# ---- block 1 ----
`config.mk`:
```
export PLATFORM = sky130hd
export DESIGN_NAME = edge_event_arbiter
export DESIGN_NICKNAME = d
export VERILOG_FILES = /design/src/rtl/edge_event_arbiter.sv
export SDC_FILE = /design/constraint.sdc
export NUM_CORES = 1
export LEC_CHECK = 0
export ABC_CLOCK_PERIOD_IN_PS = 1030
export CAP_MARGIN = 20
export CORE_MARGIN = 2
export CORE_UTILIZATION = 39
export CTS_CLUSTER_SIZE = 14
export DETAILED_ROUTE_END_ITERATION = 10
export GPL_TIMING_DRIVEN = 0
export PLACE_DENSITY = 0.72
export SLEW_MARGIN = 10
export SYNTH_ARGS = -nofsm -noshare
export SYNTH_HDL_FRONTEND = slang
export SYNTH_SLANG_ARGS = --single-unit
```
`constraint.sdc`:
```
create_clock -name clk -period 1.03 [get_ports clk]
set_clock_uncertainty 0.1 [all_clocks]
set_input_delay 0.206 -clock clk [delete_from_list [all_inputs] [get_ports clk]]
set_output_delay 0.206 -clock clk [all_outputs]
set_load 0.02 [all_outputs]
```
`src/rtl/edge_event_arbiter.sv`:
```
// edge_event_arbiter
// Captures enabled rising edges on N_CH level inputs into per-channel pending
// flags and offers them one at a time to a consumer.
// Channels are chosen round-robin, and the consumer accepts with a
// valid/ready handshake.
// An edge that arrives while its channel is still pending is dropped.
// A drop is reported with a one-cycle overflow pulse on that channel.

module edge_event_arbiter #(
    parameter int N_CH = 4,
    parameter int ID_W = 2
) (
    input  logic            clk,
    input  logic            reset,
    input  logic [N_CH-1:0] in_edge,
    input  logic [N_CH-1:0] ch_en,
    input  logic            ev_ready,
    output logic            ev_valid,
    output logic [ID_W-1:0] ev_id,
    output logic [N_CH-1:0] pending,
    output logic [N_CH-1:0] overflow
);

    // One-hot style encoding so that the two unused codes can be detected
    // and recovered from.
    localparam logic [1:0] S_IDLE  = 2'b01;
    localparam logic [1:0] S_OFFER = 2'b10;

    logic [1:0]      r_state;
    logic [N_CH-1:0] r_prev;
    logic [N_CH-1:0] r_pending;
    logic [N_CH-1:0] r_overflow;
    logic [ID_W-1:0] r_ev_id;
    logic [ID_W-1:0] r_last_grant;

    logic [N_CH-1:0] w_rise;
    logic            w_accept;
    logic [N_CH-1:0] w_clear;
    logic            w_found;
    logic [ID_W-1:0] w_sel;
    logic [ID_W-1:0] w_idx;

    assign ev_valid = (r_state == S_OFFER);
    assign ev_id    = r_ev_id;
    assign pending  = r_pending;
    assign overflow = r_overflow;

    assign w_rise   = in_edge & ~r_prev & ch_en;
    assign w_accept = ev_valid & ev_ready;
    assign w_clear  = {N_CH{w_accept}} & (N_CH'(1) << r_ev_id);

    // Round-robin search: the first pending channel after the last grant wins.
    always_comb begin
        w_found = 1'b0;
        w_sel   = '0;
        w_idx   = '0;
        for (int k = 1; k <= N_CH; k++) begin
            w_idx = ID_W'((int'(r_last_grant) + k) % N_CH);
            if (!w_found && r_pending[w_idx]) begin
                w_found = 1'b1;
                w_sel   = w_idx;
            end
        end
    end

    // Previous-level history, updated every cycle whether or not the channel is enabled.
    always_ff @(posedge clk) begin
        if (reset) begin
            r_prev <= '0;
        end else begin
            r_prev <= in_edge;
        end
    end

    // Pending flags and overflow pulses: a rise that lands on an accept survives, otherwise it is dropped.
    always_ff @(posedge clk) begin
        if (reset) begin
            r_pending  <= '0;
            r_overflow <= '0;
        end else begin
            r_pending  <= (r_pending & ~w_clear) | w_rise;
            r_overflow <= w_rise & r_pending & ~w_clear;
        end
    end

    // Controller: pick a channel in IDLE, hold it in OFFER until the consumer takes it.
    always_ff @(posedge clk) begin
        if (reset) begin
            r_state      <= S_IDLE;
            r_ev_id      <= '0;
            r_last_grant <= ID_W'(N_CH - 1);
        end else begin
            case (r_state)
                S_IDLE: begin
                    if (w_found) begin
                        r_ev_id <= w_sel;
                        r_state <= S_OFFER;
                    end
                end
                S_OFFER: begin
                    if (ev_ready) begin
                        r_last_grant <= r_ev_id;
                        r_state      <= S_IDLE;
                    end
                end
                default: begin
                    r_state <= S_IDLE;
                end
            endcase
        end
    end

endmodule
```
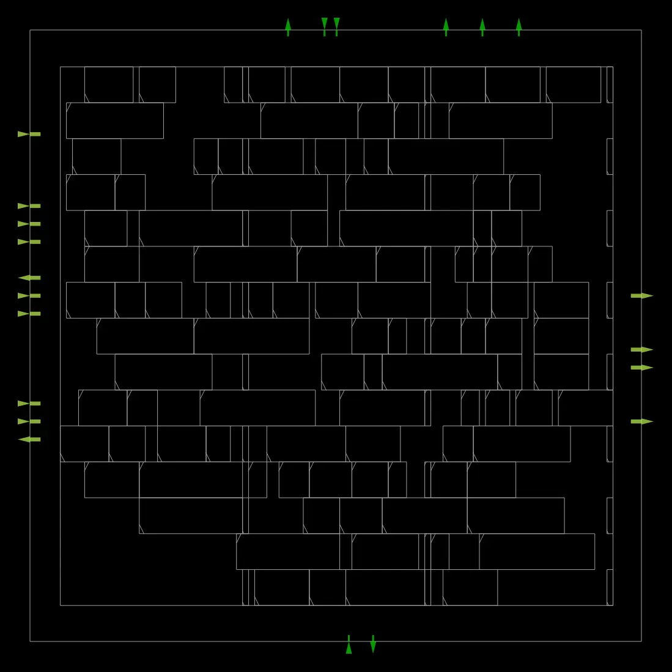
block_1/placement.png
flip-flops: 18
final core occ: 68.4%
Finished Layout Cells: 130

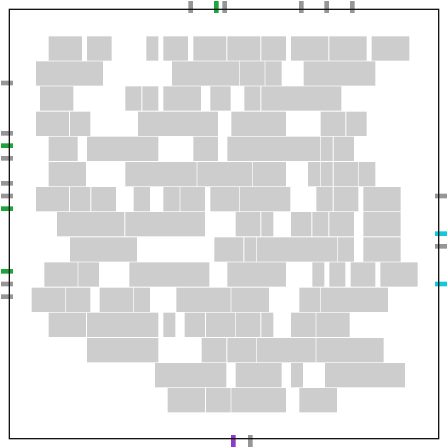
block_1/io_placement.png
Pins as bars across the die edge, other pins in gray.
Key: in_edge = green [pins 4, direction input, edge 3 west, 1 north]; ev_ready = purple [pins 1, direction input, edge south]; ev_id = cyan [pins 2, direction output, edge east]
All pins by edge: 10 west, 6 north, 4 east, 2 south.
Die Y-Extent: 46.3 microns
Die Width: 46.3 microns

==> impl_metrics.env <==
# implementation run metrics
export IMPL_final_min_period_over_clock_period_pct=125
export IMPL_syn_to_final_growth_pct=67.2
export IMPL_netlist_area_leader_share_pct=51.6
export IMPL_critPathLaunch="r_state[0]"
export IMPL_ioPinCount=22
export IMPL_place_area_sq_um=952
export IMPL_ys_types=20
export IMPL_detail_route_wl_per_cell_microns=12.5
export IMPL_tritoncts="built"
export IMPL_numCtsBuffers=3
export IMPL_pg_comb_mw=0.366
export IMPL_antenna_cells=0
export IMPL_rsz0062_at_grt="true"
export IMPL_critical_path_endpoint_type="primary output"
export IMPL_finalHoldViolations=0
export IMPL_r2r_end="ev_id[0]"
export IMPL_peakVddDrop_mv=0.845
export IMPL_edf_count=0
export IMPL_insertion_delay_ps=290
export IMPL_result_of_the_run="finished, violations left"
export IMPL_grt_first_pass_wirelength_microns=2430
export IMPL_holdPathStages=2
export IMPL_timing_setup_critical_path_class="flip-flop to primary output"
export IMPL_crit_path_end="ev_valid"
export IMPL_power_leakage_nw=0.451
export IMPL_most_repeated_cell_in_the_gate_level_netlist_after_synthesis="sky130_fd_sc_hd__dfxtp_1"
export IMPL_clock_tree_htree_level_count=1
export IMPL_switching_share_pct=28.7
export IMPL_multiInputGateArea_sq_um=415
export IMPL_async_flop_share_pct=0
export IMPL_min_period_ps=1290
export IMPL_placement_setup_worst_slack_ps=-560
export IMPL_power_leader="registers"
export IMPL_initial_core_util_pct=40.9
export IMPL_clockPowerShare_pct=23.9
export IMPL_clock_distribution_power_mw=0.364
export IMPL_detail_route_vias_per_cell=4.93
export IMPL_seq_area_sq_um=390
export IMPL_ctsResizeCount=87
export IMPL_hold_path_endpoint="r_prev[0]"
export IMPL_synthTopCellsByCount="sky130_fd_sc_hd__dfxtp_1 (18), sky130_fd_sc_hd__nand3_1 (6), sky130_fd_sc_hd__o21ai_0 (6), sky130_fd_sc_hd__inv_1 (5), sky130_fd_sc_hd__nand2b_1 (5)"
export IMPL_grt_max_degree=11
export IMPL_mappedNetlistNets=84
export IMPL_setup_viol=25
export IMPL_floorplan_die_area_sq_um=2140
export IMPL_final_layout_top_logic_cell="sky130_fd_sc_hd__buf_6"
export IMPL_power_frac_seq_pct=52.0
export IMPL_met2WireLength_microns=753
export IMPL_netlist_top_cell_by_area="sky130_fd_sc_hd__dfxtp_1"
export IMPL_required_ps=720
export IMPL_synth_main_ff_cell="sky130_fd_sc_hd__dfxtp_1"
export IMPL_top_layer="met4"
export IMPL_fin_tns_setup_ps=-2240
export IMPL_rrSetupSlack_ps=-230
export IMPL_cp_data_arrival_time_ps=980
export IMPL_violations="setup timing"
export IMPL_layout_nets=117
export IMPL_floorplan_rows=15
export IMPL_pwr_group_sequential_mw=0.792
export IMPL_drc=0
export IMPL_busiest_layer="met2"
export IMPL_worst_r2r_path_depth=5
export IMPL_grt_pass1_vias=551
export IMPL_antenna_violations_before_repair=0
export IMPL_final_setup_worst_slack_ps=-256
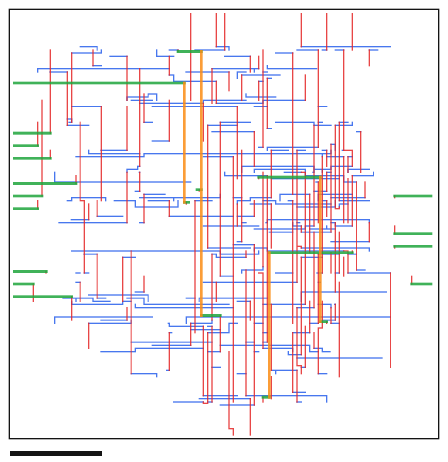
block_1/wires.png
The bar under the picture is 10 microns long.
Key: metal 2 = red [wire length 753 microns]; metal 3 = green [wire length 88.5 microns]; metal 1 = blue [wire length 717 microns]; metal 4 = orange [wire length 72.8 microns]
global-route total usage across every layer: 16.8%
final wirelength: 1630 microns
detailed-route via count: 641

==> cell families after synthesis <==
kind of cell | share of synthesized area, %
and+or+nand+nor | 25.6
DFF | 51.6
AOI/OAI and AO/OA | 19.5
buffers and inverters | 3.23
==> critical path: stages (launching register included) <==
cell,delay (ps)
sky130_fd_sc_hd__dfxtp_2,330
sky130_fd_sc_hd__and2b_2,220
sky130_fd_sc_hd__buf_6,130
==> cell type report <==
type                            count  area share (%)
Timing Repair Buffer               28            23.8
Clock buffer                        4            2.25
Inverter                            5            1.61
Buffer                              1           0.643
Sequential cell                    18            33.4
Tap cell                           25            2.68
Multi-Input combinational cell     49            35.6

# ---- block 2 ----
block_2/io_placement.png
Pins as bars across the die edge, other pins in gray.
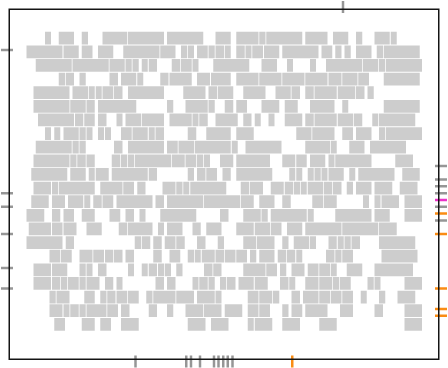
block_2/clk_routes.png
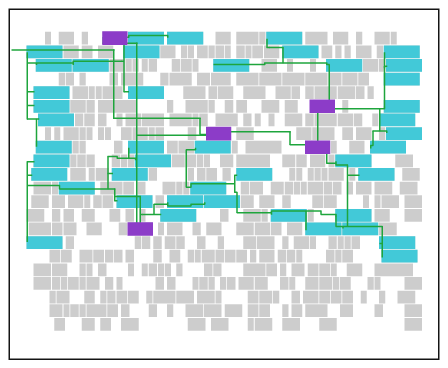
$ cat src/rtl/kitchen_timer_pkg.sv
// Shared types, constants and mm:ss step arithmetic for the kitchen timer.
package kitchen_timer_pkg;

    typedef enum logic [1:0] {
        ST_IDLE   = 2'd0,
        ST_RUN    = 2'd1,
        ST_PAUSED = 2'd2,
        ST_DONE   = 2'd3
    } state_t;

    localparam int             VAL_W      = 6;
    localparam logic [VAL_W-1:0] MAX_VAL  = 6'd59;
    localparam int             PRESCALE_W = 27;

    typedef struct packed {
        logic [VAL_W-1:0] min_v;
        logic [VAL_W-1:0] sec_v;
        logic             done;
    } step_t;

    function automatic logic [VAL_W-1:0] clamp_val(input logic [VAL_W-1:0] v);
        return (v > MAX_VAL) ? MAX_VAL : v;
    endfunction

    // Counting down finishes on reaching 00:00; counting up finishes on a step taken at 59:59.
    function automatic step_t count_step(input logic [VAL_W-1:0] m,
                                         input logic [VAL_W-1:0] s,
                                         input logic             up);
        step_t r;
        r.min_v = m;
        r.sec_v = s;
        r.done  = 1'b0;
        if (up) begin
            if (m == MAX_VAL && s == MAX_VAL) begin
                r.done = 1'b1;
            end else if (s < MAX_VAL) begin
                r.sec_v = s + 1'b1;
            end else begin
                r.sec_v = '0;
                r.min_v = m + 1'b1;
            end
        end else begin
            if (s != '0) begin
                r.sec_v = s - 1'b1;
            end else if (m != '0) begin
                r.min_v = m - 1'b1;
                r.sec_v = MAX_VAL;
            end
            r.done = (r.min_v == '0) && (r.sec_v == '0);
        end
        return r;
    endfunction

endpackage

$ cat src/rtl/tick_prescaler.sv
// Divides clk down to the count-step tick; the terminal count follows the zippy level.
module tick_prescaler
    import kitchen_timer_pkg::*;
#(
    parameter int CLK_HZ    = 100_000_000,
    parameter int ZIPPY_DIV = 100
) (
    input  logic clk,
    input  logic reset,
    input  logic en,
    input  logic clr,
    input  logic zippy,
    output logic tick
);

    localparam logic [PRESCALE_W-1:0] T_SLOW = PRESCALE_W'(CLK_HZ - 1);
    localparam logic [PRESCALE_W-1:0] T_FAST = PRESCALE_W'(CLK_HZ / ZIPPY_DIV - 1);

    logic [PRESCALE_W-1:0] r_count;
    logic                  r_tick;
    logic [PRESCALE_W-1:0] w_term;

    assign w_term = zippy ? T_FAST : T_SLOW;

    // NOTE: sequential state is updated with <= so every register samples pre-edge values.
    always_ff @(posedge clk) begin
        if (!reset) begin
            r_count <= '0;
            r_tick  <= 1'b0;
        end else begin
            r_tick <= 1'b0;
            if (clr) begin
                r_count <= '0;
            end else if (en) begin
                // >= rather than == so a switch to the fast rate past its terminal still wraps.
                if (r_count >= w_term) begin
                    r_count <= '0;
                    r_tick  <= 1'b1;
                end else begin
                    r_count <= r_count + 1'b1;
                end
            end
        end
    end

    assign tick = r_tick;

endmodule

$ cat src/rtl/kitchen_timer_ctrl.sv
// Set/run/pause/done sequencing and mm:ss counters for the kitchen timer.
module kitchen_timer_ctrl
    import kitchen_timer_pkg::*;
#(
    parameter int CLK_HZ    = 100_000_000,
    parameter int ZIPPY_DIV = 100
) (
    input  logic             clk,
    input  logic             reset,
    input  logic             minbtn,
    input  logic             secbtn,
    input  logic             start,
    input  logic             pause,
    input  logic             count_up,
    input  logic             zippy,
    input  logic [VAL_W-1:0] timesetter,
    output logic [VAL_W-1:0] min_val,
    output logic [VAL_W-1:0] sec_val,
    output logic             running,
    output logic             zled,
    output logic             tick
);

    state_t           r_state, w_state_nxt;
    logic [VAL_W-1:0] r_min, r_sec, w_min_nxt, w_sec_nxt;
    logic             r_running, r_zled;
    logic             w_tick, w_clr, w_en;
    step_t            w_step;

    assign w_en   = (r_state == ST_RUN);
    assign w_step = count_step(r_min, r_sec, count_up);

    tick_prescaler #(
        .CLK_HZ    (CLK_HZ),
        .ZIPPY_DIV (ZIPPY_DIV)
    ) u_prescaler (
        .clk   (clk),
        .reset (reset),
        .en    (w_en),
        .clr   (w_clr),
        .zippy (zippy),
        .tick  (w_tick)
    );

    // NOTE: every always_comb output gets a default first so no path can infer a latch.
    always_comb begin
        w_state_nxt = r_state;
        w_min_nxt   = r_min;
        w_sec_nxt   = r_sec;
        w_clr       = 1'b0;
        case (r_state)
            ST_RUN: begin
                if (w_tick) begin
                    w_min_nxt = w_step.min_v;
                    w_sec_nxt = w_step.sec_v;
                end
                if (w_tick && w_step.done) begin
                    w_state_nxt = ST_DONE;
                end else if (pause) begin
                    w_state_nxt = ST_PAUSED;
                end
            end
            ST_IDLE, ST_PAUSED: begin
                if (pause && r_state == ST_PAUSED) begin
                    w_state_nxt = ST_RUN;
                end else if (start) begin
                    w_state_nxt = ST_RUN;
                    w_clr       = 1'b1;
                end else begin
                    if (minbtn) w_min_nxt = clamp_val(timesetter);
                    if (secbtn) w_sec_nxt = clamp_val(timesetter);
                end
            end
            ST_DONE: begin
                w_clr = 1'b1;
                if (start) begin
                    w_state_nxt = ST_IDLE;
                end else if (minbtn || secbtn) begin
                    w_state_nxt = ST_IDLE;
                    if (minbtn) w_min_nxt = clamp_val(timesetter);
                    if (secbtn) w_sec_nxt = clamp_val(timesetter);
                end
            end
            default: w_state_nxt = ST_IDLE;
        endcase
    end

    always_ff @(posedge clk) begin
        if (!reset) begin
            r_state   <= ST_IDLE;
            r_min     <= '0;
            r_sec     <= '0;
            r_running <= 1'b0;
            r_zled    <= 1'b0;
        end else begin
            r_state   <= w_state_nxt;
            r_min     <= w_min_nxt;
            r_sec     <= w_sec_nxt;
            r_running <= (w_state_nxt == ST_RUN);
            r_zled    <= (w_state_nxt == ST_DONE);
        end
    end

    assign min_val = r_min;
    assign sec_val = r_sec;
    assign running = r_running;
    assign zled    = r_zled;
    assign tick    = w_tick;

endmodule

$ cat config.mk
export PLATFORM = sky130hd
export DESIGN_NAME = kitchen_timer_ctrl
export DESIGN_NICKNAME = d
export VERILOG_FILES = /design/src/rtl/kitchen_timer_pkg.sv /design/src/rtl/tick_prescaler.sv /design/src/rtl/kitchen_timer_ctrl.sv
export SDC_FILE = /design/constraint.sdc
export NUM_CORES = 1
export LEC_CHECK = 0
export CAP_MARGIN = 10
export CORE_ASPECT_RATIO = 0.8
export CORE_MARGIN = 3
export CORE_UTILIZATION = 61
export DETAILED_ROUTE_END_ITERATION = 6
export HOLD_SLACK_MARGIN = 0.06
export PLACE_DENSITY = 0.8
export SYNTH_ARGS = -nofsm -noshare
export SYNTH_HDL_FRONTEND = slang
export SYNTH_SLANG_ARGS = --single-unit
$ cat constraint.sdc
create_clock -name clk -period 3.4 [get_ports clk]
set_input_delay 0.68 -clock clk [delete_from_list [all_inputs] [get_ports clk]]
set_output_delay 0.68 -clock clk [all_outputs]
set_load 0.02 [all_outputs]
==> impl_metrics.env <==
# implementation run metrics
export IMPL_result_of_the_run="completed"
export IMPL_post_cts_buffers=0
export IMPL_critPathLaunch="zippy"
export IMPL_floorplan_rows=22
export IMPL_fill_cells=397
export IMPL_pwr_density_cell_nw_per_um2=353
export IMPL_n_sequential_cell=44
export IMPL_syn_avg_cell_area_sq_um=7.68
export IMPL_drive_above_1_share_pct=5.70
export IMPL_post_route_util_pct=72.8
export IMPL_m1WireLength_microns=3760
export IMPL_cp_data_arrival_time_ps=3040
export IMPL_inverters_excl_clock=15
export IMPL_timing_max_transition_violations_final=0
export IMPL_cts_root_buffer_cell="sky130_fd_sc_hd__clkbuf_8"
export IMPL_synth_main_ff_cell="sky130_fd_sc_hd__dfxtp_1"
export IMPL_r2r_end="running"
About block_2/io_placement.png:
Key: min_val = orange [pins 6, direction output, edge 5 east, 1 south]; tick = magenta [pins 1, direction output, edge east]
All pins by edge: 12 east, 10 south, 6 west, 1 north.
Die Y-Extent: 69.5 microns
Die Width: 85.4 microns
IO buf count: 28

About block_2/clk_routes.png:
Key: clock drivers = purple [count 5]; clock wires = green [length 470 microns]; flip-flops = cyan [count 44]
There are 6 routed clock nets.
clock distribution power: 0.288 mW
clock group share of total power: 23.7%
maximum clock skew at final layout: 9.07 ps

[metal layers]
metal	vias up	global-route usage (%)
met5	-	0
met1	1386	42.3
met2	149	34.8
met3	7	7.24
met4	0	4.92
li1	1491	-
[cell families (layout without fill, tap and decap cells)]
kind of cell,Yosys count,count (layout),synth area share (%)
simple gates,195,195,32.6
compound gates,84,84,18.4
flops,44,44,28.6
buf+inv,33,53,5.24
xor+xnor,25,25,7.11
fa+ha+maj,18,18,7.31
mux,2,2,0.650
[power by group]
part	internal, mW	total, mW	switching, mW
Combinational	0.143	0.356	0.213
Sequential	0.532	0.573	0.0411
Clock	0.132	0.288	0.156

# ---- block 3 ----
[config.mk]
export PLATFORM = sky130hd
export DESIGN_NAME = lz77_decoder
export DESIGN_NICKNAME = d
export VERILOG_FILES = /design/src/rtl/lz77_pkg.sv /design/src/rtl/lz77_search_buf.sv /design/src/rtl/lz77_decoder.sv
export SDC_FILE = /design/constraint.sdc
export NUM_CORES = 1
export LEC_CHECK = 0
export ABC_CLOCK_PERIOD_IN_PS = 3100
export CORE_ASPECT_RATIO = 1.75
export CORE_UTILIZATION = 45
export CTS_BUF_LIST = sky130_fd_sc_hd__clkbuf_4 sky130_fd_sc_hd__clkbuf_8 sky130_fd_sc_hd__clkbuf_16
export CTS_CLUSTER_DIAMETER = 150
export DETAILED_ROUTE_END_ITERATION = 8
export GPL_ROUTABILITY_DRIVEN = 0
export HOLD_SLACK_MARGIN = 0.1
export PLACE_DENSITY = 0.6
export SYNTH_ARGS = -nofsm -noshare
export SYNTH_HDL_FRONTEND = slang
export SYNTH_SLANG_ARGS = --single-unit
[constraint.sdc]
create_clock -name clk -period 3.1 [get_ports clk]
set_input_delay 0.62 -clock clk [delete_from_list [all_inputs] [get_ports clk]]
set_output_delay 0.62 -clock clk [all_outputs]
set_load 0.02 [all_outputs]
[src/rtl/lz77_pkg.sv]
// Shared LZ77 codec definitions, used by both the encoder and the decoder.
//   SEARCH_DEPTH : sliding search-buffer entries (offsets 0..SEARCH_DEPTH-1)
//   TERM_CHAR    : literal byte that terminates a stream
//   POS_W/LEN_W/CHAR_W : token field widths (offset, match length, literal)
//   lz77_dec_state_e   : decoder control states
package lz77_pkg;

  localparam int SEARCH_DEPTH = 9;
  localparam logic [7:0] TERM_CHAR = 8'h24;
  localparam int POS_W  = 4;
  localparam int LEN_W  = 3;
  localparam int CHAR_W = 8;

  typedef enum logic [1:0] {
    ST_IDLE = 2'd0,
    ST_COPY = 2'd1,
    ST_LIT  = 2'd2,
    ST_DONE = 2'd3
  } lz77_dec_state_e;

endpackage

[src/rtl/lz77_search_buf.sv]
// Sliding search buffer for the LZ77 decoder: a DEPTH x CHAR_W shift register.
// Entry 0 holds the most recently shifted-in byte; entry DEPTH-1 the oldest.
// Ports:
//   clk        : clock
//   clear      : synchronous clear of every entry to 0x00
//   shift_en   : shift shift_data into entry 0, older entries move up by one
//   shift_data : byte to shift in
//   rd_idx     : combinational read index (0 = newest)
//   rd_data    : entry at rd_idx, or 0x00 when rd_idx is beyond the buffer
module lz77_search_buf
  import lz77_pkg::*;
#(
  parameter int DEPTH = lz77_pkg::SEARCH_DEPTH
)(
  input  logic              clk,
  input  logic              clear,
  input  logic              shift_en,
  input  logic [CHAR_W-1:0] shift_data,
  input  logic [POS_W-1:0]  rd_idx,
  output logic [CHAR_W-1:0] rd_data
);

  localparam logic [POS_W-1:0] DEPTH_IDX = POS_W'(DEPTH);

  logic [CHAR_W-1:0] mem_reg [DEPTH];

  genvar gi;
  generate
    for (gi = 0; gi < DEPTH; gi++) begin : g_entry
      if (gi == 0) begin : g_head
        always_ff @(posedge clk) begin
          if (clear) begin
            mem_reg[gi] <= '0;
          end else if (shift_en) begin
            mem_reg[gi] <= shift_data;
          end
        end
      end else begin : g_tail
        always_ff @(posedge clk) begin
          if (clear) begin
            mem_reg[gi] <= '0;
          end else if (shift_en) begin
            mem_reg[gi] <= mem_reg[gi-1];
          end
        end
      end
    end
  endgenerate

  // Out-of-range offsets read as zero, same as never-written entries.
  assign rd_data = (rd_idx < DEPTH_IDX) ? mem_reg[rd_idx] : '0;

endmodule

[src/rtl/lz77_decoder.sv]
// LZ77 token-stream decoder. Accepts one (offset, length, literal) token per
// handshake, replays `length` bytes from the sliding search buffer at a fixed
// offset, then emits the literal. One decoded byte per cycle on out_valid /
// char_nxt. After emitting the terminator literal it stops and raises finish.
// Ports:
//   clk, reset          : clock, synchronous active-high reset
//   in_valid / in_ready : token handshake (in_ready high only in IDLE)
//   code_pos            : match offset (0 = most recent byte)
//   code_len            : match length, 0 = literal only
//   chardata            : literal appended after the match
//   out_valid / char_nxt: decoded byte, single-cycle pulse per byte
//   finish              : sticky, terminator has been emitted
//   err                 : sticky protocol error when LZ77_DEC_CHECK_EN is
//                         defined (offset beyond written data); otherwise 0
// Optional build macro: LZ77_DEC_CHECK_EN enables the fill counter and err.
module lz77_decoder #(
  parameter int                           SEARCH_DEPTH = lz77_pkg::SEARCH_DEPTH,
  parameter logic [lz77_pkg::CHAR_W-1:0]  TERM_CHAR    = lz77_pkg::TERM_CHAR
)(
  input  logic                          clk,
  input  logic                          reset,
  input  logic                          in_valid,
  output logic                          in_ready,
  input  logic [lz77_pkg::POS_W-1:0]    code_pos,
  input  logic [lz77_pkg::LEN_W-1:0]    code_len,
  input  logic [lz77_pkg::CHAR_W-1:0]   chardata,
  output logic                          out_valid,
  output logic [lz77_pkg::CHAR_W-1:0]   char_nxt,
  output logic                          finish,
  output logic                          err
);
  import lz77_pkg::*;

  lz77_dec_state_e   state_reg, state_next;
  logic [POS_W-1:0]  pos_reg;
  logic [LEN_W-1:0]  len_reg;
  logic [CHAR_W-1:0] char_reg;
  logic              out_valid_reg;
  logic [CHAR_W-1:0] char_nxt_reg;
  logic              finish_reg;

  logic              accept;
  logic              shift_en;
  logic [CHAR_W-1:0] shift_data;
  logic [CHAR_W-1:0] rd_data;

  assign in_ready = (state_reg == ST_IDLE);
  assign accept   = in_valid && in_ready;

  // The read offset stays at pos_reg for the whole copy; because each copied
  // byte is shifted in at entry 0, overlapping matches replay correctly.
  lz77_search_buf #(
    .DEPTH (SEARCH_DEPTH)
  ) u_buf (
    .clk        (clk),
    .clear      (reset),
    .shift_en   (shift_en),
    .shift_data (shift_data),
    .rd_idx     (pos_reg),
    .rd_data    (rd_data)
  );

  always_comb begin
    state_next = state_reg;
    shift_en   = 1'b0;
    shift_data = rd_data;
    case (state_reg)
      ST_IDLE: begin
        if (in_valid) begin
          state_next = (code_len != '0) ? ST_COPY : ST_LIT;
        end
      end
      ST_COPY: begin
        shift_en = 1'b1;
        if (len_reg == LEN_W'(1)) begin
          state_next = ST_LIT;
        end
      end
      ST_LIT: begin
        shift_en   = 1'b1;
        shift_data = char_reg;
        state_next = (char_reg == TERM_CHAR) ? ST_DONE : ST_IDLE;
      end
      ST_DONE: begin
        state_next = ST_DONE;
      end
      default: begin
        state_next = ST_IDLE;
      end
    endcase
  end

  always_ff @(posedge clk) begin
    if (reset) begin
      state_reg     <= ST_IDLE;
      pos_reg       <= '0;
      len_reg       <= '0;
      char_reg      <= '0;
      out_valid_reg <= 1'b0;
      char_nxt_reg  <= '0;
      finish_reg    <= 1'b0;
    end else begin
      state_reg <= state_next;
      if (accept) begin
        pos_reg  <= code_pos;
        len_reg  <= code_len;
        char_reg <= chardata;
      end
      if (state_reg == ST_COPY) begin
        len_reg <= len_reg - LEN_W'(1);
      end
      // Every byte that enters the buffer is also the decoded output.
      out_valid_reg <= shift_en;
      if (shift_en) begin
        char_nxt_reg <= shift_data;
      end
      // finish follows the terminator's output cycle by one edge.
      if (state_reg == ST_DONE) begin
        finish_reg <= 1'b1;
      end
    end
  end

  assign out_valid = out_valid_reg;
  assign char_nxt  = char_nxt_reg;
  assign finish    = finish_reg;

`ifdef LZ77_DEC_CHECK_EN
  localparam logic [POS_W-1:0] DEPTH_IDX = POS_W'(SEARCH_DEPTH);

  logic [POS_W-1:0] fill_reg;
  logic             err_reg;

  always_ff @(posedge clk) begin
    if (reset) begin
      fill_reg <= '0;
      err_reg  <= 1'b0;
    end else begin
      if (shift_en && (fill_reg < DEPTH_IDX)) begin
        fill_reg <= fill_reg + POS_W'(1);
      end
      // A match may only reference bytes that have already been written.
      if (accept && (((code_len != '0) && (code_pos >= fill_reg)) ||
                     (code_pos >= DEPTH_IDX))) begin
        err_reg <= 1'b1;
      end
    end
  end

  assign err = err_reg;
`else
  assign err = 1'b0;
`endif

endmodule

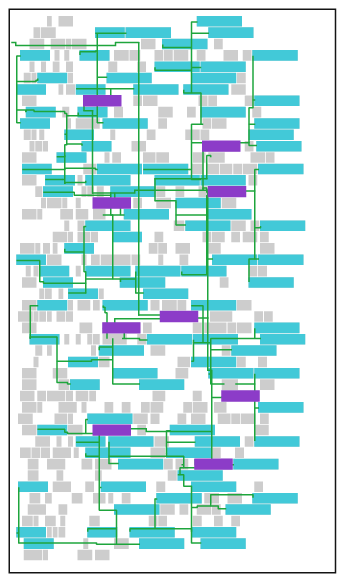
block_3/clk_routes.png
Key: clock drivers = purple [count 9]; flip-flops = cyan [count 103]; clock wires = green [length 1200 microns]
There are 10 routed clock nets. Position of the flops: spread over the die.
clock distribution power: 1.12 mW
Skew-Pair Late Insertion Delay: 350 ps
maximum clock skew at final layout: 8.41 ps
clock group share of total power: 21.9%

==> impl_metrics.env <==
# implementation run metrics
export IMPL_synth_compound_area_share_pct=10.4
export IMPL_sequential_share_of_cell_area_pct=53.8
export IMPL_drt_pass1_iter_count=5
export IMPL_ant_nets=0
export IMPL_critical_path_reg2reg_startpoint="state_reg[0]"
export IMPL_mux_share_pct=7.30
export IMPL_cts_num_sinks=103
export IMPL_floorplan_tapcells=125
export IMPL_clock_tree_htree_level_count=3
export IMPL_min_period_ps=2330
export IMPL_placement_setup_worst_slack_ps=761
export IMPL_max_slew_margin_vs_limit_pct=63.8
export IMPL_setup_viol=0
export IMPL_critPathLaunch="state_reg[0]"
export IMPL_final_setup_worst_slack_ps=767
export IMPL_achievable_frequency_ghz=0.429
export IMPL_cp_data_arrival_time_ps=1710
export IMPL_syn_avg_cell_area_sq_um=12.3
export IMPL_top_layer="met4"
export IMPL_final_min_period_over_clock_period_pct=75.3
export IMPL_routed_via_count=2831
export IMPL_grt_first_pass_wirelength_microns=14800
export IMPL_drt_initial_drc_count=293
export IMPL_place_inst=502
export IMPL_seq_area_sq_um=2780
export IMPL_die_width_microns=77.8
export IMPL_yosys_top_cells_area="sky130_fd_sc_hd__edfxtp_1 (48%), sky130_fd_sc_hd__dfxtp_1 (14%), sky130_fd_sc_hd__and2_1 (9.0%)"
export IMPL_xor_share_pct=0
export IMPL_netlist_area_sq_um=4520
export IMPL_grt_pass1_vias=2901
export IMPL_numCtsBuffers=9
export IMPL_netlist_top_cell_by_area="sky130_fd_sc_hd__edfxtp_1"
export IMPL_required_ps=2480
export IMPL_r2r_end="u_buf.mem_reg[8][5]"
export IMPL_floorplan_die_area_sq_um=10500
export IMPL_result_of_the_run="completed"
export IMPL_detail_route_wl_per_cell_microns=17.2
export IMPL_multiInputGateArea_sq_um=1570
export IMPL_synth_main_ff_cell="sky130_fd_sc_hd__edfxtp_1"
worst max-delay path, cell delays in order (launching register included):
cell,delay (ps)
sky130_fd_sc_hd__dfxtp_1,350
sky130_fd_sc_hd__inv_1,130
sky130_fd_sc_hd__ha_1,250
sky130_fd_sc_hd__clkdlybuf4s50_1,630
report_power, final:
part	total [mW]	leakage (nW)	switching [mW]	internal [mW]
clock	1.12	0.149	0.549	0.572
combinational	1.50	0.672	0.902	0.600
sequential	2.49	1.03	0.303	2.19

# ---- block 4 ----
`src/rtl/imm_ext_arbiter_pkg.sv`:
```
// Shared definitions for the immediate-extension arbiter: default widths,
// extension mode encodings and the controller state encoding.
package imm_ext_arbiter_pkg;

  localparam int DW_DEF = 16;
  localparam int FW_DEF = 12;

  localparam logic [1:0] MODE_SEXT8  = 2'b00;
  localparam logic [1:0] MODE_SEXT12 = 2'b01;
  localparam logic [1:0] MODE_ZPAD8  = 2'b10;
  localparam logic [1:0] MODE_ZPAD12 = 2'b11;

  typedef enum logic [1:0] {
    IDLE = 2'd0,
    EXT  = 2'd1,
    RESP = 2'd2
  } state_e;

endpackage

```
`src/rtl/imm_ext_arbiter_if.sv`:
```
// Request/response bundle between the two requesters, the consumer and the
// shared extender. The slave modport is the arbiter side.
interface imm_ext_arbiter_if
  import imm_ext_arbiter_pkg::*;
#(
  parameter int DW = DW_DEF,
  parameter int FW = FW_DEF
);

  logic          req0_valid;
  logic          req0_ready;
  logic [FW-1:0] req0_field;
  logic [1:0]    req0_mode;
  logic          req1_valid;
  logic          req1_ready;
  logic [FW-1:0] req1_field;
  logic [1:0]    req1_mode;
  logic          resp_valid;
  logic          resp_ready;
  logic [DW-1:0] resp_data;
  logic          resp_id;
  logic          busy;

  modport slave (
    input  req0_valid, req0_field, req0_mode,
    input  req1_valid, req1_field, req1_mode,
    input  resp_ready,
    output req0_ready, req1_ready,
    output resp_valid, resp_data, resp_id, busy
  );

  modport master (
    output req0_valid, req0_field, req0_mode,
    output req1_valid, req1_field, req1_mode,
    output resp_ready,
    input  req0_ready, req1_ready,
    input  resp_valid, resp_data, resp_id, busy
  );

endinterface

```
`src/rtl/imm_ext_arbiter_core.sv`:
```
// Combinational immediate extender: sign- or zero-extends an 8- or 12-bit
// slice of the field to the result width according to the mode.
module imm_ext_core
  import imm_ext_arbiter_pkg::*;
#(
  parameter int DW = DW_DEF,
  parameter int FW = FW_DEF
) (
  input  logic [FW-1:0] i_field,
  input  logic [1:0]    i_mode,
  output logic [DW-1:0] o_result
);

  always_comb begin
    o_result = '0;
    case (i_mode)
      MODE_SEXT8:  o_result = {{(DW-8){i_field[7]}}, i_field[7:0]};
      MODE_SEXT12: o_result = {{(DW-FW){i_field[FW-1]}}, i_field};
      MODE_ZPAD8:  o_result = {{(DW-8){1'b0}}, i_field[7:0]};
      default:     o_result = {{(DW-FW){1'b0}}, i_field};
    endcase
  end

endmodule

```
`src/rtl/imm_ext_arbiter.sv`:
```
// Round-robin arbiter sharing one immediate extender between two requesters,
// returning tagged results over a registered valid/ready response channel.
module imm_ext_arbiter
  import imm_ext_arbiter_pkg::*;
#(
  parameter int DW = DW_DEF,
  parameter int FW = FW_DEF
) (
  input  logic              clk,
  input  logic              reset,
  imm_ext_arbiter_if.slave  bus
);

  state_e        r_state;
  state_e        w_next;
  logic          r_last_grant;
  logic [FW-1:0] r_field;
  logic [1:0]    r_mode;
  logic          r_id;
  logic          r_resp_valid;
  logic [DW-1:0] r_resp_data;
  logic          r_resp_id;
  logic          w_gnt_id;
  logic          w_accept;
  logic [DW-1:0] w_ext;

  // Under contention the requester that did not win last time is served.
  always_comb begin
    w_gnt_id       = (bus.req0_valid && bus.req1_valid) ? ~r_last_grant : bus.req1_valid;
    w_accept       = (r_state == IDLE) && (bus.req0_valid || bus.req1_valid);
    bus.req0_ready = w_accept && !w_gnt_id;
    bus.req1_ready = w_accept && w_gnt_id;
  end

  always_comb begin
    w_next = r_state;
    case (r_state)
      IDLE:    if (w_accept) w_next = EXT;
      EXT:     w_next = RESP;
      RESP:    if (bus.resp_ready) w_next = IDLE;
      default: w_next = IDLE;
    endcase
  end

  always_ff @(posedge clk) begin
    if (reset) r_state <= IDLE;
    else       r_state <= w_next;
  end

  always_ff @(posedge clk) begin
    if (w_accept) begin
      r_field <= w_gnt_id ? bus.req1_field : bus.req0_field;
      r_mode  <= w_gnt_id ? bus.req1_mode  : bus.req0_mode;
      r_id    <= w_gnt_id;
    end
  end

  imm_ext_core #(.DW(DW), .FW(FW)) u_core (
    .i_field  (r_field),
    .i_mode   (r_mode),
    .o_result (w_ext)
  );

  // The result register is cleared on reset so a discarded result never leaks.
  always_ff @(posedge clk) begin
    if (reset) begin
      r_last_grant <= 1'b1;
      r_resp_valid <= 1'b0;
      r_resp_data  <= '0;
      r_resp_id    <= 1'b0;
    end else begin
      if (w_accept) r_last_grant <= w_gnt_id;
      if (r_state == EXT) begin
        r_resp_valid <= 1'b1;
        r_resp_data  <= w_ext;
        r_resp_id    <= r_id;
      end else if (r_state == RESP && bus.resp_ready) begin
        r_resp_valid <= 1'b0;
      end
    end
  end

  assign bus.resp_valid = r_resp_valid;
  assign bus.resp_data  = r_resp_data;
  assign bus.resp_id    = r_resp_id;
  assign bus.busy       = (r_state != IDLE);

endmodule

```
`src/flat_wrapper.sv`:
```
// flat-port wrapper written by rule: the top's interface ports become plain ports
module imm_ext_arbiter_flat import imm_ext_arbiter_pkg::*;
#(
  parameter int DW = DW_DEF,
  parameter int FW = FW_DEF
)
  (clk, reset, bus_req0_valid, bus_req0_field, bus_req0_mode, bus_req1_valid, bus_req1_field, bus_req1_mode, bus_resp_ready, bus_req0_ready, bus_req1_ready, bus_resp_valid, bus_resp_data, bus_resp_id, bus_busy);
  imm_ext_arbiter_if #(.DW(DW), .FW(FW)) bus_i ();
  input  logic clk;
  input  logic reset;
  input wire logic [$bits(bus_i.req0_valid)-1:0] bus_req0_valid;
  input wire logic [$bits(bus_i.req0_field)-1:0] bus_req0_field;
  input wire logic [$bits(bus_i.req0_mode)-1:0] bus_req0_mode;
  input wire logic [$bits(bus_i.req1_valid)-1:0] bus_req1_valid;
  input wire logic [$bits(bus_i.req1_field)-1:0] bus_req1_field;
  input wire logic [$bits(bus_i.req1_mode)-1:0] bus_req1_mode;
  input wire logic [$bits(bus_i.resp_ready)-1:0] bus_resp_ready;
  output wire logic [$bits(bus_i.req0_ready)-1:0] bus_req0_ready;
  output wire logic [$bits(bus_i.req1_ready)-1:0] bus_req1_ready;
  output wire logic [$bits(bus_i.resp_valid)-1:0] bus_resp_valid;
  output wire logic [$bits(bus_i.resp_data)-1:0] bus_resp_data;
  output wire logic [$bits(bus_i.resp_id)-1:0] bus_resp_id;
  output wire logic [$bits(bus_i.busy)-1:0] bus_busy;
  assign bus_i.req0_valid = bus_req0_valid;
  assign bus_i.req0_field = bus_req0_field;
  assign bus_i.req0_mode = bus_req0_mode;
  assign bus_i.req1_valid = bus_req1_valid;
  assign bus_i.req1_field = bus_req1_field;
  assign bus_i.req1_mode = bus_req1_mode;
  assign bus_i.resp_ready = bus_resp_ready;
  assign bus_req0_ready = bus_i.req0_ready;
  assign bus_req1_ready = bus_i.req1_ready;
  assign bus_resp_valid = bus_i.resp_valid;
  assign bus_resp_data = bus_i.resp_data;
  assign bus_resp_id = bus_i.resp_id;
  assign bus_busy = bus_i.busy;
  imm_ext_arbiter #(.DW(DW), .FW(FW)) u_core (.clk(clk), .reset(reset), .bus(bus_i));
endmodule
```
`config.mk`:
```
export PLATFORM = sky130hd
export DESIGN_NAME = imm_ext_arbiter_flat
export DESIGN_NICKNAME = d
export VERILOG_FILES = /design/src/rtl/imm_ext_arbiter_pkg.sv /design/src/rtl/imm_ext_arbiter_if.sv /design/src/rtl/imm_ext_arbiter_core.sv /design/src/rtl/imm_ext_arbiter.sv /design/src/flat_wrapper.sv
export SDC_FILE = /design/constraint.sdc
export NUM_CORES = 1
export LEC_CHECK = 0
export ABC_AREA = 1
export CAP_MARGIN = 20
export CELL_PAD_IN_SITES_DETAIL_PLACEMENT = 1
export CELL_PAD_IN_SITES_GLOBAL_PLACEMENT = 1
export CORE_ASPECT_RATIO = 0.8
export CORE_MARGIN = 1.5
export CORE_UTILIZATION = 26
export CTS_CLUSTER_SIZE = 16
export DETAILED_ROUTE_END_ITERATION = 12
export DONT_BUFFER_PORTS = 1
export PLACE_DENSITY_LB_ADDON = 0.1
export SLEW_MARGIN = 20
export SYNTH_ARGS = -nofsm -noshare
export SYNTH_HDL_FRONTEND = slang
export SYNTH_HIERARCHICAL = 1
export SYNTH_SLANG_ARGS = --single-unit
```
`constraint.sdc`:
```
create_clock -name clk -period 3.9 [get_ports clk]
set_input_delay 0.975 -clock clk [delete_from_list [all_inputs] [get_ports clk]]
set_output_delay 0.975 -clock clk [all_outputs]
set_load 0.1 [all_outputs]
```
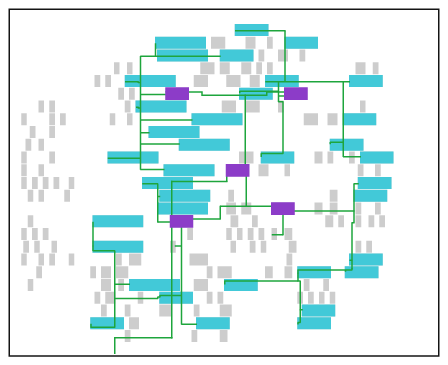
block_4/clk_routes.png
Key: flip-flops = cyan [count 36]; clock wires = green [length 507 microns]; clock drivers = purple [count 5]
There are 6 routed clock nets.
clock distribution power: 0.251 mW
maximum clock skew at final layout: 3.72 ps
clock group share of total power: 25.0%

==> impl_metrics.env <==
# implementation run metrics
export IMPL_setup_viol=0
export IMPL_grt_pass1_vias=1126
export IMPL_largest_register_ffs=16
export IMPL_top_layer="met4"
export IMPL_m1WireLength_microns=1700
export IMPL_mostFrequentLayoutCells="sky130_fd_sc_hd__nand2_1 (57), sky130_fd_sc_hd__nor2_1 (28), sky130_fd_sc_hd__dfxtp_1 (21)"
export IMPL_synth_main_ff_cell="sky130_fd_sc_hd__dfxtp_1"
export IMPL_yosys_dominant_comb_family="simple AND/OR/NAND/NOR gates"
export IMPL_critical_path_max_stage_delay_ps=290
export IMPL_insertion_delay_ps=280
export IMPL_critical_path_slowest_cell="sky130_fd_sc_hd__buf_4"
export IMPL_max_area_cell_class="sequential cells"
export IMPL_multiInputGateArea_sq_um=568
export IMPL_cap_viol_max_count=0
export IMPL_clockBufferCount=7
export IMPL_synth_compound_area_share_pct=8.19
export IMPL_layout_nets=209
export IMPL_clock_tree_htree_level_count=2
export IMPL_fin_tns_setup_ps=0
export IMPL_mux_share_pct=0
export IMPL_tritoncts="built"
export IMPL_p_sw_mw=0.400
export IMPL_worst_slew_pin_transition_ps=994
export IMPL_grt_first_pass_wirelength_microns=5600
export IMPL_yosys_stat_chipArea_sq_um=1620
export IMPL_layout_nonclk_buf_share_pct=1.35
export IMPL_achievable_frequency_ghz=0.346
export IMPL_global_route_usage_total_pct=11.1
export IMPL_sequential_share_of_cell_area_pct=52.1
export IMPL_power_leader="registers"
export IMPL_holdWs_ps=471
export IMPL_die_height_microns=73.6
export IMPL_dpl_hpwl_microns=2690
export IMPL_pg_comb_mw=0.146
export IMPL_final_layout_top_logic_cell="sky130_fd_sc_hd__nand2_1"
export IMPL_placeableCoreArea_sq_um=5970
export IMPL_synth_cells=183
export IMPL_n_sequential_cell=36
export IMPL_clk_transition_reported_paths_ps=70
export IMPL_quantity_of_hold_fixing_buffers_added_after_cts=0
export IMPL_required_ps=2920
export IMPL_switching_share_pct=39.8
export IMPL_min_period_ps=2890
export IMPL_met1_usage_pct=14.3
export IMPL_most_repeated_cell_in_the_gate_level_netlist_after_synthesis="sky130_fd_sc_hd__nand2_1"
export IMPL_ys_ff=36
export IMPL_n_all_buffers=3
export IMPL_grt_ovfl_total=0
export IMPL_place_area_sq_um=1590
export IMPL_result_of_the_run="completed"
export IMPL_timing_max_transition_violations_final=0
export IMPL_path_cells="nand2_1 > nand2_2 > inv_2 > nor2_2 > buf_4"
export IMPL_crit_buf_inv=2
export IMPL_synthesis_yosys_warnings=6
==> final timing paths <==
check | start | to | slack [ps]
setup / recovery | bus_req0_valid | bus_req0_ready | 1010
hold / removal | u_core/r_last_grant | u_core/r_last_grant | 470
setup reg to reg | u_core/r_state[0] | u_core/r_field[6] | 2150
hold reg to reg | u_core/r_last_grant | u_core/r_last_grant | 470
==> through the flow <==
step	util (%)	total power [mW]	setup WS, ps
floorplan	-	0.759	328
global placement	26.7	0.760	1070
detailed placement	26.7	0.768	987
global route	28.0	1.06	916
CTS	28.0	1.02	987
finish	28.0	1.01	1010

# ---- block 5 ----
block_5/io_placement.png
Pins as bars across the die edge, other pins in gray.
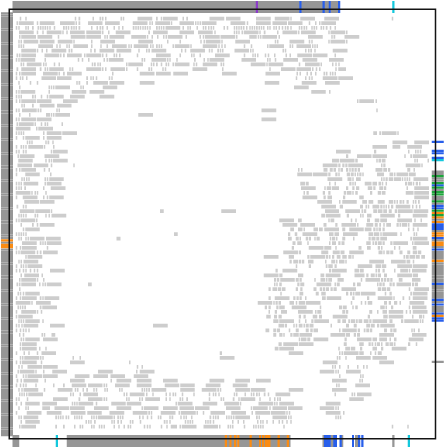
block_5/placement.png
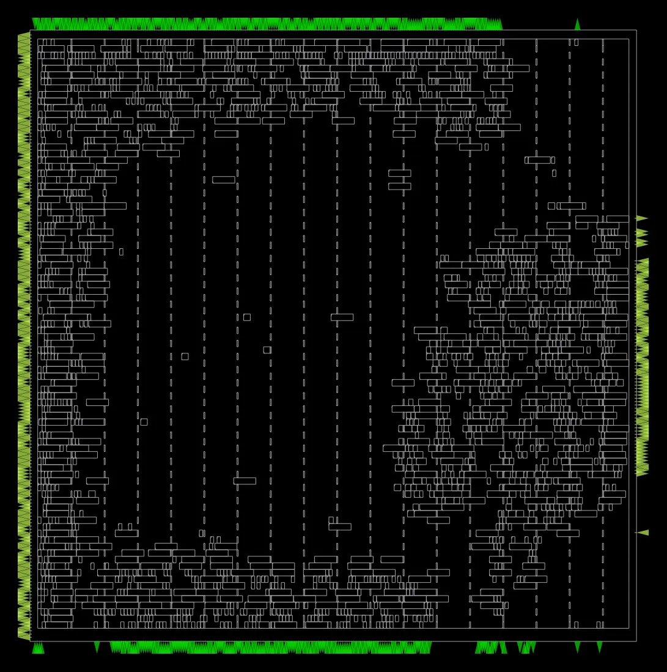
--- src/rtl/dram_rd_ctrl.sv ---
// dram_rd_ctrl: AXI4 read master streaming a contiguous DRAM region to the UART transmit path,
// one burst in flight, throttled by tx_almst_full. Define DRAM_RD_PERF_CNT_EN to add stall_cnt.
module dram_rd_ctrl #(
   parameter int ADDR_W    = 32,
   parameter int DATA_W    = 256,
   parameter int ID_W      = 4,
   parameter int BURST_LEN = 16,
   parameter int CNT_W     = 24
) (
   input  logic              AXI_clk,
   input  logic              i_rst,
   input  logic              start,
   input  logic [ADDR_W-1:0] base_addr,
   input  logic [CNT_W-1:0]  num_beats,
   input  logic              tx_almst_full,
   output logic [ID_W-1:0]   arid,
   output logic [ADDR_W-1:0] araddr,
   output logic [7:0]        arlen,
   output logic [2:0]        arsize,
   output logic [1:0]        arburst,
   output logic              arvalid,
   input  logic              arready,
   input  logic [ID_W-1:0]   rid,
   input  logic [DATA_W-1:0] rdata,
   input  logic [1:0]        rresp,
   input  logic              rlast,
   input  logic              rvalid,
   output logic              rready,
   output logic              rvalid_tx,
   output logic [DATA_W-1:0] data_out,
   output logic              busy,
   output logic              done,
`ifdef DRAM_RD_PERF_CNT_EN
   output logic [31:0]       stall_cnt,
`endif
   output logic              rd_err
);

   typedef enum logic [1:0] {IDLE = 2'b00, ARQ = 2'b01, RDAT = 2'b10, FIN = 2'b11} state_t;

   localparam logic [7:0] BURST_M1 = 8'(BURST_LEN - 1);

   state_t              state_r, state_s;
   logic [ADDR_W-1:0]   addr_r;
   logic [CNT_W-1:0]    remaining_r;
   logic [7:0]          burst_cnt_r;
   logic [7:0]          len_m1_s;
   logic [ADDR_W-1:0]   step_s;
   logic                accept_s, beat_s, last_beat_s;
   logic                rid_unused_s;

   assign arid         = {ID_W{1'b0}};
   assign rid_unused_s = ^rid;
   assign step_s       = ADDR_W'({({1'b0, arlen} + 9'd1), 5'b00000});

   always_ff @(posedge AXI_clk or posedge i_rst) begin
      if (i_rst) state_r <= IDLE;
      else       state_r <= state_s;
   end

   // busy is still high during the done cycle, so a start there is ignored
   always_comb begin
      state_s     = state_r;
      accept_s    = 1'b0;
      beat_s      = 1'b0;
      last_beat_s = 1'b0;
      if (remaining_r >= CNT_W'(BURST_LEN)) len_m1_s = BURST_M1;
      else                                   len_m1_s = remaining_r[7:0] - 8'd1;
      case (state_r)
         IDLE: begin
            if (start && !busy) begin
               accept_s = 1'b1;
               state_s  = (num_beats == {CNT_W{1'b0}}) ? FIN : ARQ;
            end else begin
               state_s = IDLE;
            end
         end
         ARQ: begin
            if (arvalid && arready) state_s = RDAT;
            else                    state_s = ARQ;
         end
         RDAT: begin
            if (rvalid && rready) begin
               beat_s = 1'b1;
               if (burst_cnt_r == 8'd1) begin
                  last_beat_s = 1'b1;
                  state_s     = (remaining_r == CNT_W'(1)) ? FIN : ARQ;
               end else begin
                  state_s = RDAT;
               end
            end else begin
               state_s = RDAT;
            end
         end
         FIN:     state_s = IDLE;
         default: state_s = IDLE;
      endcase
   end

   // rready follows the flag with one cycle of lag and is only offered while in RDAT
   always_ff @(posedge AXI_clk or posedge i_rst) begin
      if (i_rst) begin
         addr_r      <= {ADDR_W{1'b0}};
         remaining_r <= {CNT_W{1'b0}};
         burst_cnt_r <= 8'd0;
         araddr      <= {ADDR_W{1'b0}};
         arlen       <= 8'd0;
         arsize      <= 3'b000;
         arburst     <= 2'b00;
         arvalid     <= 1'b0;
         rready      <= 1'b0;
         rvalid_tx   <= 1'b0;
         data_out    <= {DATA_W{1'b0}};
         busy        <= 1'b0;
         done        <= 1'b0;
         rd_err      <= 1'b0;
      end else begin
         rvalid_tx <= 1'b0;
         done      <= 1'b0;
         rready    <= (state_s == RDAT) && !tx_almst_full;
         case (state_r)
            IDLE: begin
               if (accept_s) begin
                  addr_r      <= base_addr;
                  remaining_r <= num_beats;
                  rd_err      <= 1'b0;
                  busy        <= 1'b1;
               end else begin
                  busy <= 1'b0;
               end
            end
            ARQ: begin
               if (!arvalid && !tx_almst_full) begin
                  arvalid <= 1'b1;
                  araddr  <= addr_r;
                  arlen   <= len_m1_s;
                  arsize  <= 3'b101;
                  arburst <= 2'b01;
               end else if (arvalid && arready) begin
                  arvalid     <= 1'b0;
                  burst_cnt_r <= arlen + 8'd1;
               end else begin
                  arvalid <= arvalid;
               end
            end
            RDAT: begin
               if (beat_s) begin
                  data_out    <= rdata;
                  rvalid_tx   <= 1'b1;
                  burst_cnt_r <= burst_cnt_r - 8'd1;
                  remaining_r <= remaining_r - CNT_W'(1);
                  if ((rresp != 2'b00) || (rlast != (burst_cnt_r == 8'd1))) rd_err <= 1'b1;
                  if (last_beat_s) addr_r <= addr_r + step_s;
               end
            end
            FIN:     done <= 1'b1;
            default: begin end
         endcase
      end
   end

`ifdef DRAM_RD_PERF_CNT_EN
   // Cycles where the slave offers data but the transmit side holds us off
   always_ff @(posedge AXI_clk or posedge i_rst) begin
      if (i_rst)
         stall_cnt <= 32'd0;
      else if (accept_s)
         stall_cnt <= 32'd0;
      else if ((state_r == RDAT) && rvalid && !rready && (stall_cnt != 32'hFFFF_FFFF))
         stall_cnt <= stall_cnt + 32'd1;
      else
         stall_cnt <= stall_cnt;
   end
`endif

endmodule

--- config.mk ---
export PLATFORM = sky130hd
export DESIGN_NAME = dram_rd_ctrl
export DESIGN_NICKNAME = d
export VERILOG_FILES = /design/src/rtl/dram_rd_ctrl.sv
export SDC_FILE = /design/constraint.sdc
export NUM_CORES = 1
export LEC_CHECK = 0
export CAP_MARGIN = 20
export CORE_AREA = 3 3 249 251
export CTS_CLUSTER_SIZE = 10
export DETAILED_ROUTE_END_ITERATION = 7
export DIE_AREA = 0 0 252 254
export DONT_BUFFER_PORTS = 1
export GPL_ROUTABILITY_DRIVEN = 0
export SYNTH_ARGS = -nofsm -noshare
export SYNTH_HDL_FRONTEND = slang
export SYNTH_SLANG_ARGS = --single-unit
--- constraint.sdc ---
create_clock -name AXI_clk -period 14.85 [get_ports AXI_clk]
set_input_delay 1.485 -clock AXI_clk [delete_from_list [all_inputs] [get_ports AXI_clk]]
set_output_delay 1.485 -clock AXI_clk [all_outputs]
set_load 0.01 [all_outputs]
==> impl_metrics.env <==
# implementation run metrics
export IMPL_grt_first_pass_wirelength_microns=73100
export IMPL_drive_above_1_share_pct=4.79
export IMPL_result_of_the_run="completed"
export IMPL_routed_via_count=12400
export IMPL_quantity_of_hold_fixing_buffers_added_after_cts=0
export IMPL_fin_tns_setup_ps=0
export IMPL_rrSetupSlack_ps=11530
export IMPL_hp_class="flip-flop to flip-flop"
export IMPL_dpl_hpwl_microns=36100
export IMPL_timing_setup_critical_path_class="primary input to flip-flop"
export IMPL_required_ps=15280
export IMPL_clock_distribution_power_mw=0.967
export IMPL_n_sequential_cell=369
export IMPL_multiInputGateArea_sq_um=6010
export IMPL_synthTopCellsByCount="sky130_fd_sc_hd__nand2_1 (928), sky130_fd_sc_hd__dfrtp_1 (369), sky130_fd_sc_hd__clkbuf_1 (87), sky130_fd_sc_hd__a21oi_1 (48), sky130_fd_sc_hd__o21ai_0 (46)"
export IMPL_die_width_microns=252
export IMPL_p_sw_mw=1.46
export IMPL_critical_path_reg2reg_startpoint="burst_cnt_r[2]"
export IMPL_timing_max_transition_violations_final=0
export IMPL_max_area_cell_class="sequential cells"
export IMPL_setup_viol=0
export IMPL_crit_path_end="addr_r[28]"
export IMPL_critPathTopFamily="simple AND/OR/NAND/NOR gates"
export IMPL_detail_route_wl_per_cell_microns=19.3
export IMPL_largest_register_ffs=256
export IMPL_ys_ff=369
About block_5/io_placement.png:
Key: arid = cyan [pins 4, direction output, edge 2 south, 1 north, 1 east]; num_beats = orange [pins 24, direction input, edge 12 south, 9 east, 3 west]; rlast = purple [pins 1, direction input, edge north]; araddr = blue [pins 32, direction output, edge 18 east, 10 south, 4 north]; arlen = green [pins 8, direction output, edge east]
All pins by edge: 212 north, 185 west, 167 south, 72 east.
IO buf count: 0
Die Y-Extent: 254 microns

About block_5/placement.png:
well-tap cell count: 782
sequential share of cell area: 52.3%

## worst reg2reg max path: cells and delay by family, from the launching register on
kind | cells | cell delay (ps)
flip-flops | 1 | 440
AND/OR/NAND/NOR | 5 | 2410
AND-OR/OR-AND | 1 | 370
## cells by family (layout without fill, tap and decap cells)
| group | Yosys count | count (layout) |
|---|---|---|
| XOR/XNOR | 15 | 15 |
| AND/OR/NAND/NOR | 1091 | 1091 |
| adder cells (fa/ha/maj) | 17 | 17 |
| buffers and inverters | 124 | 91 |
| flip-flops | 369 | 369 |
| other | 1 | 11 |
| multiplexers | 3 | 3 |
| AND-OR/OR-AND | 181 | 181 |

# ---- block 6 ----
## config.mk

```make
export PLATFORM = sky130hd
export DESIGN_NAME = click_ctrl
export DESIGN_NICKNAME = d
export VERILOG_FILES = /design/src/rtl/click_ctrl.sv
export SDC_FILE = /design/constraint.sdc
export NUM_CORES = 1
export LEC_CHECK = 0
export CAP_MARGIN = 10
export CELL_PAD_IN_SITES_DETAIL_PLACEMENT = 1
export CELL_PAD_IN_SITES_GLOBAL_PLACEMENT = 1
export CORE_MARGIN = 5
export CORE_UTILIZATION = 44
export CTS_CLUSTER_SIZE = 14
export DETAILED_ROUTE_END_ITERATION = 12
export GPL_TIMING_DRIVEN = 0
export PLACE_DENSITY = 0.93
export SKIP_CTS_REPAIR_TIMING = 1
export SLEW_MARGIN = 40
export SYNTH_ARGS = -nofsm -noshare
export SYNTH_HDL_FRONTEND = slang
export SYNTH_SLANG_ARGS = --single-unit
```

## constraint.sdc

```tcl
create_clock -name clk -period 2.9 [get_ports clk]
set_input_delay 0.58 -clock clk [delete_from_list [all_inputs] [get_ports clk]]
set_output_delay 0.58 -clock clk [all_outputs]
set_load 0.01 [all_outputs]
```

## src/rtl/click_ctrl.sv

```systemverilog
// -----------------------------------------------------------------------------
// click_ctrl
//
// Button front-end controller for a step counter. A short press either emits a
// single manual step or, in auto-click mode, advances the auto-click rate. A
// long press (held for LONG time-base ticks) toggles between manual and
// auto-click mode. In auto-click mode a free-running tick counter emits a step
// every rate_o+1 ticks.
//
// Build option:
//   CLICK_CTRL_STEP_CNT_EN  adds step_cnt_o, a 16-bit wrapping count of step_o
//                           pulses. When undefined the port and its logic are
//                           absent.
//
// Parameters:
//   W     width of the auto-click rate selector
//   LONG  long-press threshold in tick_i strobes (2..255)
//
// Ports:
//   clk         clock, all logic on the rising edge
//   rst         synchronous active-high reset
//   press_i     one-cycle debounced press-down pulse
//   held_i      debounced button level (1 = pressed)
//   tick_i      one-cycle prescaled time-base strobe
//   step_o      registered one-cycle step pulse
//   auto_o      mode: 1 = auto-click, 0 = manual
//   rate_o      auto-click period selector (period = rate_o+1 ticks)
//   step_cnt_o  (optional) count of step_o pulses
//
// FSM states:
//   state     | meaning
//   ----------+-----------------------------------------------------------
//   IDLE      | waiting for a press_i pulse
//   TIMING    | button down, counting held ticks toward the long threshold
//   LONG_WAIT | long press already acted on, waiting for release
// -----------------------------------------------------------------------------
module click_ctrl #(
  parameter int W    = 3,
  parameter int LONG = 16
) (
  input  logic         clk,
  input  logic         rst,
  input  logic         press_i,
  input  logic         held_i,
  input  logic         tick_i,
  output logic         step_o,
  output logic         auto_o,
  output logic [W-1:0] rate_o
`ifdef CLICK_CTRL_STEP_CNT_EN
  ,
  output logic [15:0]  step_cnt_o
`endif
);

  typedef enum logic [1:0] {
    IDLE      = 2'd0,
    TIMING    = 2'd1,
    LONG_WAIT = 2'd2
  } state_e;

  localparam logic [7:0] LONG_C = 8'(LONG);

  state_e         state_q, state_d;
  logic [7:0]     hold_q,  hold_d;
  logic           auto_q,  auto_d;
  logic [W-1:0]   rate_q,  rate_d;
  logic [W-1:0]   tick_q,  tick_d;
  logic           step_q,  step_d;

  logic           manual_step;
  logic           auto_step;
  logic           rate_chg;
  logic           auto_enter;

  // ---------------------------------------------------------------------------
  // State registers
  // ---------------------------------------------------------------------------
  always_ff @(posedge clk) begin
    if (rst) begin
      state_q <= IDLE;
      hold_q  <= '0;
      auto_q  <= 1'b0;
      rate_q  <= '0;
      tick_q  <= '0;
      step_q  <= 1'b0;
    end else begin
      state_q <= state_d;
      hold_q  <= hold_d;
      auto_q  <= auto_d;
      rate_q  <= rate_d;
      tick_q  <= tick_d;
      step_q  <= step_d;
    end
  end

  // ---------------------------------------------------------------------------
  // Press FSM: classifies presses and updates mode / rate
  // ---------------------------------------------------------------------------
  always_comb begin
    state_d     = state_q;
    hold_d      = hold_q;
    auto_d      = auto_q;
    rate_d      = rate_q;
    manual_step = 1'b0;

    unique case (state_q)
      IDLE: begin
        if (press_i) begin
          state_d = TIMING;
          hold_d  = '0;
        end
      end

      TIMING: begin
        // Release wins over a coincident tick: a tick only counts while held.
        if (!held_i) begin
          state_d = IDLE;
          if (auto_q) begin
            rate_d = rate_q + W'(1);
          end else begin
            manual_step = 1'b1;
          end
        end else if (tick_i) begin
          hold_d = hold_q + 8'd1;
          if (hold_q + 8'd1 == LONG_C) begin
            auto_d  = ~auto_q;
            state_d = LONG_WAIT;
          end
        end
      end

      LONG_WAIT: begin
        if (!held_i) begin
          state_d = IDLE;
        end
      end

      default: begin
        state_d = IDLE;
      end
    endcase
  end

  // ---------------------------------------------------------------------------
  // Auto-click timer
  // ---------------------------------------------------------------------------
  assign rate_chg   = (rate_d != rate_q);
  assign auto_enter = auto_d & ~auto_q;

  always_comb begin
    tick_d    = tick_q;
    auto_step = 1'b0;

    // A rate change or fresh entry into auto mode restarts the period and
    // drops any step that would have landed this cycle. Stepping requires
    // auto mode both now and next cycle, so the leaving cycle emits nothing.
    if (auto_enter || rate_chg) begin
      tick_d = '0;
    end else if (auto_q && auto_d && tick_i) begin
      if (tick_q == rate_q) begin
        auto_step = 1'b1;
        tick_d    = '0;
      end else begin
        tick_d = tick_q + W'(1);
      end
    end
  end

  // Manual and auto steps are mutually exclusive by mode. The step_q term only
  // matters if tick_i were ever high on consecutive cycles at rate 0; it keeps
  // step_o a strict single-cycle pulse.
  assign step_d = (manual_step | auto_step) & ~step_q;

  assign step_o = step_q;
  assign auto_o = auto_q;
  assign rate_o = rate_q;

`ifdef CLICK_CTRL_STEP_CNT_EN
  // ---------------------------------------------------------------------------
  // Step counter: advances on the same edge that raises step_o
  // ---------------------------------------------------------------------------
  logic [15:0] step_cnt_q, step_cnt_d;

  always_comb begin
    step_cnt_d = step_cnt_q;
    if (step_d) begin
      step_cnt_d = step_cnt_q + 16'd1;
    end
  end

  always_ff @(posedge clk) begin
    if (rst) begin
      step_cnt_q <= '0;
    end else begin
      step_cnt_q <= step_cnt_d;
    end
  end

  assign step_cnt_o = step_cnt_q;
`endif

endmodule

```

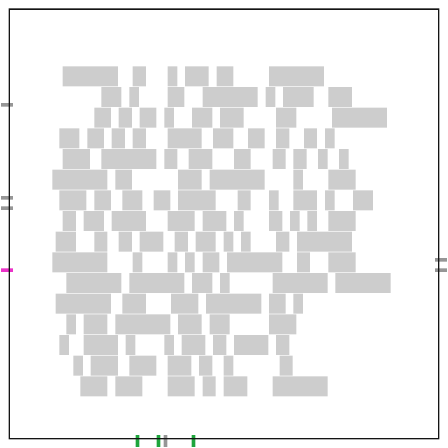
block_6/io_placement.png
Pins as bars across the die edge, other pins in gray.
Key: held_i = magenta [pins 1, direction input, edge west]; rate_o = green [pins 3, direction output, edge south]
IO buf count: 8
Die Y-Extent: 56.3 microns
Die Width: 56.3 microns

==> impl_metrics.env <==
# implementation run metrics
export IMPL_finalClockSkew_ps=11.0
export IMPL_openroad_warnings=26
export IMPL_path_cells="clkdlybuf4s50_1 > nand3_1 > a21oi_1 > o21ai_1 > nand2_1 > a21oi_1"
export IMPL_fraction_of_the_yosys_area_taken_by_sequential_cells_pct=38.1
export IMPL_layout_nets=132
export IMPL_floorplan_rows=16
export IMPL_detail_route_vias_per_cell=5.91
export IMPL_result_of_the_run="completed"
export IMPL_syn_to_final_growth_pct=15.9
export IMPL_numCtsBuffers=3
export IMPL_final_estimated_routing_congestion_in_global_placement=0.790
export IMPL_yosys_cell_count=111
export IMPL_clk_transition_reported_paths_ps=120
export IMPL_yosys_stat_chipArea_sq_um=945
export IMPL_cp_data_arrival_time_ps=2320
export IMPL_post_route_util_pct=54.7
export IMPL_synthTopCellsByCount="sky130_fd_sc_hd__dfxtp_1 (18), sky130_fd_sc_hd__nor2_1 (13), sky130_fd_sc_hd__nand2_1 (10), sky130_fd_sc_hd__a21oi_1 (8)"
export IMPL_critPathMaxFanout=9
export IMPL_grt_ovfl_total=0
export IMPL_antenna_violations_before_repair=0
export IMPL_peakVddDrop_mv=0.248
export IMPL_grt_pass1_vias=908
export IMPL_grt_first_pass_wirelength_microns=4260
export IMPL_max_flop_register="hold_q"
export IMPL_clockBufferCount=4
export IMPL_timing_setup_critical_path_class="primary input to flip-flop"
export IMPL_power_leakage_nw=0.390
export IMPL_synthesis_yosys_warnings=0
export IMPL_ant_nets=0
export IMPL_critical_path_max_stage_delay_ps=640
export IMPL_mostFrequentLayoutCells="sky130_fd_sc_hd__dfxtp_1 (18), sky130_fd_sc_hd__nor2_1 (13), sky130_fd_sc_hd__nand2_1 (10)"
export IMPL_seq_area_sq_um=360
export IMPL_n_multi_input_combinational_cell=90
export IMPL_min_period_ps=2130
export IMPL_drc=0
export IMPL_holdPathStages=1
export IMPL_pwr_density_cell_nw_per_um2=410
export IMPL_timing_max_transition_violations_final=0
export IMPL_rrSetupSlack_ps=960
export IMPL_layout_nonclk_buf_share_pct=8.34
export IMPL_fin_tns_setup_ps=0
export IMPL_timing_critical_path_depth=6
export IMPL_setup_viol=0
export IMPL_p_sw_mw=0.110
export IMPL_dpl_hpwl_microns=1860
export IMPL_fill_cells=261
export IMPL_critical_path_slowest_cell="sky130_fd_sc_hd__a21oi_1"
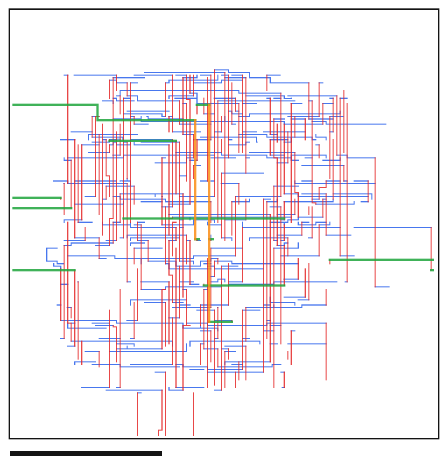
block_6/wires.png
The bar under the picture is 20 microns long.
Key: metal 2 = red [wire length 1270 microns]; metal 3 = green [wire length 107 microns]; metal 1 = blue [wire length 1110 microns]; metal 4 = orange [wire length 44.2 microns]
average wire per standard cell: 16.8 microns
detailed-route via count: 886
final wirelength: 2530 microns
global-route total usage across every layer: 17.3%

[cell families after synthesis]
kind of cell             after synthesis  synth area share [%]
AND/OR/NAND/NOR                       54                  32.1
AND-OR/OR-AND                         26                  18.0
flip-flops                            18                  38.1
XOR/XNOR                               6                  5.56
buffers and inverters                  3                  1.19
adder cells (fa/ha/maj)                3                  3.97
multiplexers                           1                  1.06
[metal layers]
layer	wire (microns)	up-vias	GRT usage [%]
li1	-	429	-
met1	1110	437	20.3
met2	1270	15	30.1
met3	107	5	2.98
met4	44	0	8.47
met5	0	-	0

# ---- block 7 ----
File: config.mk
export PLATFORM = sky130hd
export DESIGN_NAME = cmd_sequencer
export DESIGN_NICKNAME = d
export VERILOG_FILES = /design/src/rtl/cmd_sequencer.sv
export SDC_FILE = /design/constraint.sdc
export NUM_CORES = 1
export LEC_CHECK = 0
export CAP_MARGIN = 40
export CELL_PAD_IN_SITES_DETAIL_PLACEMENT = 0
export CELL_PAD_IN_SITES_GLOBAL_PLACEMENT = 1
export CORE_AREA = 3 3 121 123
export CTS_CLUSTER_SIZE = 28
export DETAILED_ROUTE_END_ITERATION = 10
export DIE_AREA = 0 0 124 126
export GPL_TIMING_DRIVEN = 0
export PLACE_DENSITY_LB_ADDON = 0.1
export RECOVER_POWER = 25
export SETUP_SLACK_MARGIN = 0.3
export SLEW_MARGIN = 40
export SYNTH_ARGS = -nofsm -noshare
export SYNTH_HDL_FRONTEND = slang
export SYNTH_SLANG_ARGS = --single-unit
File: constraint.sdc
create_clock -name iClock -period 2.6 [get_ports iClock]
set_input_delay 0.39 -clock iClock [delete_from_list [all_inputs] [get_ports iClock]]
set_output_delay 0.39 -clock iClock [all_outputs]
set_load 0.02 [all_outputs]
File: src/rtl/cmd_sequencer.sv
`default_nettype none
// ============================================================================
// Module      : cmd_sequencer
// Description : Start/abort controlled sequencer. After an accepted start it
//               counts up in ADD1 (saturating, STEP per cycle) until the
//               latched limit is reached, holds in ADD2 for HOLD_CYC cycles,
//               then pulses oDone for one cycle. A watchdog ends ADD1 after
//               TIMEOUT_CYC cycles. Sticky status flags report timeout,
//               abort and passage through reset.
// Ports       : iClock       clock, rising edge
//               Reset        synchronous active-high reset
//               iStart       start request (sampled in IDLE only)
//               iLimit       count limit, latched on accepted start
//               iAbort       abort request (effective in ADD1/ADD2)
//               oCount       running count
//               oBusy        high while in ADD1 or ADD2
//               oDone        high for the single DONE cycle
//               oTimeout     sticky watchdog flag
//               oAborted     sticky abort flag
//               oPassedReset sticky "came through reset" flag
//               oState       encoded state (RESET=0 IDLE=1 ADD1=2 ADD2=3 DONE=4)
// Revision    : 1.0 - initial release
// ============================================================================
module cmd_sequencer #(
    parameter int DATA_W      = 32,
    parameter int STEP        = 1,
    parameter int HOLD_CYC    = 2,
    parameter int TIMEOUT_W   = 16,
    parameter int TIMEOUT_CYC = 1000
) (
    input  logic              iClock,
    input  logic              Reset,
    input  logic              iStart,
    input  logic [DATA_W-1:0] iLimit,
    input  logic              iAbort,
    output logic [DATA_W-1:0] oCount,
    output logic              oBusy,
    output logic              oDone,
    output logic              oTimeout,
    output logic              oAborted,
    output logic              oPassedReset,
    output logic [2:0]        oState
);

    localparam logic [2:0] c_S_RESET = 3'd0;
    localparam logic [2:0] c_S_IDLE  = 3'd1;
    localparam logic [2:0] c_S_ADD1  = 3'd2;
    localparam logic [2:0] c_S_ADD2  = 3'd3;
    localparam logic [2:0] c_S_DONE  = 3'd4;

    localparam logic [DATA_W:0]    c_STEP      = (DATA_W+1)'(STEP);
    localparam logic [TIMEOUT_W-1:0] c_TO_LAST   = TIMEOUT_W'(TIMEOUT_CYC - 1);
    localparam logic [TIMEOUT_W-1:0] c_HOLD_LAST = TIMEOUT_W'(HOLD_CYC - 1);

    logic [2:0]           r_state,   w_state;
    logic [TIMEOUT_W-1:0] r_timer,   w_timer;
    logic [DATA_W-1:0]    r_limit,   w_limit;
    logic [DATA_W-1:0]    r_count,   w_count;
    logic                 r_busy,    w_busy;
    logic                 r_done,    w_done;
    logic                 r_timeout, w_timeout;
    logic                 r_aborted, w_aborted;
    logic                 r_passed,  w_passed;

    // One extra bit catches the carry so the count clamps at all-ones
    // instead of wrapping.
    logic [DATA_W:0]   w_sum;
    logic [DATA_W-1:0] w_sat;
    logic              w_reached;

    assign w_sum     = {1'b0, r_count} + c_STEP;
    assign w_sat     = w_sum[DATA_W] ? {DATA_W{1'b1}} : w_sum[DATA_W-1:0];
    assign w_reached = (r_count >= r_limit);

    always_comb begin
        w_state   = r_state;
        w_timer   = r_timer;
        w_limit   = r_limit;
        w_count   = r_count;
        w_timeout = r_timeout;
        w_aborted = r_aborted;
        w_passed  = r_passed;

        case (r_state)
            c_S_RESET: begin
                w_state = c_S_IDLE;
            end
            c_S_IDLE: begin
                if (iStart) begin
                    w_limit   = iLimit;
                    w_count   = '0;
                    w_timeout = 1'b0;
                    w_aborted = 1'b0;
                    w_passed  = 1'b0;
                    w_state   = c_S_ADD1;
                end
            end
            c_S_ADD1: begin
                if (iAbort) begin
                    w_state   = c_S_IDLE;
                    w_aborted = 1'b1;
                end else if (w_reached) begin
                    w_state = c_S_ADD2;
                end else begin
                    // The last watchdog cycle still counts; the value then
                    // freezes in IDLE.
                    w_count = w_sat;
                    w_timer = r_timer + 1'b1;
                    if (r_timer == c_TO_LAST) begin
                        w_state   = c_S_IDLE;
                        w_timeout = 1'b1;
                    end
                end
            end
            c_S_ADD2: begin
                if (iAbort) begin
                    w_state   = c_S_IDLE;
                    w_aborted = 1'b1;
                end else if (r_timer == c_HOLD_LAST) begin
                    w_state = c_S_DONE;
                end else begin
                    w_timer = r_timer + 1'b1;
                end
            end
            c_S_DONE: begin
                w_state = c_S_IDLE;
            end
            default: begin
                w_state = c_S_IDLE;
            end
        endcase

        // Every state is timed from zero.
        if (w_state != r_state) begin
            w_timer = '0;
        end

        // Status outputs are decoded from the next state so they line up
        // with oState while still coming straight from flops.
        w_busy = (w_state == c_S_ADD1) || (w_state == c_S_ADD2);
        w_done = (w_state == c_S_DONE);
    end

    always_ff @(posedge iClock) begin
        if (Reset) begin
            r_state   <= c_S_RESET;
            r_timer   <= '0;
            r_limit   <= '0;
            r_count   <= '0;
            r_busy    <= 1'b0;
            r_done    <= 1'b0;
            r_timeout <= 1'b0;
            r_aborted <= 1'b0;
            r_passed  <= 1'b1;
        end else begin
            r_state   <= w_state;
            r_timer   <= w_timer;
            r_limit   <= w_limit;
            r_count   <= w_count;
            r_busy    <= w_busy;
            r_done    <= w_done;
            r_timeout <= w_timeout;
            r_aborted <= w_aborted;
            r_passed  <= w_passed;
        end
    end

    assign oCount       = r_count;
    assign oBusy        = r_busy;
    assign oDone        = r_done;
    assign oTimeout     = r_timeout;
    assign oAborted     = r_aborted;
    assign oPassedReset = r_passed;
    assign oState       = r_state;

endmodule
`default_nettype wire

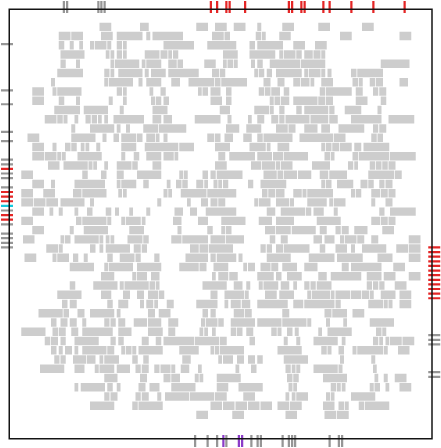
block_7/io_placement.png
Pins as bars across the die edge, other pins in gray.
Key: oPassedReset = cyan [pins 1, direction output, edge west]; oCount = red [pins 32, direction output, edge 14 north, 12 east, 6 west]; oState = purple [pins 3, direction output, edge south]
Die Width: 124 microns
IO buf count: 75
Die Y-Extent: 126 microns

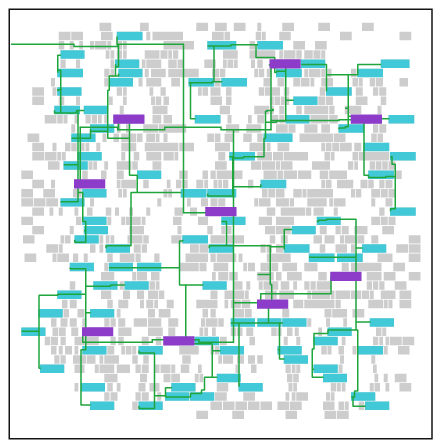
block_7/clk_routes.png
Key: clock drivers = purple [count 9]; clock wires = green [length 1340 microns]; flip-flops = cyan [count 88]
There are 10 routed clock nets. Position of the flops: spread over the die.
Skew-Pair Late Insertion Delay: 360 ps
clock distribution power: 1.23 mW

==> impl_metrics.env <==
# implementation run metrics
export IMPL_final_setup_worst_slack_ps=-117
export IMPL_ys_ff=88
export IMPL_met1_usage_pct=27.5
export IMPL_async_flop_share_pct=0
export IMPL_synth_main_ff_cell="sky130_fd_sc_hd__dfxtp_1"
export IMPL_grt_pass1_vias=4826
export IMPL_groute_layer_met3_usage_pct=4.76
export IMPL_place_area_sq_um=6050
export IMPL_synthAdderAreaFrac_pct=8.94
export IMPL_crit_buf_inv=3
export IMPL_busiest_layer="met2"
export IMPL_yosys_dominant_comb_family="simple AND/OR/NAND/NOR gates"
export IMPL_rsz0062_at_grt="true"
export IMPL_drc=0
export IMPL_timing_max_transition_violations_final=0
export IMPL_detail_route_vias_per_cell=5.33
export IMPL_critical_path_max_stage_delay_ps=530
export IMPL_yosys_stat_chipArea_sq_um=4900
export IMPL_mux_share_pct=0.408
export IMPL_hp_class="flip-flop to flip-flop"
export IMPL_fill_cells=1360
export IMPL_min_period_ps=2720
export IMPL_critPathTopFamily="simple AND/OR/NAND/NOR gates"
export IMPL_edf_count=0
export IMPL_max_slew_margin_vs_limit_pct=52.2
export IMPL_cp_data_arrival_time_ps=2990
export IMPL_timing_critical_path_depth=11
export IMPL_finalHoldViolations=0
export IMPL_critical_path_most_common_cell="sky130_fd_sc_hd__buf_6"
export IMPL_routed_wl_met3_microns=729
export IMPL_openroad_warnings=30
export IMPL_critical_path_endpoint_type="flip-flop"
export IMPL_violations="setup timing"
export IMPL_worst_slew_pin_transition_ps=717
export IMPL_floorplan_die_area_sq_um=15600
export IMPL_timing_setup_critical_path_class="flip-flop to flip-flop"
export IMPL_setup_viol=42
export IMPL_global_route_usage_total_pct=20.4
export IMPL_worst_r2r_path_depth=11
export IMPL_fraction_of_the_yosys_area_taken_by_sequential_cells_pct=35.9
export IMPL_result_of_the_run="finished, violations left"
export IMPL_drive_above_1_share_pct=20.7
export IMPL_final_min_period_over_clock_period_pct=105
export IMPL_cap_viol_max_count=0
export IMPL_power_leakage_nw=2.54
export IMPL_cts_num_sinks=88
## area by class of cell
class                   count  area share [%]
repair buffers            105            15.4
multi-input cells         482            46.2
flip-flops and latches     88            25.9
clock inverters             1          0.0718
plain buffers              34            3.38
inverters                  39            2.10
clock buffers              13            3.73
well taps                 180            3.23
## where the power goes
part	internal [mW]	switching (mW)
sequential	1.38	0.0198
combinational	0.222	0.243
clock	0.689	0.537
## final timing paths
path,start,end,slack [ps]
worst max-delay path,oCount[8],oCount[29],-120
worst min-delay path,r_limit[4],r_limit[4],450
worst max register to register,oCount[8],oCount[29],-120
worst min register to register,r_limit[4],r_limit[4],450

# ---- block 8 ----
`src/rtl/mem_b_reader.sv`:
```
// mem_b_reader: reads len words from memory B (addresses 0..len-1) and streams
// them out through a 2-entry FIFO with a valid/ready handshake.
//
// Ports:
//   clock, reset (async, active low)
//   start, len          : burst request, sampled in IDLE only
//   addrB, reB, rdataB  : memory B read port, data returns one cycle after reB
//   dout, dout_valid, dout_ready : output stream (FIFO head)
//   busy, done          : burst in progress / one-cycle completion pulse
//   dout_par            : even parity of dout, only with READBACK_PARITY_EN
//
// Optional feature macro: READBACK_PARITY_EN
module mem_b_reader #(
  parameter int DW = 8,
  parameter int AW = 4
) (
  input  logic          clock,
  input  logic          reset,
  input  logic          start,
  input  logic [AW:0]   len,
  output logic [AW-1:0] addrB,
  output logic          reB,
  input  logic [DW-1:0] rdataB,
  output logic [DW-1:0] dout,
  output logic          dout_valid,
  input  logic          dout_ready,
`ifdef READBACK_PARITY_EN
  output logic          dout_par,
`endif
  output logic          busy,
  output logic          done
);

  typedef enum logic [1:0] {
    IDLE,
    READ,
    DRAIN,
    FIN
  } state_t;

  localparam logic [AW:0] DEPTH = {1'b1, {AW{1'b0}}};

  state_t        state_q, state_d;
  logic [AW:0]   len_q, len_d;
  logic [AW:0]   cnt_q, cnt_d;
  logic [AW-1:0] addr_q;
  logic          inf_q;

  logic [DW-1:0] mem_q [2];
  logic          wp_q, rp_q;
  logic [1:0]    occ_q;

  logic [AW:0]   len_eff;
  logic [AW-1:0] iss_addr;
  logic          issue;
  logic          push, pop;
  logic [1:0]    occ_nx;
  logic          room;

  assign len_eff = (len > DEPTH) ? DEPTH : len;

  assign push = inf_q;
  assign pop  = dout_valid && dout_ready;

  // A word leaving this cycle frees its slot, so count it as gone;
  // otherwise a full-rate stream would stall every other cycle.
  assign occ_nx = occ_q - {1'b0, pop};
  assign room   = (occ_nx + {1'b0, inf_q}) < 2'd2;

  always_comb begin
    state_d  = state_q;
    len_d    = len_q;
    cnt_d    = cnt_q;
    issue    = 1'b0;
    iss_addr = cnt_q[AW-1:0];
    unique case (state_q)
      IDLE: begin
        if (start) begin
          if (len == '0) begin
            state_d = FIN;
          end else begin
            // First read goes out in the accept cycle.
            len_d    = len_eff;
            issue    = 1'b1;
            iss_addr = '0;
            cnt_d    = {{AW{1'b0}}, 1'b1};
            state_d  = READ;
          end
        end
      end
      READ: begin
        if (cnt_q < len_q && room) begin
          issue = 1'b1;
          cnt_d = cnt_q + 1'b1;
        end
        if (cnt_d == len_q) state_d = DRAIN;
      end
      DRAIN: begin
        if (occ_q == 2'd0 && !inf_q) state_d = FIN;
      end
      FIN: state_d = IDLE;
      default: state_d = IDLE;
    endcase
  end

  assign reB        = issue;
  assign addrB      = issue ? iss_addr : addr_q;
  assign dout_valid = occ_q != 2'd0;
  assign dout       = mem_q[rp_q];
  assign busy       = state_q != IDLE;
  assign done       = state_q == FIN;

  always_ff @(posedge clock or negedge reset) begin
    if (!reset) begin
      state_q <= IDLE;
      len_q   <= '0;
      cnt_q   <= '0;
      addr_q  <= '0;
      inf_q   <= 1'b0;
    end else begin
      state_q <= state_d;
      len_q   <= len_d;
      cnt_q   <= cnt_d;
      inf_q   <= issue;
      if (issue) addr_q <= iss_addr;
    end
  end

  always_ff @(posedge clock or negedge reset) begin
    if (!reset) begin
      mem_q[0] <= '0;
      mem_q[1] <= '0;
      wp_q     <= 1'b0;
      rp_q     <= 1'b0;
      occ_q    <= 2'd0;
    end else begin
      if (push) begin
        mem_q[wp_q] <= rdataB;
        wp_q        <= ~wp_q;
      end
      if (pop) rp_q <= ~rp_q;
      occ_q <= occ_q + {1'b0, push} - {1'b0, pop};
    end
  end

`ifdef READBACK_PARITY_EN
  logic [1:0] par_q;

  always_ff @(posedge clock or negedge reset) begin
    if (!reset) begin
      par_q <= '0;
    end else if (push) begin
      par_q[wp_q] <= ^rdataB;
    end
  end

  assign dout_par = par_q[rp_q];
`endif

endmodule

```
`config.mk`:
```
export PLATFORM = sky130hd
export DESIGN_NAME = mem_b_reader
export DESIGN_NICKNAME = d
export VERILOG_FILES = /design/src/rtl/mem_b_reader.sv
export SDC_FILE = /design/constraint.sdc
export NUM_CORES = 1
export LEC_CHECK = 0
export CAP_MARGIN = 5
export CORE_ASPECT_RATIO = 0.7
export CORE_MARGIN = 5
export CORE_UTILIZATION = 53
export CTS_CLUSTER_SIZE = 16
export DETAILED_ROUTE_END_ITERATION = 10
export PLACE_DENSITY = 0.8
export SLEW_MARGIN = 20
export SYNTH_ARGS = -nofsm -noshare
export SYNTH_HDL_FRONTEND = slang
export SYNTH_SLANG_ARGS = --single-unit
```
`constraint.sdc`:
```
create_clock -name clock -period 3.8 [get_ports clock]
set_clock_uncertainty 0.15 [all_clocks]
set_input_delay 0.76 -clock clock [delete_from_list [all_inputs] [get_ports clock]]
set_output_delay 0.76 -clock clock [all_outputs]
set_load 0.1 [all_outputs]
```
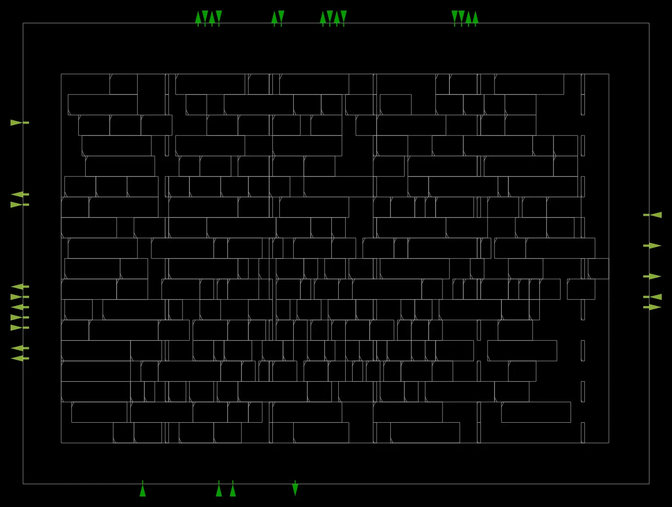
block_8/placement.png
flip-flops: 37
# fillers: 254
core area: 3560 sq um

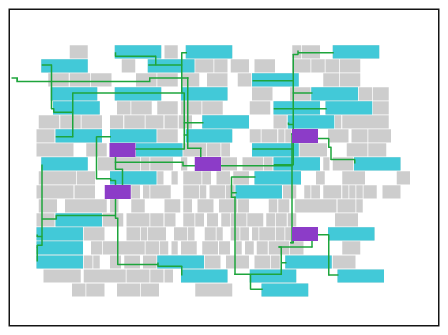
block_8/clk_routes.png
Key: flip-flops = cyan [count 37]; clock wires = green [length 462 microns]; clock drivers = purple [count 5]
Position of the flops: spread over the die.
Skew-Pair Late Insertion Delay: 290 ps

per-stage QoR:
| stage | worst slack (ps) | instances | setup TNS [ps] | util, % |
|---|---|---|---|---|
| after floorplan | 144 | 174 | 0 | - |
| after global placement | -90.0 | 258 | -321 | 69.0 |
| after detailed placement | -164 | 258 | -613 | 69.0 |
| after CTS | 2.55 | 268 | 0 | 73.3 |
| after global routing | -10.2 | 269 | -10.2 | 74.0 |
| final | 54.4 | 269 | 0 | 74.0 |
==> impl_metrics.env <==
# implementation run metrics
export IMPL_ys_types=35
export IMPL_timing_critical_path_depth=12
export IMPL_die_height_microns=61.2
export IMPL_groute_layer_met3_usage_pct=5.61
export IMPL_drt_pass1_iter_count=4
export IMPL_drc=0
export IMPL_holdPathStages=1
export IMPL_final_estimated_routing_congestion_in_global_placement=0.846
export IMPL_critPathTopFamily="buffers and inverters"
export IMPL_setup_viol=0
export IMPL_rrSetupSlack_ps=630
export IMPL_fraction_of_the_yosys_area_taken_by_sequential_cells_pct=46.7
export IMPL_ys_ff=37
export IMPL_crit_buf_inv=4
export IMPL_multiInputGateArea_sq_um=1100
export IMPL_ctsResizeCount=11
export IMPL_result_of_the_run="completed"
export IMPL_max_slew_margin_vs_limit_pct=35.4
export IMPL_global_route_usage_total_pct=18.2
export IMPL_place_area_sq_um=2450
export IMPL_max_area_cell_class="logic gates"
export IMPL_path_cells="dlygate4sd2_1 > and2_4 > ha_4 > inv_1 > ha_2 > xnor3_1 > and2_4 > o211ai_1 > buf_6 > mux2i_4 > nor2_4 > buf_12"
export IMPL_clockBufferCount=5
export IMPL_min_period_ps=3750
export IMPL_routed_via_count=1488
export IMPL_netlist_area_leader_share_pct=46.7
export IMPL_yosys_cell_count=174

# ---- block 9 ----
$ cat config.mk
export PLATFORM = sky130hd
export DESIGN_NAME = uart_rx_fifo
export DESIGN_NICKNAME = d
export VERILOG_FILES = /design/src/rtl/uart_rx_fifo.sv
export SDC_FILE = /design/constraint.sdc
export NUM_CORES = 1
export LEC_CHECK = 0
export ABC_AREA = 0
export ABC_CLOCK_PERIOD_IN_PS = 3500
export CELL_PAD_IN_SITES_DETAIL_PLACEMENT = 0
export CELL_PAD_IN_SITES_GLOBAL_PLACEMENT = 1
export CORE_MARGIN = 2
export CORE_UTILIZATION = 41
export DETAILED_ROUTE_END_ITERATION = 10
export PLACE_DENSITY_LB_ADDON = 0.05
export SLEW_MARGIN = 20
export SYNTH_ARGS = -nofsm -noshare
export SYNTH_HDL_FRONTEND = slang
export SYNTH_SLANG_ARGS = --single-unit
$ cat constraint.sdc
create_clock -name clk -period 3.5 [get_ports clk]
set_input_delay 0.35 -clock clk [delete_from_list [all_inputs] [get_ports clk]]
set_output_delay 0.35 -clock clk [all_outputs]
set_load 0.01 [all_outputs]
$ cat src/rtl/uart_rx_fifo.sv
// uart_rx_fifo: receive-side word buffer sitting directly behind the UART receiver.
// Each rising edge of the receiver's `write` strobe pushes one word, however long
// the strobe stays high. The consumer pops words with `rd`. The block reports the
// fill level, full, almost-full and a sticky overflow flag.
// Optional build macro UART_RX_FIFO_FWFT_EN selects first-word-fall-through reads:
// `q` then shows the head word and `qv` = ~empty. Without the macro a pop returns
// the word on `q` one cycle later, with a one-cycle `qv` pulse.
module uart_rx_fifo #(
   parameter int WIDTH = 8,
   parameter int DEPTH = 16,
   parameter int AFULL = 12
) (
   input  logic                     clk,
   input  logic                     reset,
   input  logic                     write,
   input  logic [WIDTH-1:0]         Data,
   input  logic                     rd,
   input  logic                     clr_ovf,
   output logic [WIDTH-1:0]         q,
   output logic                     qv,
   output logic                     empty,
   output logic                     full,
   output logic                     afull,
   output logic [$clog2(DEPTH):0]   level,
   output logic                     overflow
);

   localparam int AW = $clog2(DEPTH);
   localparam int LW = AW + 1;

   localparam logic [LW-1:0] LVL_ZERO  = LW'(0);
   localparam logic [LW-1:0] LVL_ONE   = LW'(1);
   localparam logic [LW-1:0] LVL_DEPTH = LW'(DEPTH);
   localparam logic [LW-1:0] LVL_AFULL = LW'(AFULL);
   localparam logic [AW-1:0] PTR_ZERO  = AW'(0);
   localparam logic [AW-1:0] PTR_ONE   = AW'(1);

   // storage and state registers
   logic [WIDTH-1:0] mem_r [DEPTH];
   logic             write_d_r;
   logic [AW-1:0]    wr_ptr_r;
   logic [AW-1:0]    rd_ptr_r;
   logic [LW-1:0]    level_r;
   logic             empty_r;
   logic             full_r;
   logic             afull_r;
   logic             overflow_r;
   logic [WIDTH-1:0] q_r;
   logic             qv_r;

   // combinational next-state values
   logic             push_s;
   logic             pop_s;
   logic             accept_s;
   logic             drop_s;
   logic [LW-1:0]    level_nxt_s;
   logic [AW-1:0]    wr_ptr_nxt_s;
   logic [AW-1:0]    rd_ptr_nxt_s;
   logic             overflow_nxt_s;
   logic [WIDTH-1:0] q_nxt_s;
   logic             qv_nxt_s;

   // Detect the write rising edge, qualify pops, and decide push accept or drop.
   // A push into a full FIFO is accepted only when a pop frees a slot in the same cycle.
   always_comb begin
      push_s   = write & ~write_d_r;
      pop_s    = rd & ~empty_r;
      accept_s = push_s & (~full_r | pop_s);
      drop_s   = push_s & full_r & ~pop_s;
   end

   // Compute the next level, the next pointers and the sticky overflow value.
   // A new drop wins over a clear arriving in the same cycle.
   always_comb begin
      level_nxt_s = level_r;
      case ({accept_s, pop_s})
         2'b10:   level_nxt_s = level_r + LVL_ONE;
         2'b01:   level_nxt_s = level_r - LVL_ONE;
         default: level_nxt_s = level_r;
      endcase

      if (accept_s) begin
         wr_ptr_nxt_s = wr_ptr_r + PTR_ONE;
      end else begin
         wr_ptr_nxt_s = wr_ptr_r;
      end

      if (pop_s) begin
         rd_ptr_nxt_s = rd_ptr_r + PTR_ONE;
      end else begin
         rd_ptr_nxt_s = rd_ptr_r;
      end

      if (drop_s) begin
         overflow_nxt_s = 1'b1;
      end else if (clr_ovf) begin
         overflow_nxt_s = 1'b0;
      end else begin
         overflow_nxt_s = overflow_r;
      end
   end

`ifdef UART_RX_FIFO_FWFT_EN
   // Compute the head word that will be visible after this edge.
   // If the only word left after a pop is the one being written now, take it
   // straight from Data, because the memory does not hold it yet.
   always_comb begin
      q_nxt_s  = q_r;
      qv_nxt_s = (level_nxt_s != LVL_ZERO);
      if (level_nxt_s != LVL_ZERO) begin
         if (accept_s && (wr_ptr_r == rd_ptr_nxt_s)) begin
            q_nxt_s = Data;
         end else begin
            q_nxt_s = mem_r[rd_ptr_nxt_s];
         end
      end else begin
         q_nxt_s = q_r;
      end
   end
`else
   // Registered read: a pop loads the head word into q for one qv cycle.
   // Without a pop, q holds its last value.
   always_comb begin
      q_nxt_s  = q_r;
      qv_nxt_s = pop_s;
      if (pop_s) begin
         q_nxt_s = mem_r[rd_ptr_r];
      end else begin
         q_nxt_s = q_r;
      end
   end
`endif

   // Write an accepted word into the circular storage.
   always_ff @(posedge clk) begin
      if (!reset && accept_s) begin
         mem_r[wr_ptr_r] <= Data;
      end
   end

   // Update pointers, level, flags and read outputs on the same edge.
   // write_d resets high so that a write held across reset is not taken as a push.
   always_ff @(posedge clk) begin
      if (reset) begin
         write_d_r  <= 1'b1;
         wr_ptr_r   <= PTR_ZERO;
         rd_ptr_r   <= PTR_ZERO;
         level_r    <= LVL_ZERO;
         empty_r    <= 1'b1;
         full_r     <= 1'b0;
         afull_r    <= 1'b0;
         overflow_r <= 1'b0;
         q_r        <= {WIDTH{1'b0}};
         qv_r       <= 1'b0;
      end else begin
         write_d_r  <= write;
         wr_ptr_r   <= wr_ptr_nxt_s;
         rd_ptr_r   <= rd_ptr_nxt_s;
         level_r    <= level_nxt_s;
         empty_r    <= (level_nxt_s == LVL_ZERO);
         full_r     <= (level_nxt_s == LVL_DEPTH);
         afull_r    <= (level_nxt_s >= LVL_AFULL);
         overflow_r <= overflow_nxt_s;
         q_r        <= q_nxt_s;
         qv_r       <= qv_nxt_s;
      end
   end

   assign q        = q_r;
   assign qv       = qv_r;
   assign empty    = empty_r;
   assign full     = full_r;
   assign afull    = afull_r;
   assign level    = level_r;
   assign overflow = overflow_r;

endmodule
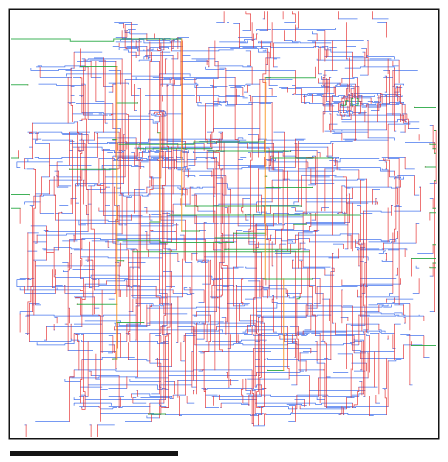
block_9/wires.png
The bar under the picture is 50 microns long.
Key: metal 2 = red [wire length 5790 microns]; metal 3 = green [wire length 561 microns]; metal 1 = blue [wire length 5930 microns]; metal 4 = orange [wire length 258 microns]
detailed-route via count: 3304
final wirelength: 12500 microns
average wire per standard cell: 20.3 microns
global-route total usage across every layer: 16.6%

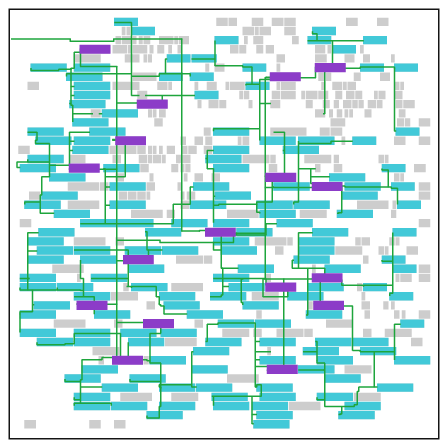
block_9/clk_routes.png
Key: flip-flops = cyan [count 155]; clock drivers = purple [count 17]; clock wires = green [length 1850 microns]
Position of the flops: spread over the die. There are 18 routed clock nets.
clock group share of total power: 41.0%
Skew-Pair Late Insertion Delay: 420 ps
clock distribution power: 1.70 mW
maximum clock skew at final layout: 5.70 ps

## stage by stage
step,worst slack (ps),instances
2_1_floorplan,856,364
3_3_place_gp,483,584
3_5_place_dp,385,584
4_1_cts,822,616
5_1_grt,609,616
6_report,826,616
## registers in the layout (all words and copies together), names as in the netlist
register / cells
full: 1
qv: 1
overflow: 1
mem_r: 128
wr_ptr_r: 4
empty: 1
afull: 1
q: 8
level: 5
rd_ptr_r: 4
write_d_r: 1
## where the power goes
part	leakage [nW]	internal, mW	switching, mW
clock network	0.271	0.994	0.707
logic	0.788	0.205	0.184
registers	1.37	2.02	0.0362
total	2.43	3.22	0.927
==> impl_metrics.env <==
# implementation run metrics
export IMPL_critical_path_reg2reg_startpoint="empty"
export IMPL_r2r_end="afull"
export IMPL_sequential_share_of_cell_area_pct=59.7
export IMPL_timing_setup_critical_path_class="primary input to flip-flop"
export IMPL_clk_share_pct=7.46
export IMPL_post_route_util_pct=48.9
export IMPL_critical_path_most_common_cell="sky130_fd_sc_hd__ha_1"
export IMPL_cts_num_sinks=155
export IMPL_yosys_stat_chipArea_sq_um=6230
export IMPL_path_cells="clkdlybuf4s50_1 > nor2b_1 > a21boi_1 > inv_1 > ha_1 > xor2_1 > ha_1 > a21oi_1 > mux2i_1 > xnor2_1 > or2_2 > o22ai_1"
export IMPL_tritoncts="built"
export IMPL_hold_path_endpoint="q[2]"
export IMPL_multi_input_logic_portion_of_the_cell_area_pct=22.7
export IMPL_layout_nonclk_buf_share_pct=6.61
export IMPL_result_of_the_run="completed"
export IMPL_initial_core_util_pct=41.4

# ---- block 10 ----
block_10/io_fan.png
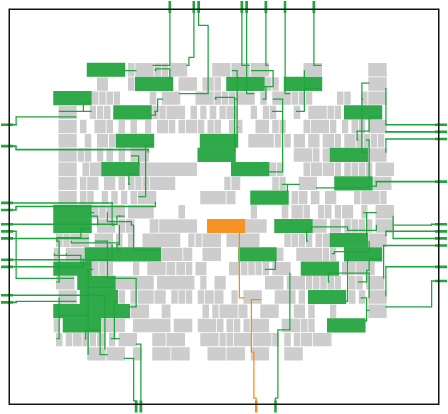
block_10/wires.png
The bar under the picture is 20 microns long.
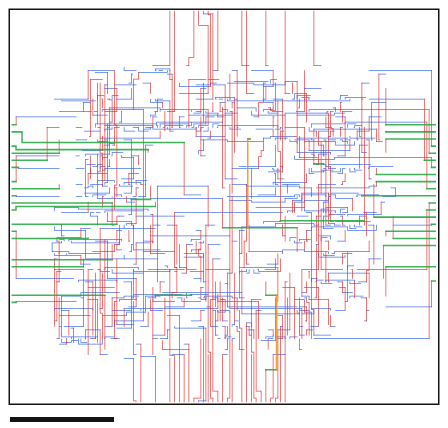
### src/rtl/multdiv_pkg.sv
// Shared constants and types for the multiply/divide sequencing controller.
// Optional watchdog is enabled with the MULTDIV_TIMEOUT_EN macro.
package multdiv_pkg;

    localparam logic [4:0] OPC_RTYPE = 5'b00000;
    localparam logic [4:0] ALU_MULT  = 5'b00110;
    localparam logic [4:0] ALU_DIV   = 5'b00111;

    localparam int unsigned DEFAULT_TIMEOUT = 40;

    typedef enum logic [1:0] {
        ST_IDLE = 2'b00,
        ST_BUSY = 2'b01,
        ST_DONE = 2'b10
    } state_e;

    function automatic logic is_multdiv(input logic [4:0] opcode, input logic [4:0] alu_op);
        return (opcode == OPC_RTYPE) && ((alu_op == ALU_MULT) || (alu_op == ALU_DIV));
    endfunction

endpackage

### src/rtl/multdiv_watchdog.sv
// BUSY-cycle counter for the multdiv controller; only instantiated when
// MULTDIV_TIMEOUT_EN is defined.
module multdiv_watchdog
    import multdiv_pkg::*;
#(
    parameter int unsigned LIMIT = DEFAULT_TIMEOUT
) (
    input  logic clock,
    input  logic ctrl_reset_n,
    input  logic clr_i,
    input  logic en_i,
    output logic expired_o
);

    localparam int unsigned CW = $clog2(LIMIT + 1);

    logic [CW-1:0] cnt_q, cnt_d;

    // cnt_q holds (BUSY cycle number - 1), so the start-pulse cycle reads 0.
    always_comb begin
        cnt_d = cnt_q;
        if (clr_i) begin
            cnt_d = '0;
        end else if (en_i && (cnt_q != CW'(LIMIT))) begin
            cnt_d = cnt_q + 1'b1;
        end
    end

    always_ff @(posedge clock) begin
        if (!ctrl_reset_n) begin
            cnt_q <= '0;
        end else begin
            cnt_q <= cnt_d;
        end
    end

    assign expired_o = en_i && (cnt_q == CW'(LIMIT - 1));

endmodule

### src/rtl/multdiv_ctrl.sv
// Execute-stage sequencer for mult/div: start pulse, pipeline stall, result latch write.
// Define MULTDIV_TIMEOUT_EN to add a BUSY watchdog of TIMEOUT_CYCLES cycles.
module multdiv_ctrl
    import multdiv_pkg::*;
#(
    parameter int unsigned TIMEOUT_CYCLES = DEFAULT_TIMEOUT
) (
    input  logic        clock,
    input  logic        ctrl_reset_n,
    input  logic [31:0] ir_in,
    input  logic        op_valid,
    input  logic        flush,
    input  logic        data_resultRDY,
    input  logic        data_exception,
    output logic        ctrl_MULT,
    output logic        ctrl_DIV,
    output logic        stall,
    output logic        latch_en,
    output logic        latch_clr,
    output logic [31:0] ir_hold,
    output logic        latch_valid,
    output logic        exception_out
);

    if (TIMEOUT_CYCLES < 1) begin : g_bad_timeout
        $error("multdiv_ctrl: TIMEOUT_CYCLES must be at least 1");
    end

    state_e      state_q, state_d;
    logic [31:0] ir_hold_q, ir_hold_d;
    logic        mult_q, mult_d;
    logic        div_q, div_d;
    logic        clr_q, clr_d;
    logic        exc_q, exc_d;

    logic decode_hit, decode_div, accept, rdy_seen, timeout;

    assign decode_hit = is_multdiv(ir_in[31:27], ir_in[6:2]);
    assign decode_div = (ir_in[6:2] == ALU_DIV);
    // rdy is ignored while the start pulse is still on the wire.
    assign rdy_seen   = data_resultRDY && !(mult_q || div_q);

`ifdef MULTDIV_TIMEOUT_EN
    multdiv_watchdog #(
        .LIMIT(TIMEOUT_CYCLES)
    ) u_watchdog (
        .clock       (clock),
        .ctrl_reset_n(ctrl_reset_n),
        .clr_i       (accept),
        .en_i        (state_q == ST_BUSY),
        .expired_o   (timeout)
    );
`else
    assign timeout = 1'b0;
`endif

    // NOTE: every signal driven here gets a default first; a path that skips
    // an assignment would otherwise infer a latch.
    always_comb begin
        state_d   = state_q;
        ir_hold_d = ir_hold_q;
        mult_d    = 1'b0;
        div_d     = 1'b0;
        clr_d     = 1'b0;
        exc_d     = exc_q;
        accept    = 1'b0;
        stall     = 1'b0;
        latch_en  = 1'b0;

        unique case (state_q)
            ST_IDLE: begin
                if (op_valid && decode_hit && !flush) begin
                    accept    = 1'b1;
                    stall     = 1'b1;
                    ir_hold_d = ir_in;
                    mult_d    = !decode_div;
                    div_d     = decode_div;
                    state_d   = ST_BUSY;
                end
            end
            ST_BUSY: begin
                if (flush) begin
                    clr_d   = 1'b1;
                    state_d = ST_IDLE;
                end else begin
                    stall = 1'b1;
                    if (rdy_seen) begin
                        latch_en = 1'b1;
                        exc_d    = data_exception;
                        state_d  = ST_DONE;
                    end else if (timeout) begin
                        clr_d   = 1'b1;
                        exc_d   = 1'b1;
                        state_d = ST_DONE;
                    end
                end
            end
            ST_DONE: state_d = ST_IDLE;
            default: state_d = ST_IDLE;
        endcase

        if (!ctrl_reset_n) begin
            stall    = 1'b0;
            latch_en = 1'b0;
        end
    end

    // NOTE: sequential state uses non-blocking assignments so all registers
    // update together from pre-edge values.
    always_ff @(posedge clock) begin
        if (!ctrl_reset_n) begin
            state_q   <= ST_IDLE;
            ir_hold_q <= '0;
            mult_q    <= 1'b0;
            div_q     <= 1'b0;
            clr_q     <= 1'b0;
            exc_q     <= 1'b0;
        end else begin
            state_q   <= state_d;
            ir_hold_q <= ir_hold_d;
            mult_q    <= mult_d;
            div_q     <= div_d;
            clr_q     <= clr_d;
            exc_q     <= exc_d;
        end
    end

    assign ctrl_MULT     = mult_q;
    assign ctrl_DIV      = div_q;
    assign latch_clr     = clr_q;
    assign ir_hold       = ir_hold_q;
    assign latch_valid   = (state_q == ST_DONE);
    assign exception_out = (state_q == ST_DONE) && exc_q;

endmodule
### config.mk
export PLATFORM = sky130hd
export DESIGN_NAME = multdiv_ctrl
export DESIGN_NICKNAME = d
export VERILOG_FILES = /design/src/rtl/multdiv_pkg.sv /design/src/rtl/multdiv_watchdog.sv /design/src/rtl/multdiv_ctrl.sv
export SDC_FILE = /design/constraint.sdc
export NUM_CORES = 1
export LEC_CHECK = 0
export ABC_AREA = 1
export CORE_ASPECT_RATIO = 0.9
export CORE_MARGIN = 8
export CORE_UTILIZATION = 45
export DETAILED_ROUTE_END_ITERATION = 12
export GPL_TIMING_DRIVEN = 0
export PLACE_DENSITY = 0.91
export SLEW_MARGIN = 15
export SYNTH_ARGS = -nofsm -noshare
export SYNTH_HDL_FRONTEND = slang
export SYNTH_SLANG_ARGS = --single-unit
### constraint.sdc
create_clock -name clock -period 5.2 [get_ports clock]
set_clock_uncertainty 0.2 [all_clocks]
set_input_delay 1.56 -clock clock [delete_from_list [all_inputs] [get_ports clock]]
set_output_delay 1.56 -clock clock [all_outputs]
set_load 0.1 [all_outputs]
==> impl_metrics.env <==
# implementation run metrics
export IMPL_combinationalPowerShare_pct=8.3
export IMPL_busiest_layer="met2"
export IMPL_critical_path_max_stage_delay_ps=480
export IMPL_holdPathStages=2
export IMPL_stdcell_area_sq_um=2680
export IMPL_timing_critical_path_depth=7
export IMPL_worst_r2r_path_depth=5
export IMPL_met1_usage_pct=16.9
export IMPL_p_sw_mw=0.128
export IMPL_yosys_dominant_comb_family="simple AND/OR/NAND/NOR gates"
export IMPL_crit_path_end="stall"
export IMPL_clk_transition_reported_paths_ps=80
export IMPL_detail_route_wirelength_microns=4680
export IMPL_quantity_of_hold_fixing_buffers_added_after_cts=0
export IMPL_floorplan_die_area_sq_um=6180
export IMPL_syn_avg_cell_area_sq_um=6.62
export IMPL_yosys_stat_chipArea_sq_um=1760
export IMPL_worst_slew_pin_transition_ps=1010
export IMPL_worst_hold_startpoint="ir_hold[6]"
export IMPL_power_leakage_nw=1.22
export IMPL_hp_class="flip-flop to flip-flop"
export IMPL_netlist_area_sq_um=1760
export IMPL_xor_share_pct=0
export IMPL_mux_share_pct=0
export IMPL_cts_root_buffer_cell="sky130_fd_sc_hd__clkbuf_8"
export IMPL_timing_setup_critical_path_class="primary input to primary output"
export IMPL_pwr_group_sequential_mw=0.291
export IMPL_r2r_end="ir_hold[22]"
export IMPL_top_layer="met4"
export IMPL_rrSetupSlack_ps=3570
export IMPL_result_of_the_run="completed"
export IMPL_power_internal_mw=0.463
export IMPL_drt_pass1_iter_count=4
export IMPL_crit_buf_inv=3
export IMPL_synthesis_yosys_warnings=0
export IMPL_die_width_microns=82.0
export IMPL_instances_no_fill=395
export IMPL_antenna_cells=0
export IMPL_detail_route_vias_per_cell=4.39
export IMPL_most_repeated_cell_in_the_gate_level_netlist_after_synthesis="sky130_fd_sc_hd__inv_1"
export IMPL_drt_initial_drc_count=68
export IMPL_initial_core_util_pct=47.2
export IMPL_power_leader="registers"
export IMPL_fraction_of_the_yosys_area_taken_by_sequential_cells_pct=43.2
export IMPL_floorplan_rows=21
export IMPL_grt_max_degree=14
export IMPL_met2_usage_pct=28.2
About block_10/io_fan.png:
Key: latch_clr = orange [bits 1, direction output, end cells 1, buffers 1, wire 37.1 microns]; ir_hold = green [bits 32, direction output, end cells 32, buffers 32, wire 912 microns]
IO buf count: 75
Ports: 77

About block_10/wires.png:
Key: metal 4 = orange [wire length 31.3 microns]; metal 3 = green [wire length 394 microns]; metal 1 = blue [wire length 1920 microns]; metal 2 = red [wire length 2330 microns]
detailed-route via count: 1736
average wire per standard cell: 11.8 microns
global-route total usage across every layer: 15.7%

flip-flops by register name, summed over array words and instances, names as in the netlist:
signal	flops
ctrl_DIV	1
state_q	2
ctrl_MULT	1
latch_clr	1
ir_hold	32
exc_q	1
cell type report:
type | instances | area share [%]
sequential | 38 | 28.4
timing repair buffer | 75 | 27.7
multi-input combinational | 136 | 23.8
inverter | 79 | 11.1
buffer | 13 | 2.66
clock buffer | 5 | 2.57
tap | 46 | 2.15
clock inverter | 3 | 1.68
repair_timing:
item,CTS,global route
buffers inserted,0,0
setup endpoints to repair,2,1
gates resized,6,2
pin swaps,0,0

# ---- block 11 ----
block_11/clk_routes.png
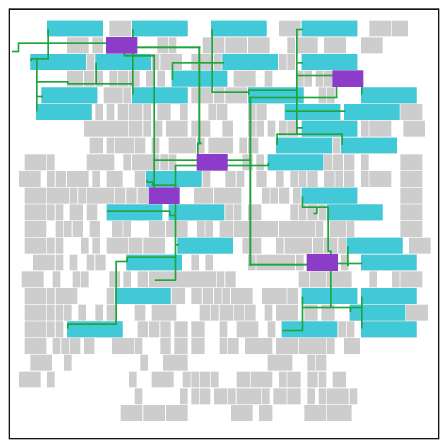
`src/rtl/mul_share_arbiter_if.sv`:
```
// Handshake bundle between NREQ requesters and the shared multiplier.
//   req     : per-requester request level
//   x_in    : packed multiplicands, requester i at [4i+3:4i]
//   y_in    : packed multipliers, requester i at [4i+3:4i]
//   ack     : one-hot, one-cycle operand-capture pulse
//   busy    : multiply in flight
//   done    : one-cycle pulse, p/done_id valid
//   done_id : requester index of the product on p
//   p       : 8-bit unsigned product, held until the next done
// The arbiter drives the slave side; requesters drive the master side.
// NREQ must match the NREQ of the attached mul_share_arbiter.
interface mul_share_arbiter_if #(
  parameter int unsigned NREQ = 4
) ();
  logic [NREQ-1:0]   req;
  logic [4*NREQ-1:0] x_in;
  logic [4*NREQ-1:0] y_in;
  logic [NREQ-1:0]   ack;
  logic              busy;
  logic              done;
  logic [2:0]        done_id;
  logic [7:0]        p;

  modport master (
    output req, x_in, y_in,
    input  ack, busy, done, done_id, p
  );

  modport slave (
    input  req, x_in, y_in,
    output ack, busy, done, done_id, p
  );
endinterface

```
`src/rtl/mul_share_arbiter.sv`:
```
// Round-robin arbiter sharing one 4x4 shift-add multiplier among NREQ requesters.
// Ports:
//   clk   : clock, rising edge
//   rst_n : asynchronous active-low reset
//   bus   : mul_share_arbiter_if slave (req/x_in/y_in in, ack/busy/done/done_id/p out)
// A grant in IDLE captures the winner's operands, four RUN cycles do one
// multiplier bit each, and DONE publishes the product. Every output is a register.
module mul_share_arbiter #(
  parameter int unsigned NREQ = 4
) (
  input  logic               clk,
  input  logic               rst_n,
  mul_share_arbiter_if.slave bus
);

  typedef enum logic [1:0] {StIdle, StRun, StDone} state_e;

  state_e           state_q, state_d;
  logic [2:0]       ptr_q, ptr_d;
  logic [2:0]       id_q, id_d;
  logic [4:0]       a_q, a_d;
  logic [3:0]       b_q, b_d;
  logic [3:0]       q_q, q_d;
  logic [1:0]       cnt_q, cnt_d;
  logic [NREQ-1:0]  ack_q, ack_d;
  logic             busy_q, busy_d;
  logic             done_q, done_d;
  logic [7:0]       p_q, p_d;

  // Widened copies so the 3-bit winner index can select without width games.
  logic [7:0]       req_ext;
  logic [31:0]      x_ext, y_ext;
  logic [2:0]       win;
  logic             found;
  logic [3:0]       idx;
  logic [4:0]       sum;

  always_comb begin
    req_ext = '0;
    x_ext   = '0;
    y_ext   = '0;
    req_ext[NREQ-1:0]   = bus.req;
    x_ext[4*NREQ-1:0]   = bus.x_in;
    y_ext[4*NREQ-1:0]   = bus.y_in;
  end

  // First set request at or after ptr, wrapping modulo NREQ.
  always_comb begin
    win   = ptr_q;
    found = 1'b0;
    idx   = '0;
    for (int i = 0; i < int'(NREQ); i++) begin
      idx = {1'b0, ptr_q} + 4'(i);
      if (idx >= 4'(NREQ)) idx = idx - 4'(NREQ);
      if (!found && req_ext[idx[2:0]]) begin
        found = 1'b1;
        win   = idx[2:0];
      end
    end
  end

  always_comb begin
    state_d = state_q;
    ptr_d   = ptr_q;
    id_d    = id_q;
    a_d     = a_q;
    b_d     = b_q;
    q_d     = q_q;
    cnt_d   = cnt_q;
    ack_d   = '0;
    busy_d  = busy_q;
    done_d  = 1'b0;
    p_d     = p_q;
    sum     = q_q[0] ? a_q + {1'b0, b_q} : a_q;

    unique case (state_q)
      StIdle: begin
        if (found) begin
          b_d     = x_ext[{win, 2'b00} +: 4];
          q_d     = y_ext[{win, 2'b00} +: 4];
          a_d     = '0;
          cnt_d   = '0;
          id_d    = win;
          ack_d   = {{(NREQ-1){1'b0}}, 1'b1} << win;
          busy_d  = 1'b1;
          ptr_d   = (win == 3'(NREQ - 1)) ? 3'd0 : win + 3'd1;
          state_d = StRun;
        end
      end
      StRun: begin
        // Conditional add, then shift {A,Q} right with 0 into the MSB.
        a_d   = {1'b0, sum[4:1]};
        q_d   = {sum[0], q_q[3:1]};
        cnt_d = cnt_q + 2'd1;
        if (cnt_q == 2'd3) state_d = StDone;
      end
      StDone: begin
        p_d     = {a_q[3:0], q_q};
        done_d  = 1'b1;
        busy_d  = 1'b0;
        state_d = StIdle;
      end
      default: state_d = StIdle;
    endcase
  end

  always_ff @(posedge clk or negedge rst_n) begin
    if (!rst_n) begin
      state_q <= StIdle;
      ptr_q   <= '0;
      id_q    <= '0;
      a_q     <= '0;
      b_q     <= '0;
      q_q     <= '0;
      cnt_q   <= '0;
      ack_q   <= '0;
      busy_q  <= 1'b0;
      done_q  <= 1'b0;
      p_q     <= '0;
    end else begin
      state_q <= state_d;
      ptr_q   <= ptr_d;
      id_q    <= id_d;
      a_q     <= a_d;
      b_q     <= b_d;
      q_q     <= q_d;
      cnt_q   <= cnt_d;
      ack_q   <= ack_d;
      busy_q  <= busy_d;
      done_q  <= done_d;
      p_q     <= p_d;
    end
  end

  // done_id only changes at grant time, so it is stable from grant through done.
  assign bus.ack     = ack_q;
  assign bus.busy    = busy_q;
  assign bus.done    = done_q;
  assign bus.done_id = id_q;
  assign bus.p       = p_q;

endmodule

```
`src/flat_wrapper.sv`:
```
// flat-port wrapper written by rule: the top's interface ports become plain ports
module mul_share_arbiter_flat 
#(
  parameter int unsigned NREQ = 4
)
  (clk, rst_n, bus_req, bus_x_in, bus_y_in, bus_ack, bus_busy, bus_done, bus_done_id, bus_p);
  mul_share_arbiter_if #(.NREQ(NREQ)) bus_i ();
  input  logic clk;
  input  logic rst_n;
  input wire logic [$bits(bus_i.req)-1:0] bus_req;
  input wire logic [$bits(bus_i.x_in)-1:0] bus_x_in;
  input wire logic [$bits(bus_i.y_in)-1:0] bus_y_in;
  output wire logic [$bits(bus_i.ack)-1:0] bus_ack;
  output wire logic [$bits(bus_i.busy)-1:0] bus_busy;
  output wire logic [$bits(bus_i.done)-1:0] bus_done;
  output wire logic [$bits(bus_i.done_id)-1:0] bus_done_id;
  output wire logic [$bits(bus_i.p)-1:0] bus_p;
  assign bus_i.req = bus_req;
  assign bus_i.x_in = bus_x_in;
  assign bus_i.y_in = bus_y_in;
  assign bus_ack = bus_i.ack;
  assign bus_busy = bus_i.busy;
  assign bus_done = bus_i.done;
  assign bus_done_id = bus_i.done_id;
  assign bus_p = bus_i.p;
  mul_share_arbiter #(.NREQ(NREQ)) u_core (.clk(clk), .rst_n(rst_n), .bus(bus_i));
endmodule
```
`config.mk`:
```
export PLATFORM = sky130hd
export DESIGN_NAME = mul_share_arbiter_flat
export DESIGN_NICKNAME = d
export VERILOG_FILES = /design/src/rtl/mul_share_arbiter_if.sv /design/src/rtl/mul_share_arbiter.sv /design/src/flat_wrapper.sv
export SDC_FILE = /design/constraint.sdc
export NUM_CORES = 1
export LEC_CHECK = 0
export ABC_AREA = 1
export CAP_MARGIN = 0
export CORE_MARGIN = 1
export CORE_UTILIZATION = 50
export DETAILED_ROUTE_END_ITERATION = 12
export PLACE_DENSITY = 0.83
export SLEW_MARGIN = 10
export SYNTH_ARGS = -nofsm -noshare
export SYNTH_HDL_FRONTEND = slang
export SYNTH_SLANG_ARGS = --single-unit
```
`constraint.sdc`:
```
create_clock -name clk -period 3 [get_ports clk]
set_input_delay 0.3 -clock clk [delete_from_list [all_inputs] [get_ports clk]]
set_output_delay 0.3 -clock clk [all_outputs]
set_load 0.02 [all_outputs]
```
==> impl_metrics.env <==
# implementation run metrics
export IMPL_combinationalPowerShare_pct=66.8
export IMPL_fill_cells=361
export IMPL_cp_data_arrival_time_ps=2650
export IMPL_detail_route_wl_per_cell_microns=12.9
export IMPL_n_all_buffers=57
export IMPL_grt_first_pass_wirelength_microns=8780
export IMPL_cts_root_buffer_cell="sky130_fd_sc_hd__clkbuf_8"
export IMPL_floorplan_die_area_sq_um=4850
export IMPL_placement_setup_worst_slack_ps=588
export IMPL_synth_cells=293
export IMPL_peakVddDrop_mv=0.560
export IMPL_mappedNetlistNets=340
export IMPL_initial_core_util_pct=52.2
export IMPL_most_repeated_cell_in_the_gate_level_netlist_after_synthesis="sky130_fd_sc_hd__nand2_1"
export IMPL_final_layout_top_logic_cell="sky130_fd_sc_hd__nand2_1"
export IMPL_inverters_excl_clock=38
export IMPL_path_cells="inv_2 > ha_1 > inv_1 > nand3_1 > inv_1 > nor2_4 > nand2_2 > nand2_1 > nand2_1 > nand2_1 > nand2_1 > nand2_1 > buf_4 > nand3_1 > nand3_2 > a21oi_1"
export IMPL_clock_tree_htree_level_count=2
export IMPL_cts_num_sinks=36
export IMPL_power_frac_seq_pct=22.2
export IMPL_final_min_period_over_clock_period_pct=81.9
export IMPL_multiInputGateArea_sq_um=1180
export IMPL_netlist_area_leader_share_pct=39.4
export IMPL_drc=0
export IMPL_grt_pass1_vias=1977
export IMPL_fraction_of_the_yosys_area_taken_by_sequential_cells_pct=39.4
export IMPL_result_of_the_run="completed"
export IMPL_clk_transition_reported_paths_ps=80
export IMPL_r2r_end="u_core.q_q[3]"
export IMPL_holdWs_ps=405
export IMPL_rrSetupSlack_ps=540
export IMPL_ys_types=37
export IMPL_yosys_cell_count=293
export IMPL_critical_path_slowest_cell="sky130_fd_sc_hd__dfrtp_1"
export IMPL_edf_count=0
export IMPL_timing_critical_path_depth=16
export IMPL_switching_share_pct=51.2
export IMPL_critical_path_most_common_cell="sky130_fd_sc_hd__nand2_1"
export IMPL_sequential_share_of_cell_area_pct=30.3
export IMPL_netlist_top_cell_by_area="sky130_fd_sc_hd__dfrtp_1"
export IMPL_antenna_cells=0
Notes on block_11/clk_routes.png above:
Key: flip-flops = cyan [count 36]; clock wires = green [length 441 microns]; clock drivers = purple [count 5]
Position of the flops: spread over the die.
Skew-Pair Late Insertion Delay: 300 ps
clock group share of total power: 11.0%
clock distribution power: 0.426 mW
maximum clock skew at final layout: 10.1 ps

==> power groups by stage <==
stage | registers, mW | clock network [mW] | logic (mW)
6_report | 0.863 | 0.426 | 2.59
5_1_grt | 0.887 | 0.452 | 2.90
4_1_cts | 0.860 | 0.430 | 2.59
3_5_place_dp | 0.865 | 0 | 2.57
3_3_place_gp | 0.862 | 0 | 2.50
2_1_floorplan | 0.917 | 0 | 1.95
==> routing by layer <==
layer  GRT usage [%]  part of all wire (%)  vias up
li1                -                     -     1053
met1            29.4                    44      988
met2            38.4                    49       57
met3            4.65                   5.5        8
met4            7.78                   1.2        0
met5               0                     0        -


==> gallery <==
Metal layers overlaid.
The bar under the picture is 20 microns long.
picture 1
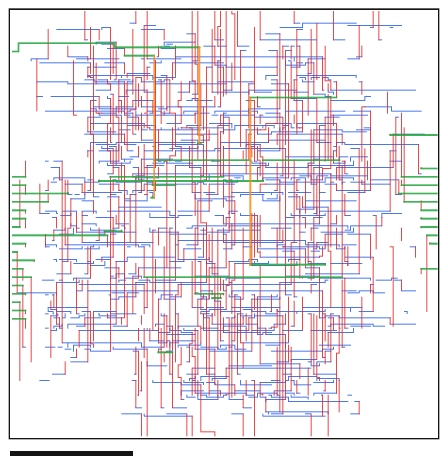
picture 2
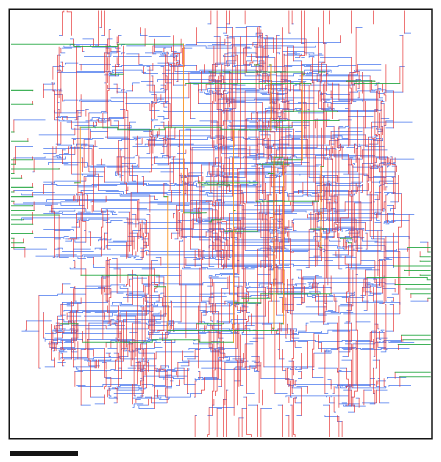
picture 3
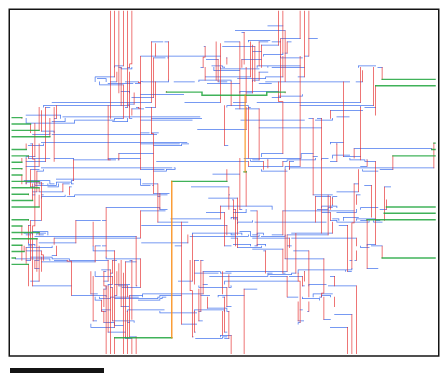
picture 4
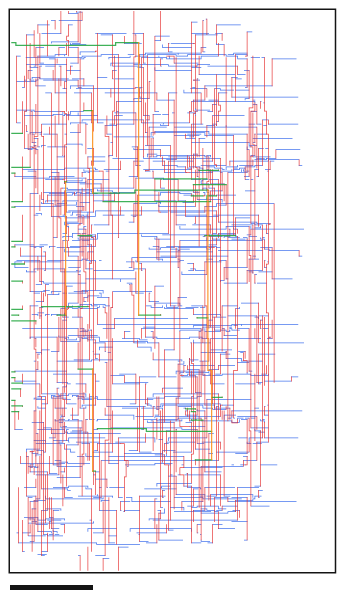
picture 5
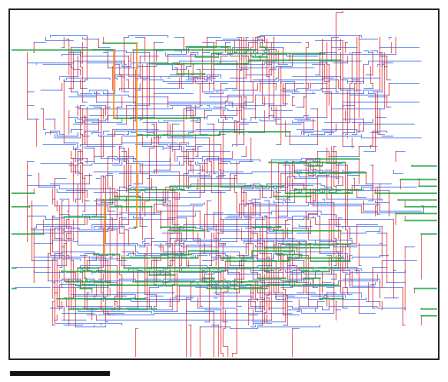
picture 6
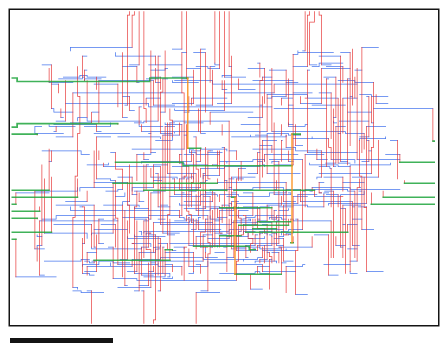
block 2 -> picture 5
block 8 -> picture 6
block 3 -> picture 4
block 4 -> picture 3
block 7 -> picture 2
block 11 -> picture 1
Of these, most wire: picture 2

Key to picture 3:
Key: metal 2 = red [wire length 1480 microns]; metal 1 = blue [wire length 1700 microns]; metal 3 = green [wire length 214 microns]; metal 4 = orange [wire length 49.6 microns]


==> layout pictures side by side <==
I/O pins on the die edge.
Pins as bars across the die edge, other pins in gray.
panel A
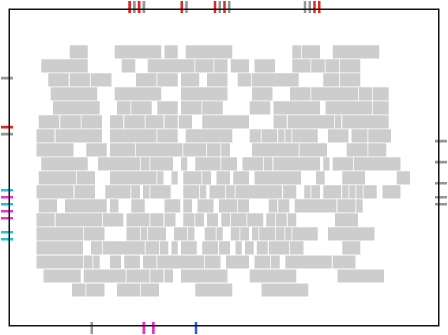
panel B
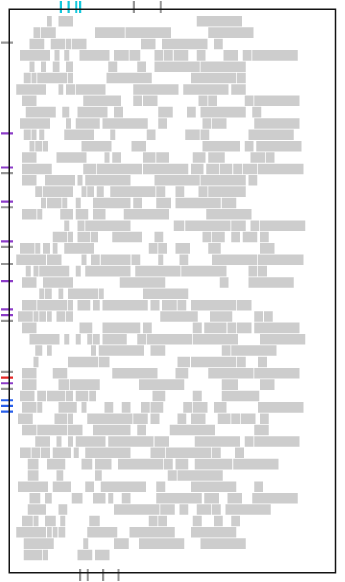
panel C
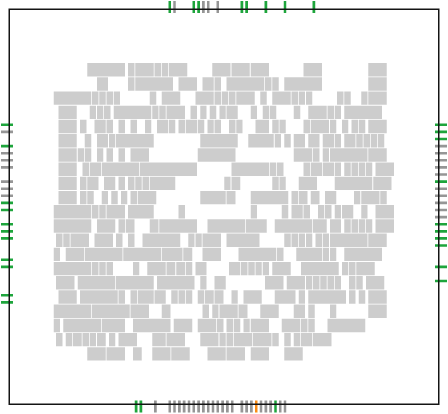
panel D
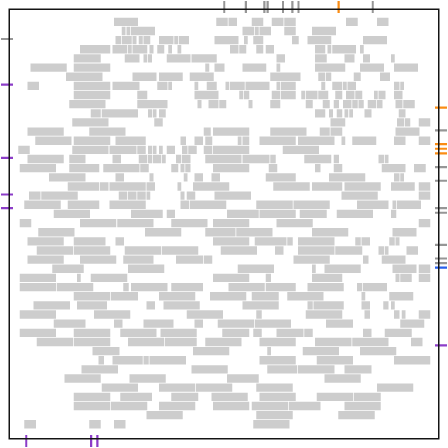
panel E
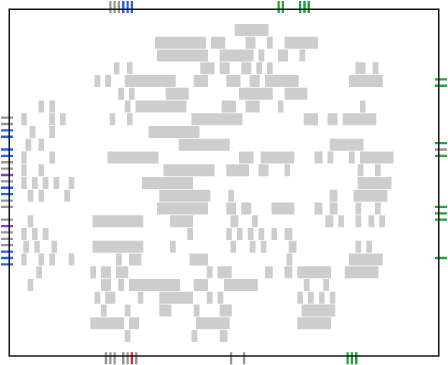
panel F
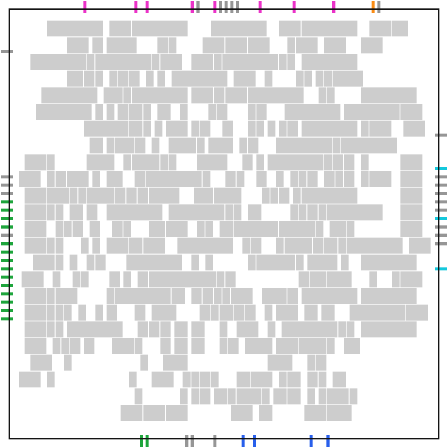
block 8: panel A
block 3: panel B
block 4: panel E
block 9: panel D
block 11: panel F
block 10: panel C
Of these, most pins: panel C

Power and IR drop assume default switching activity.
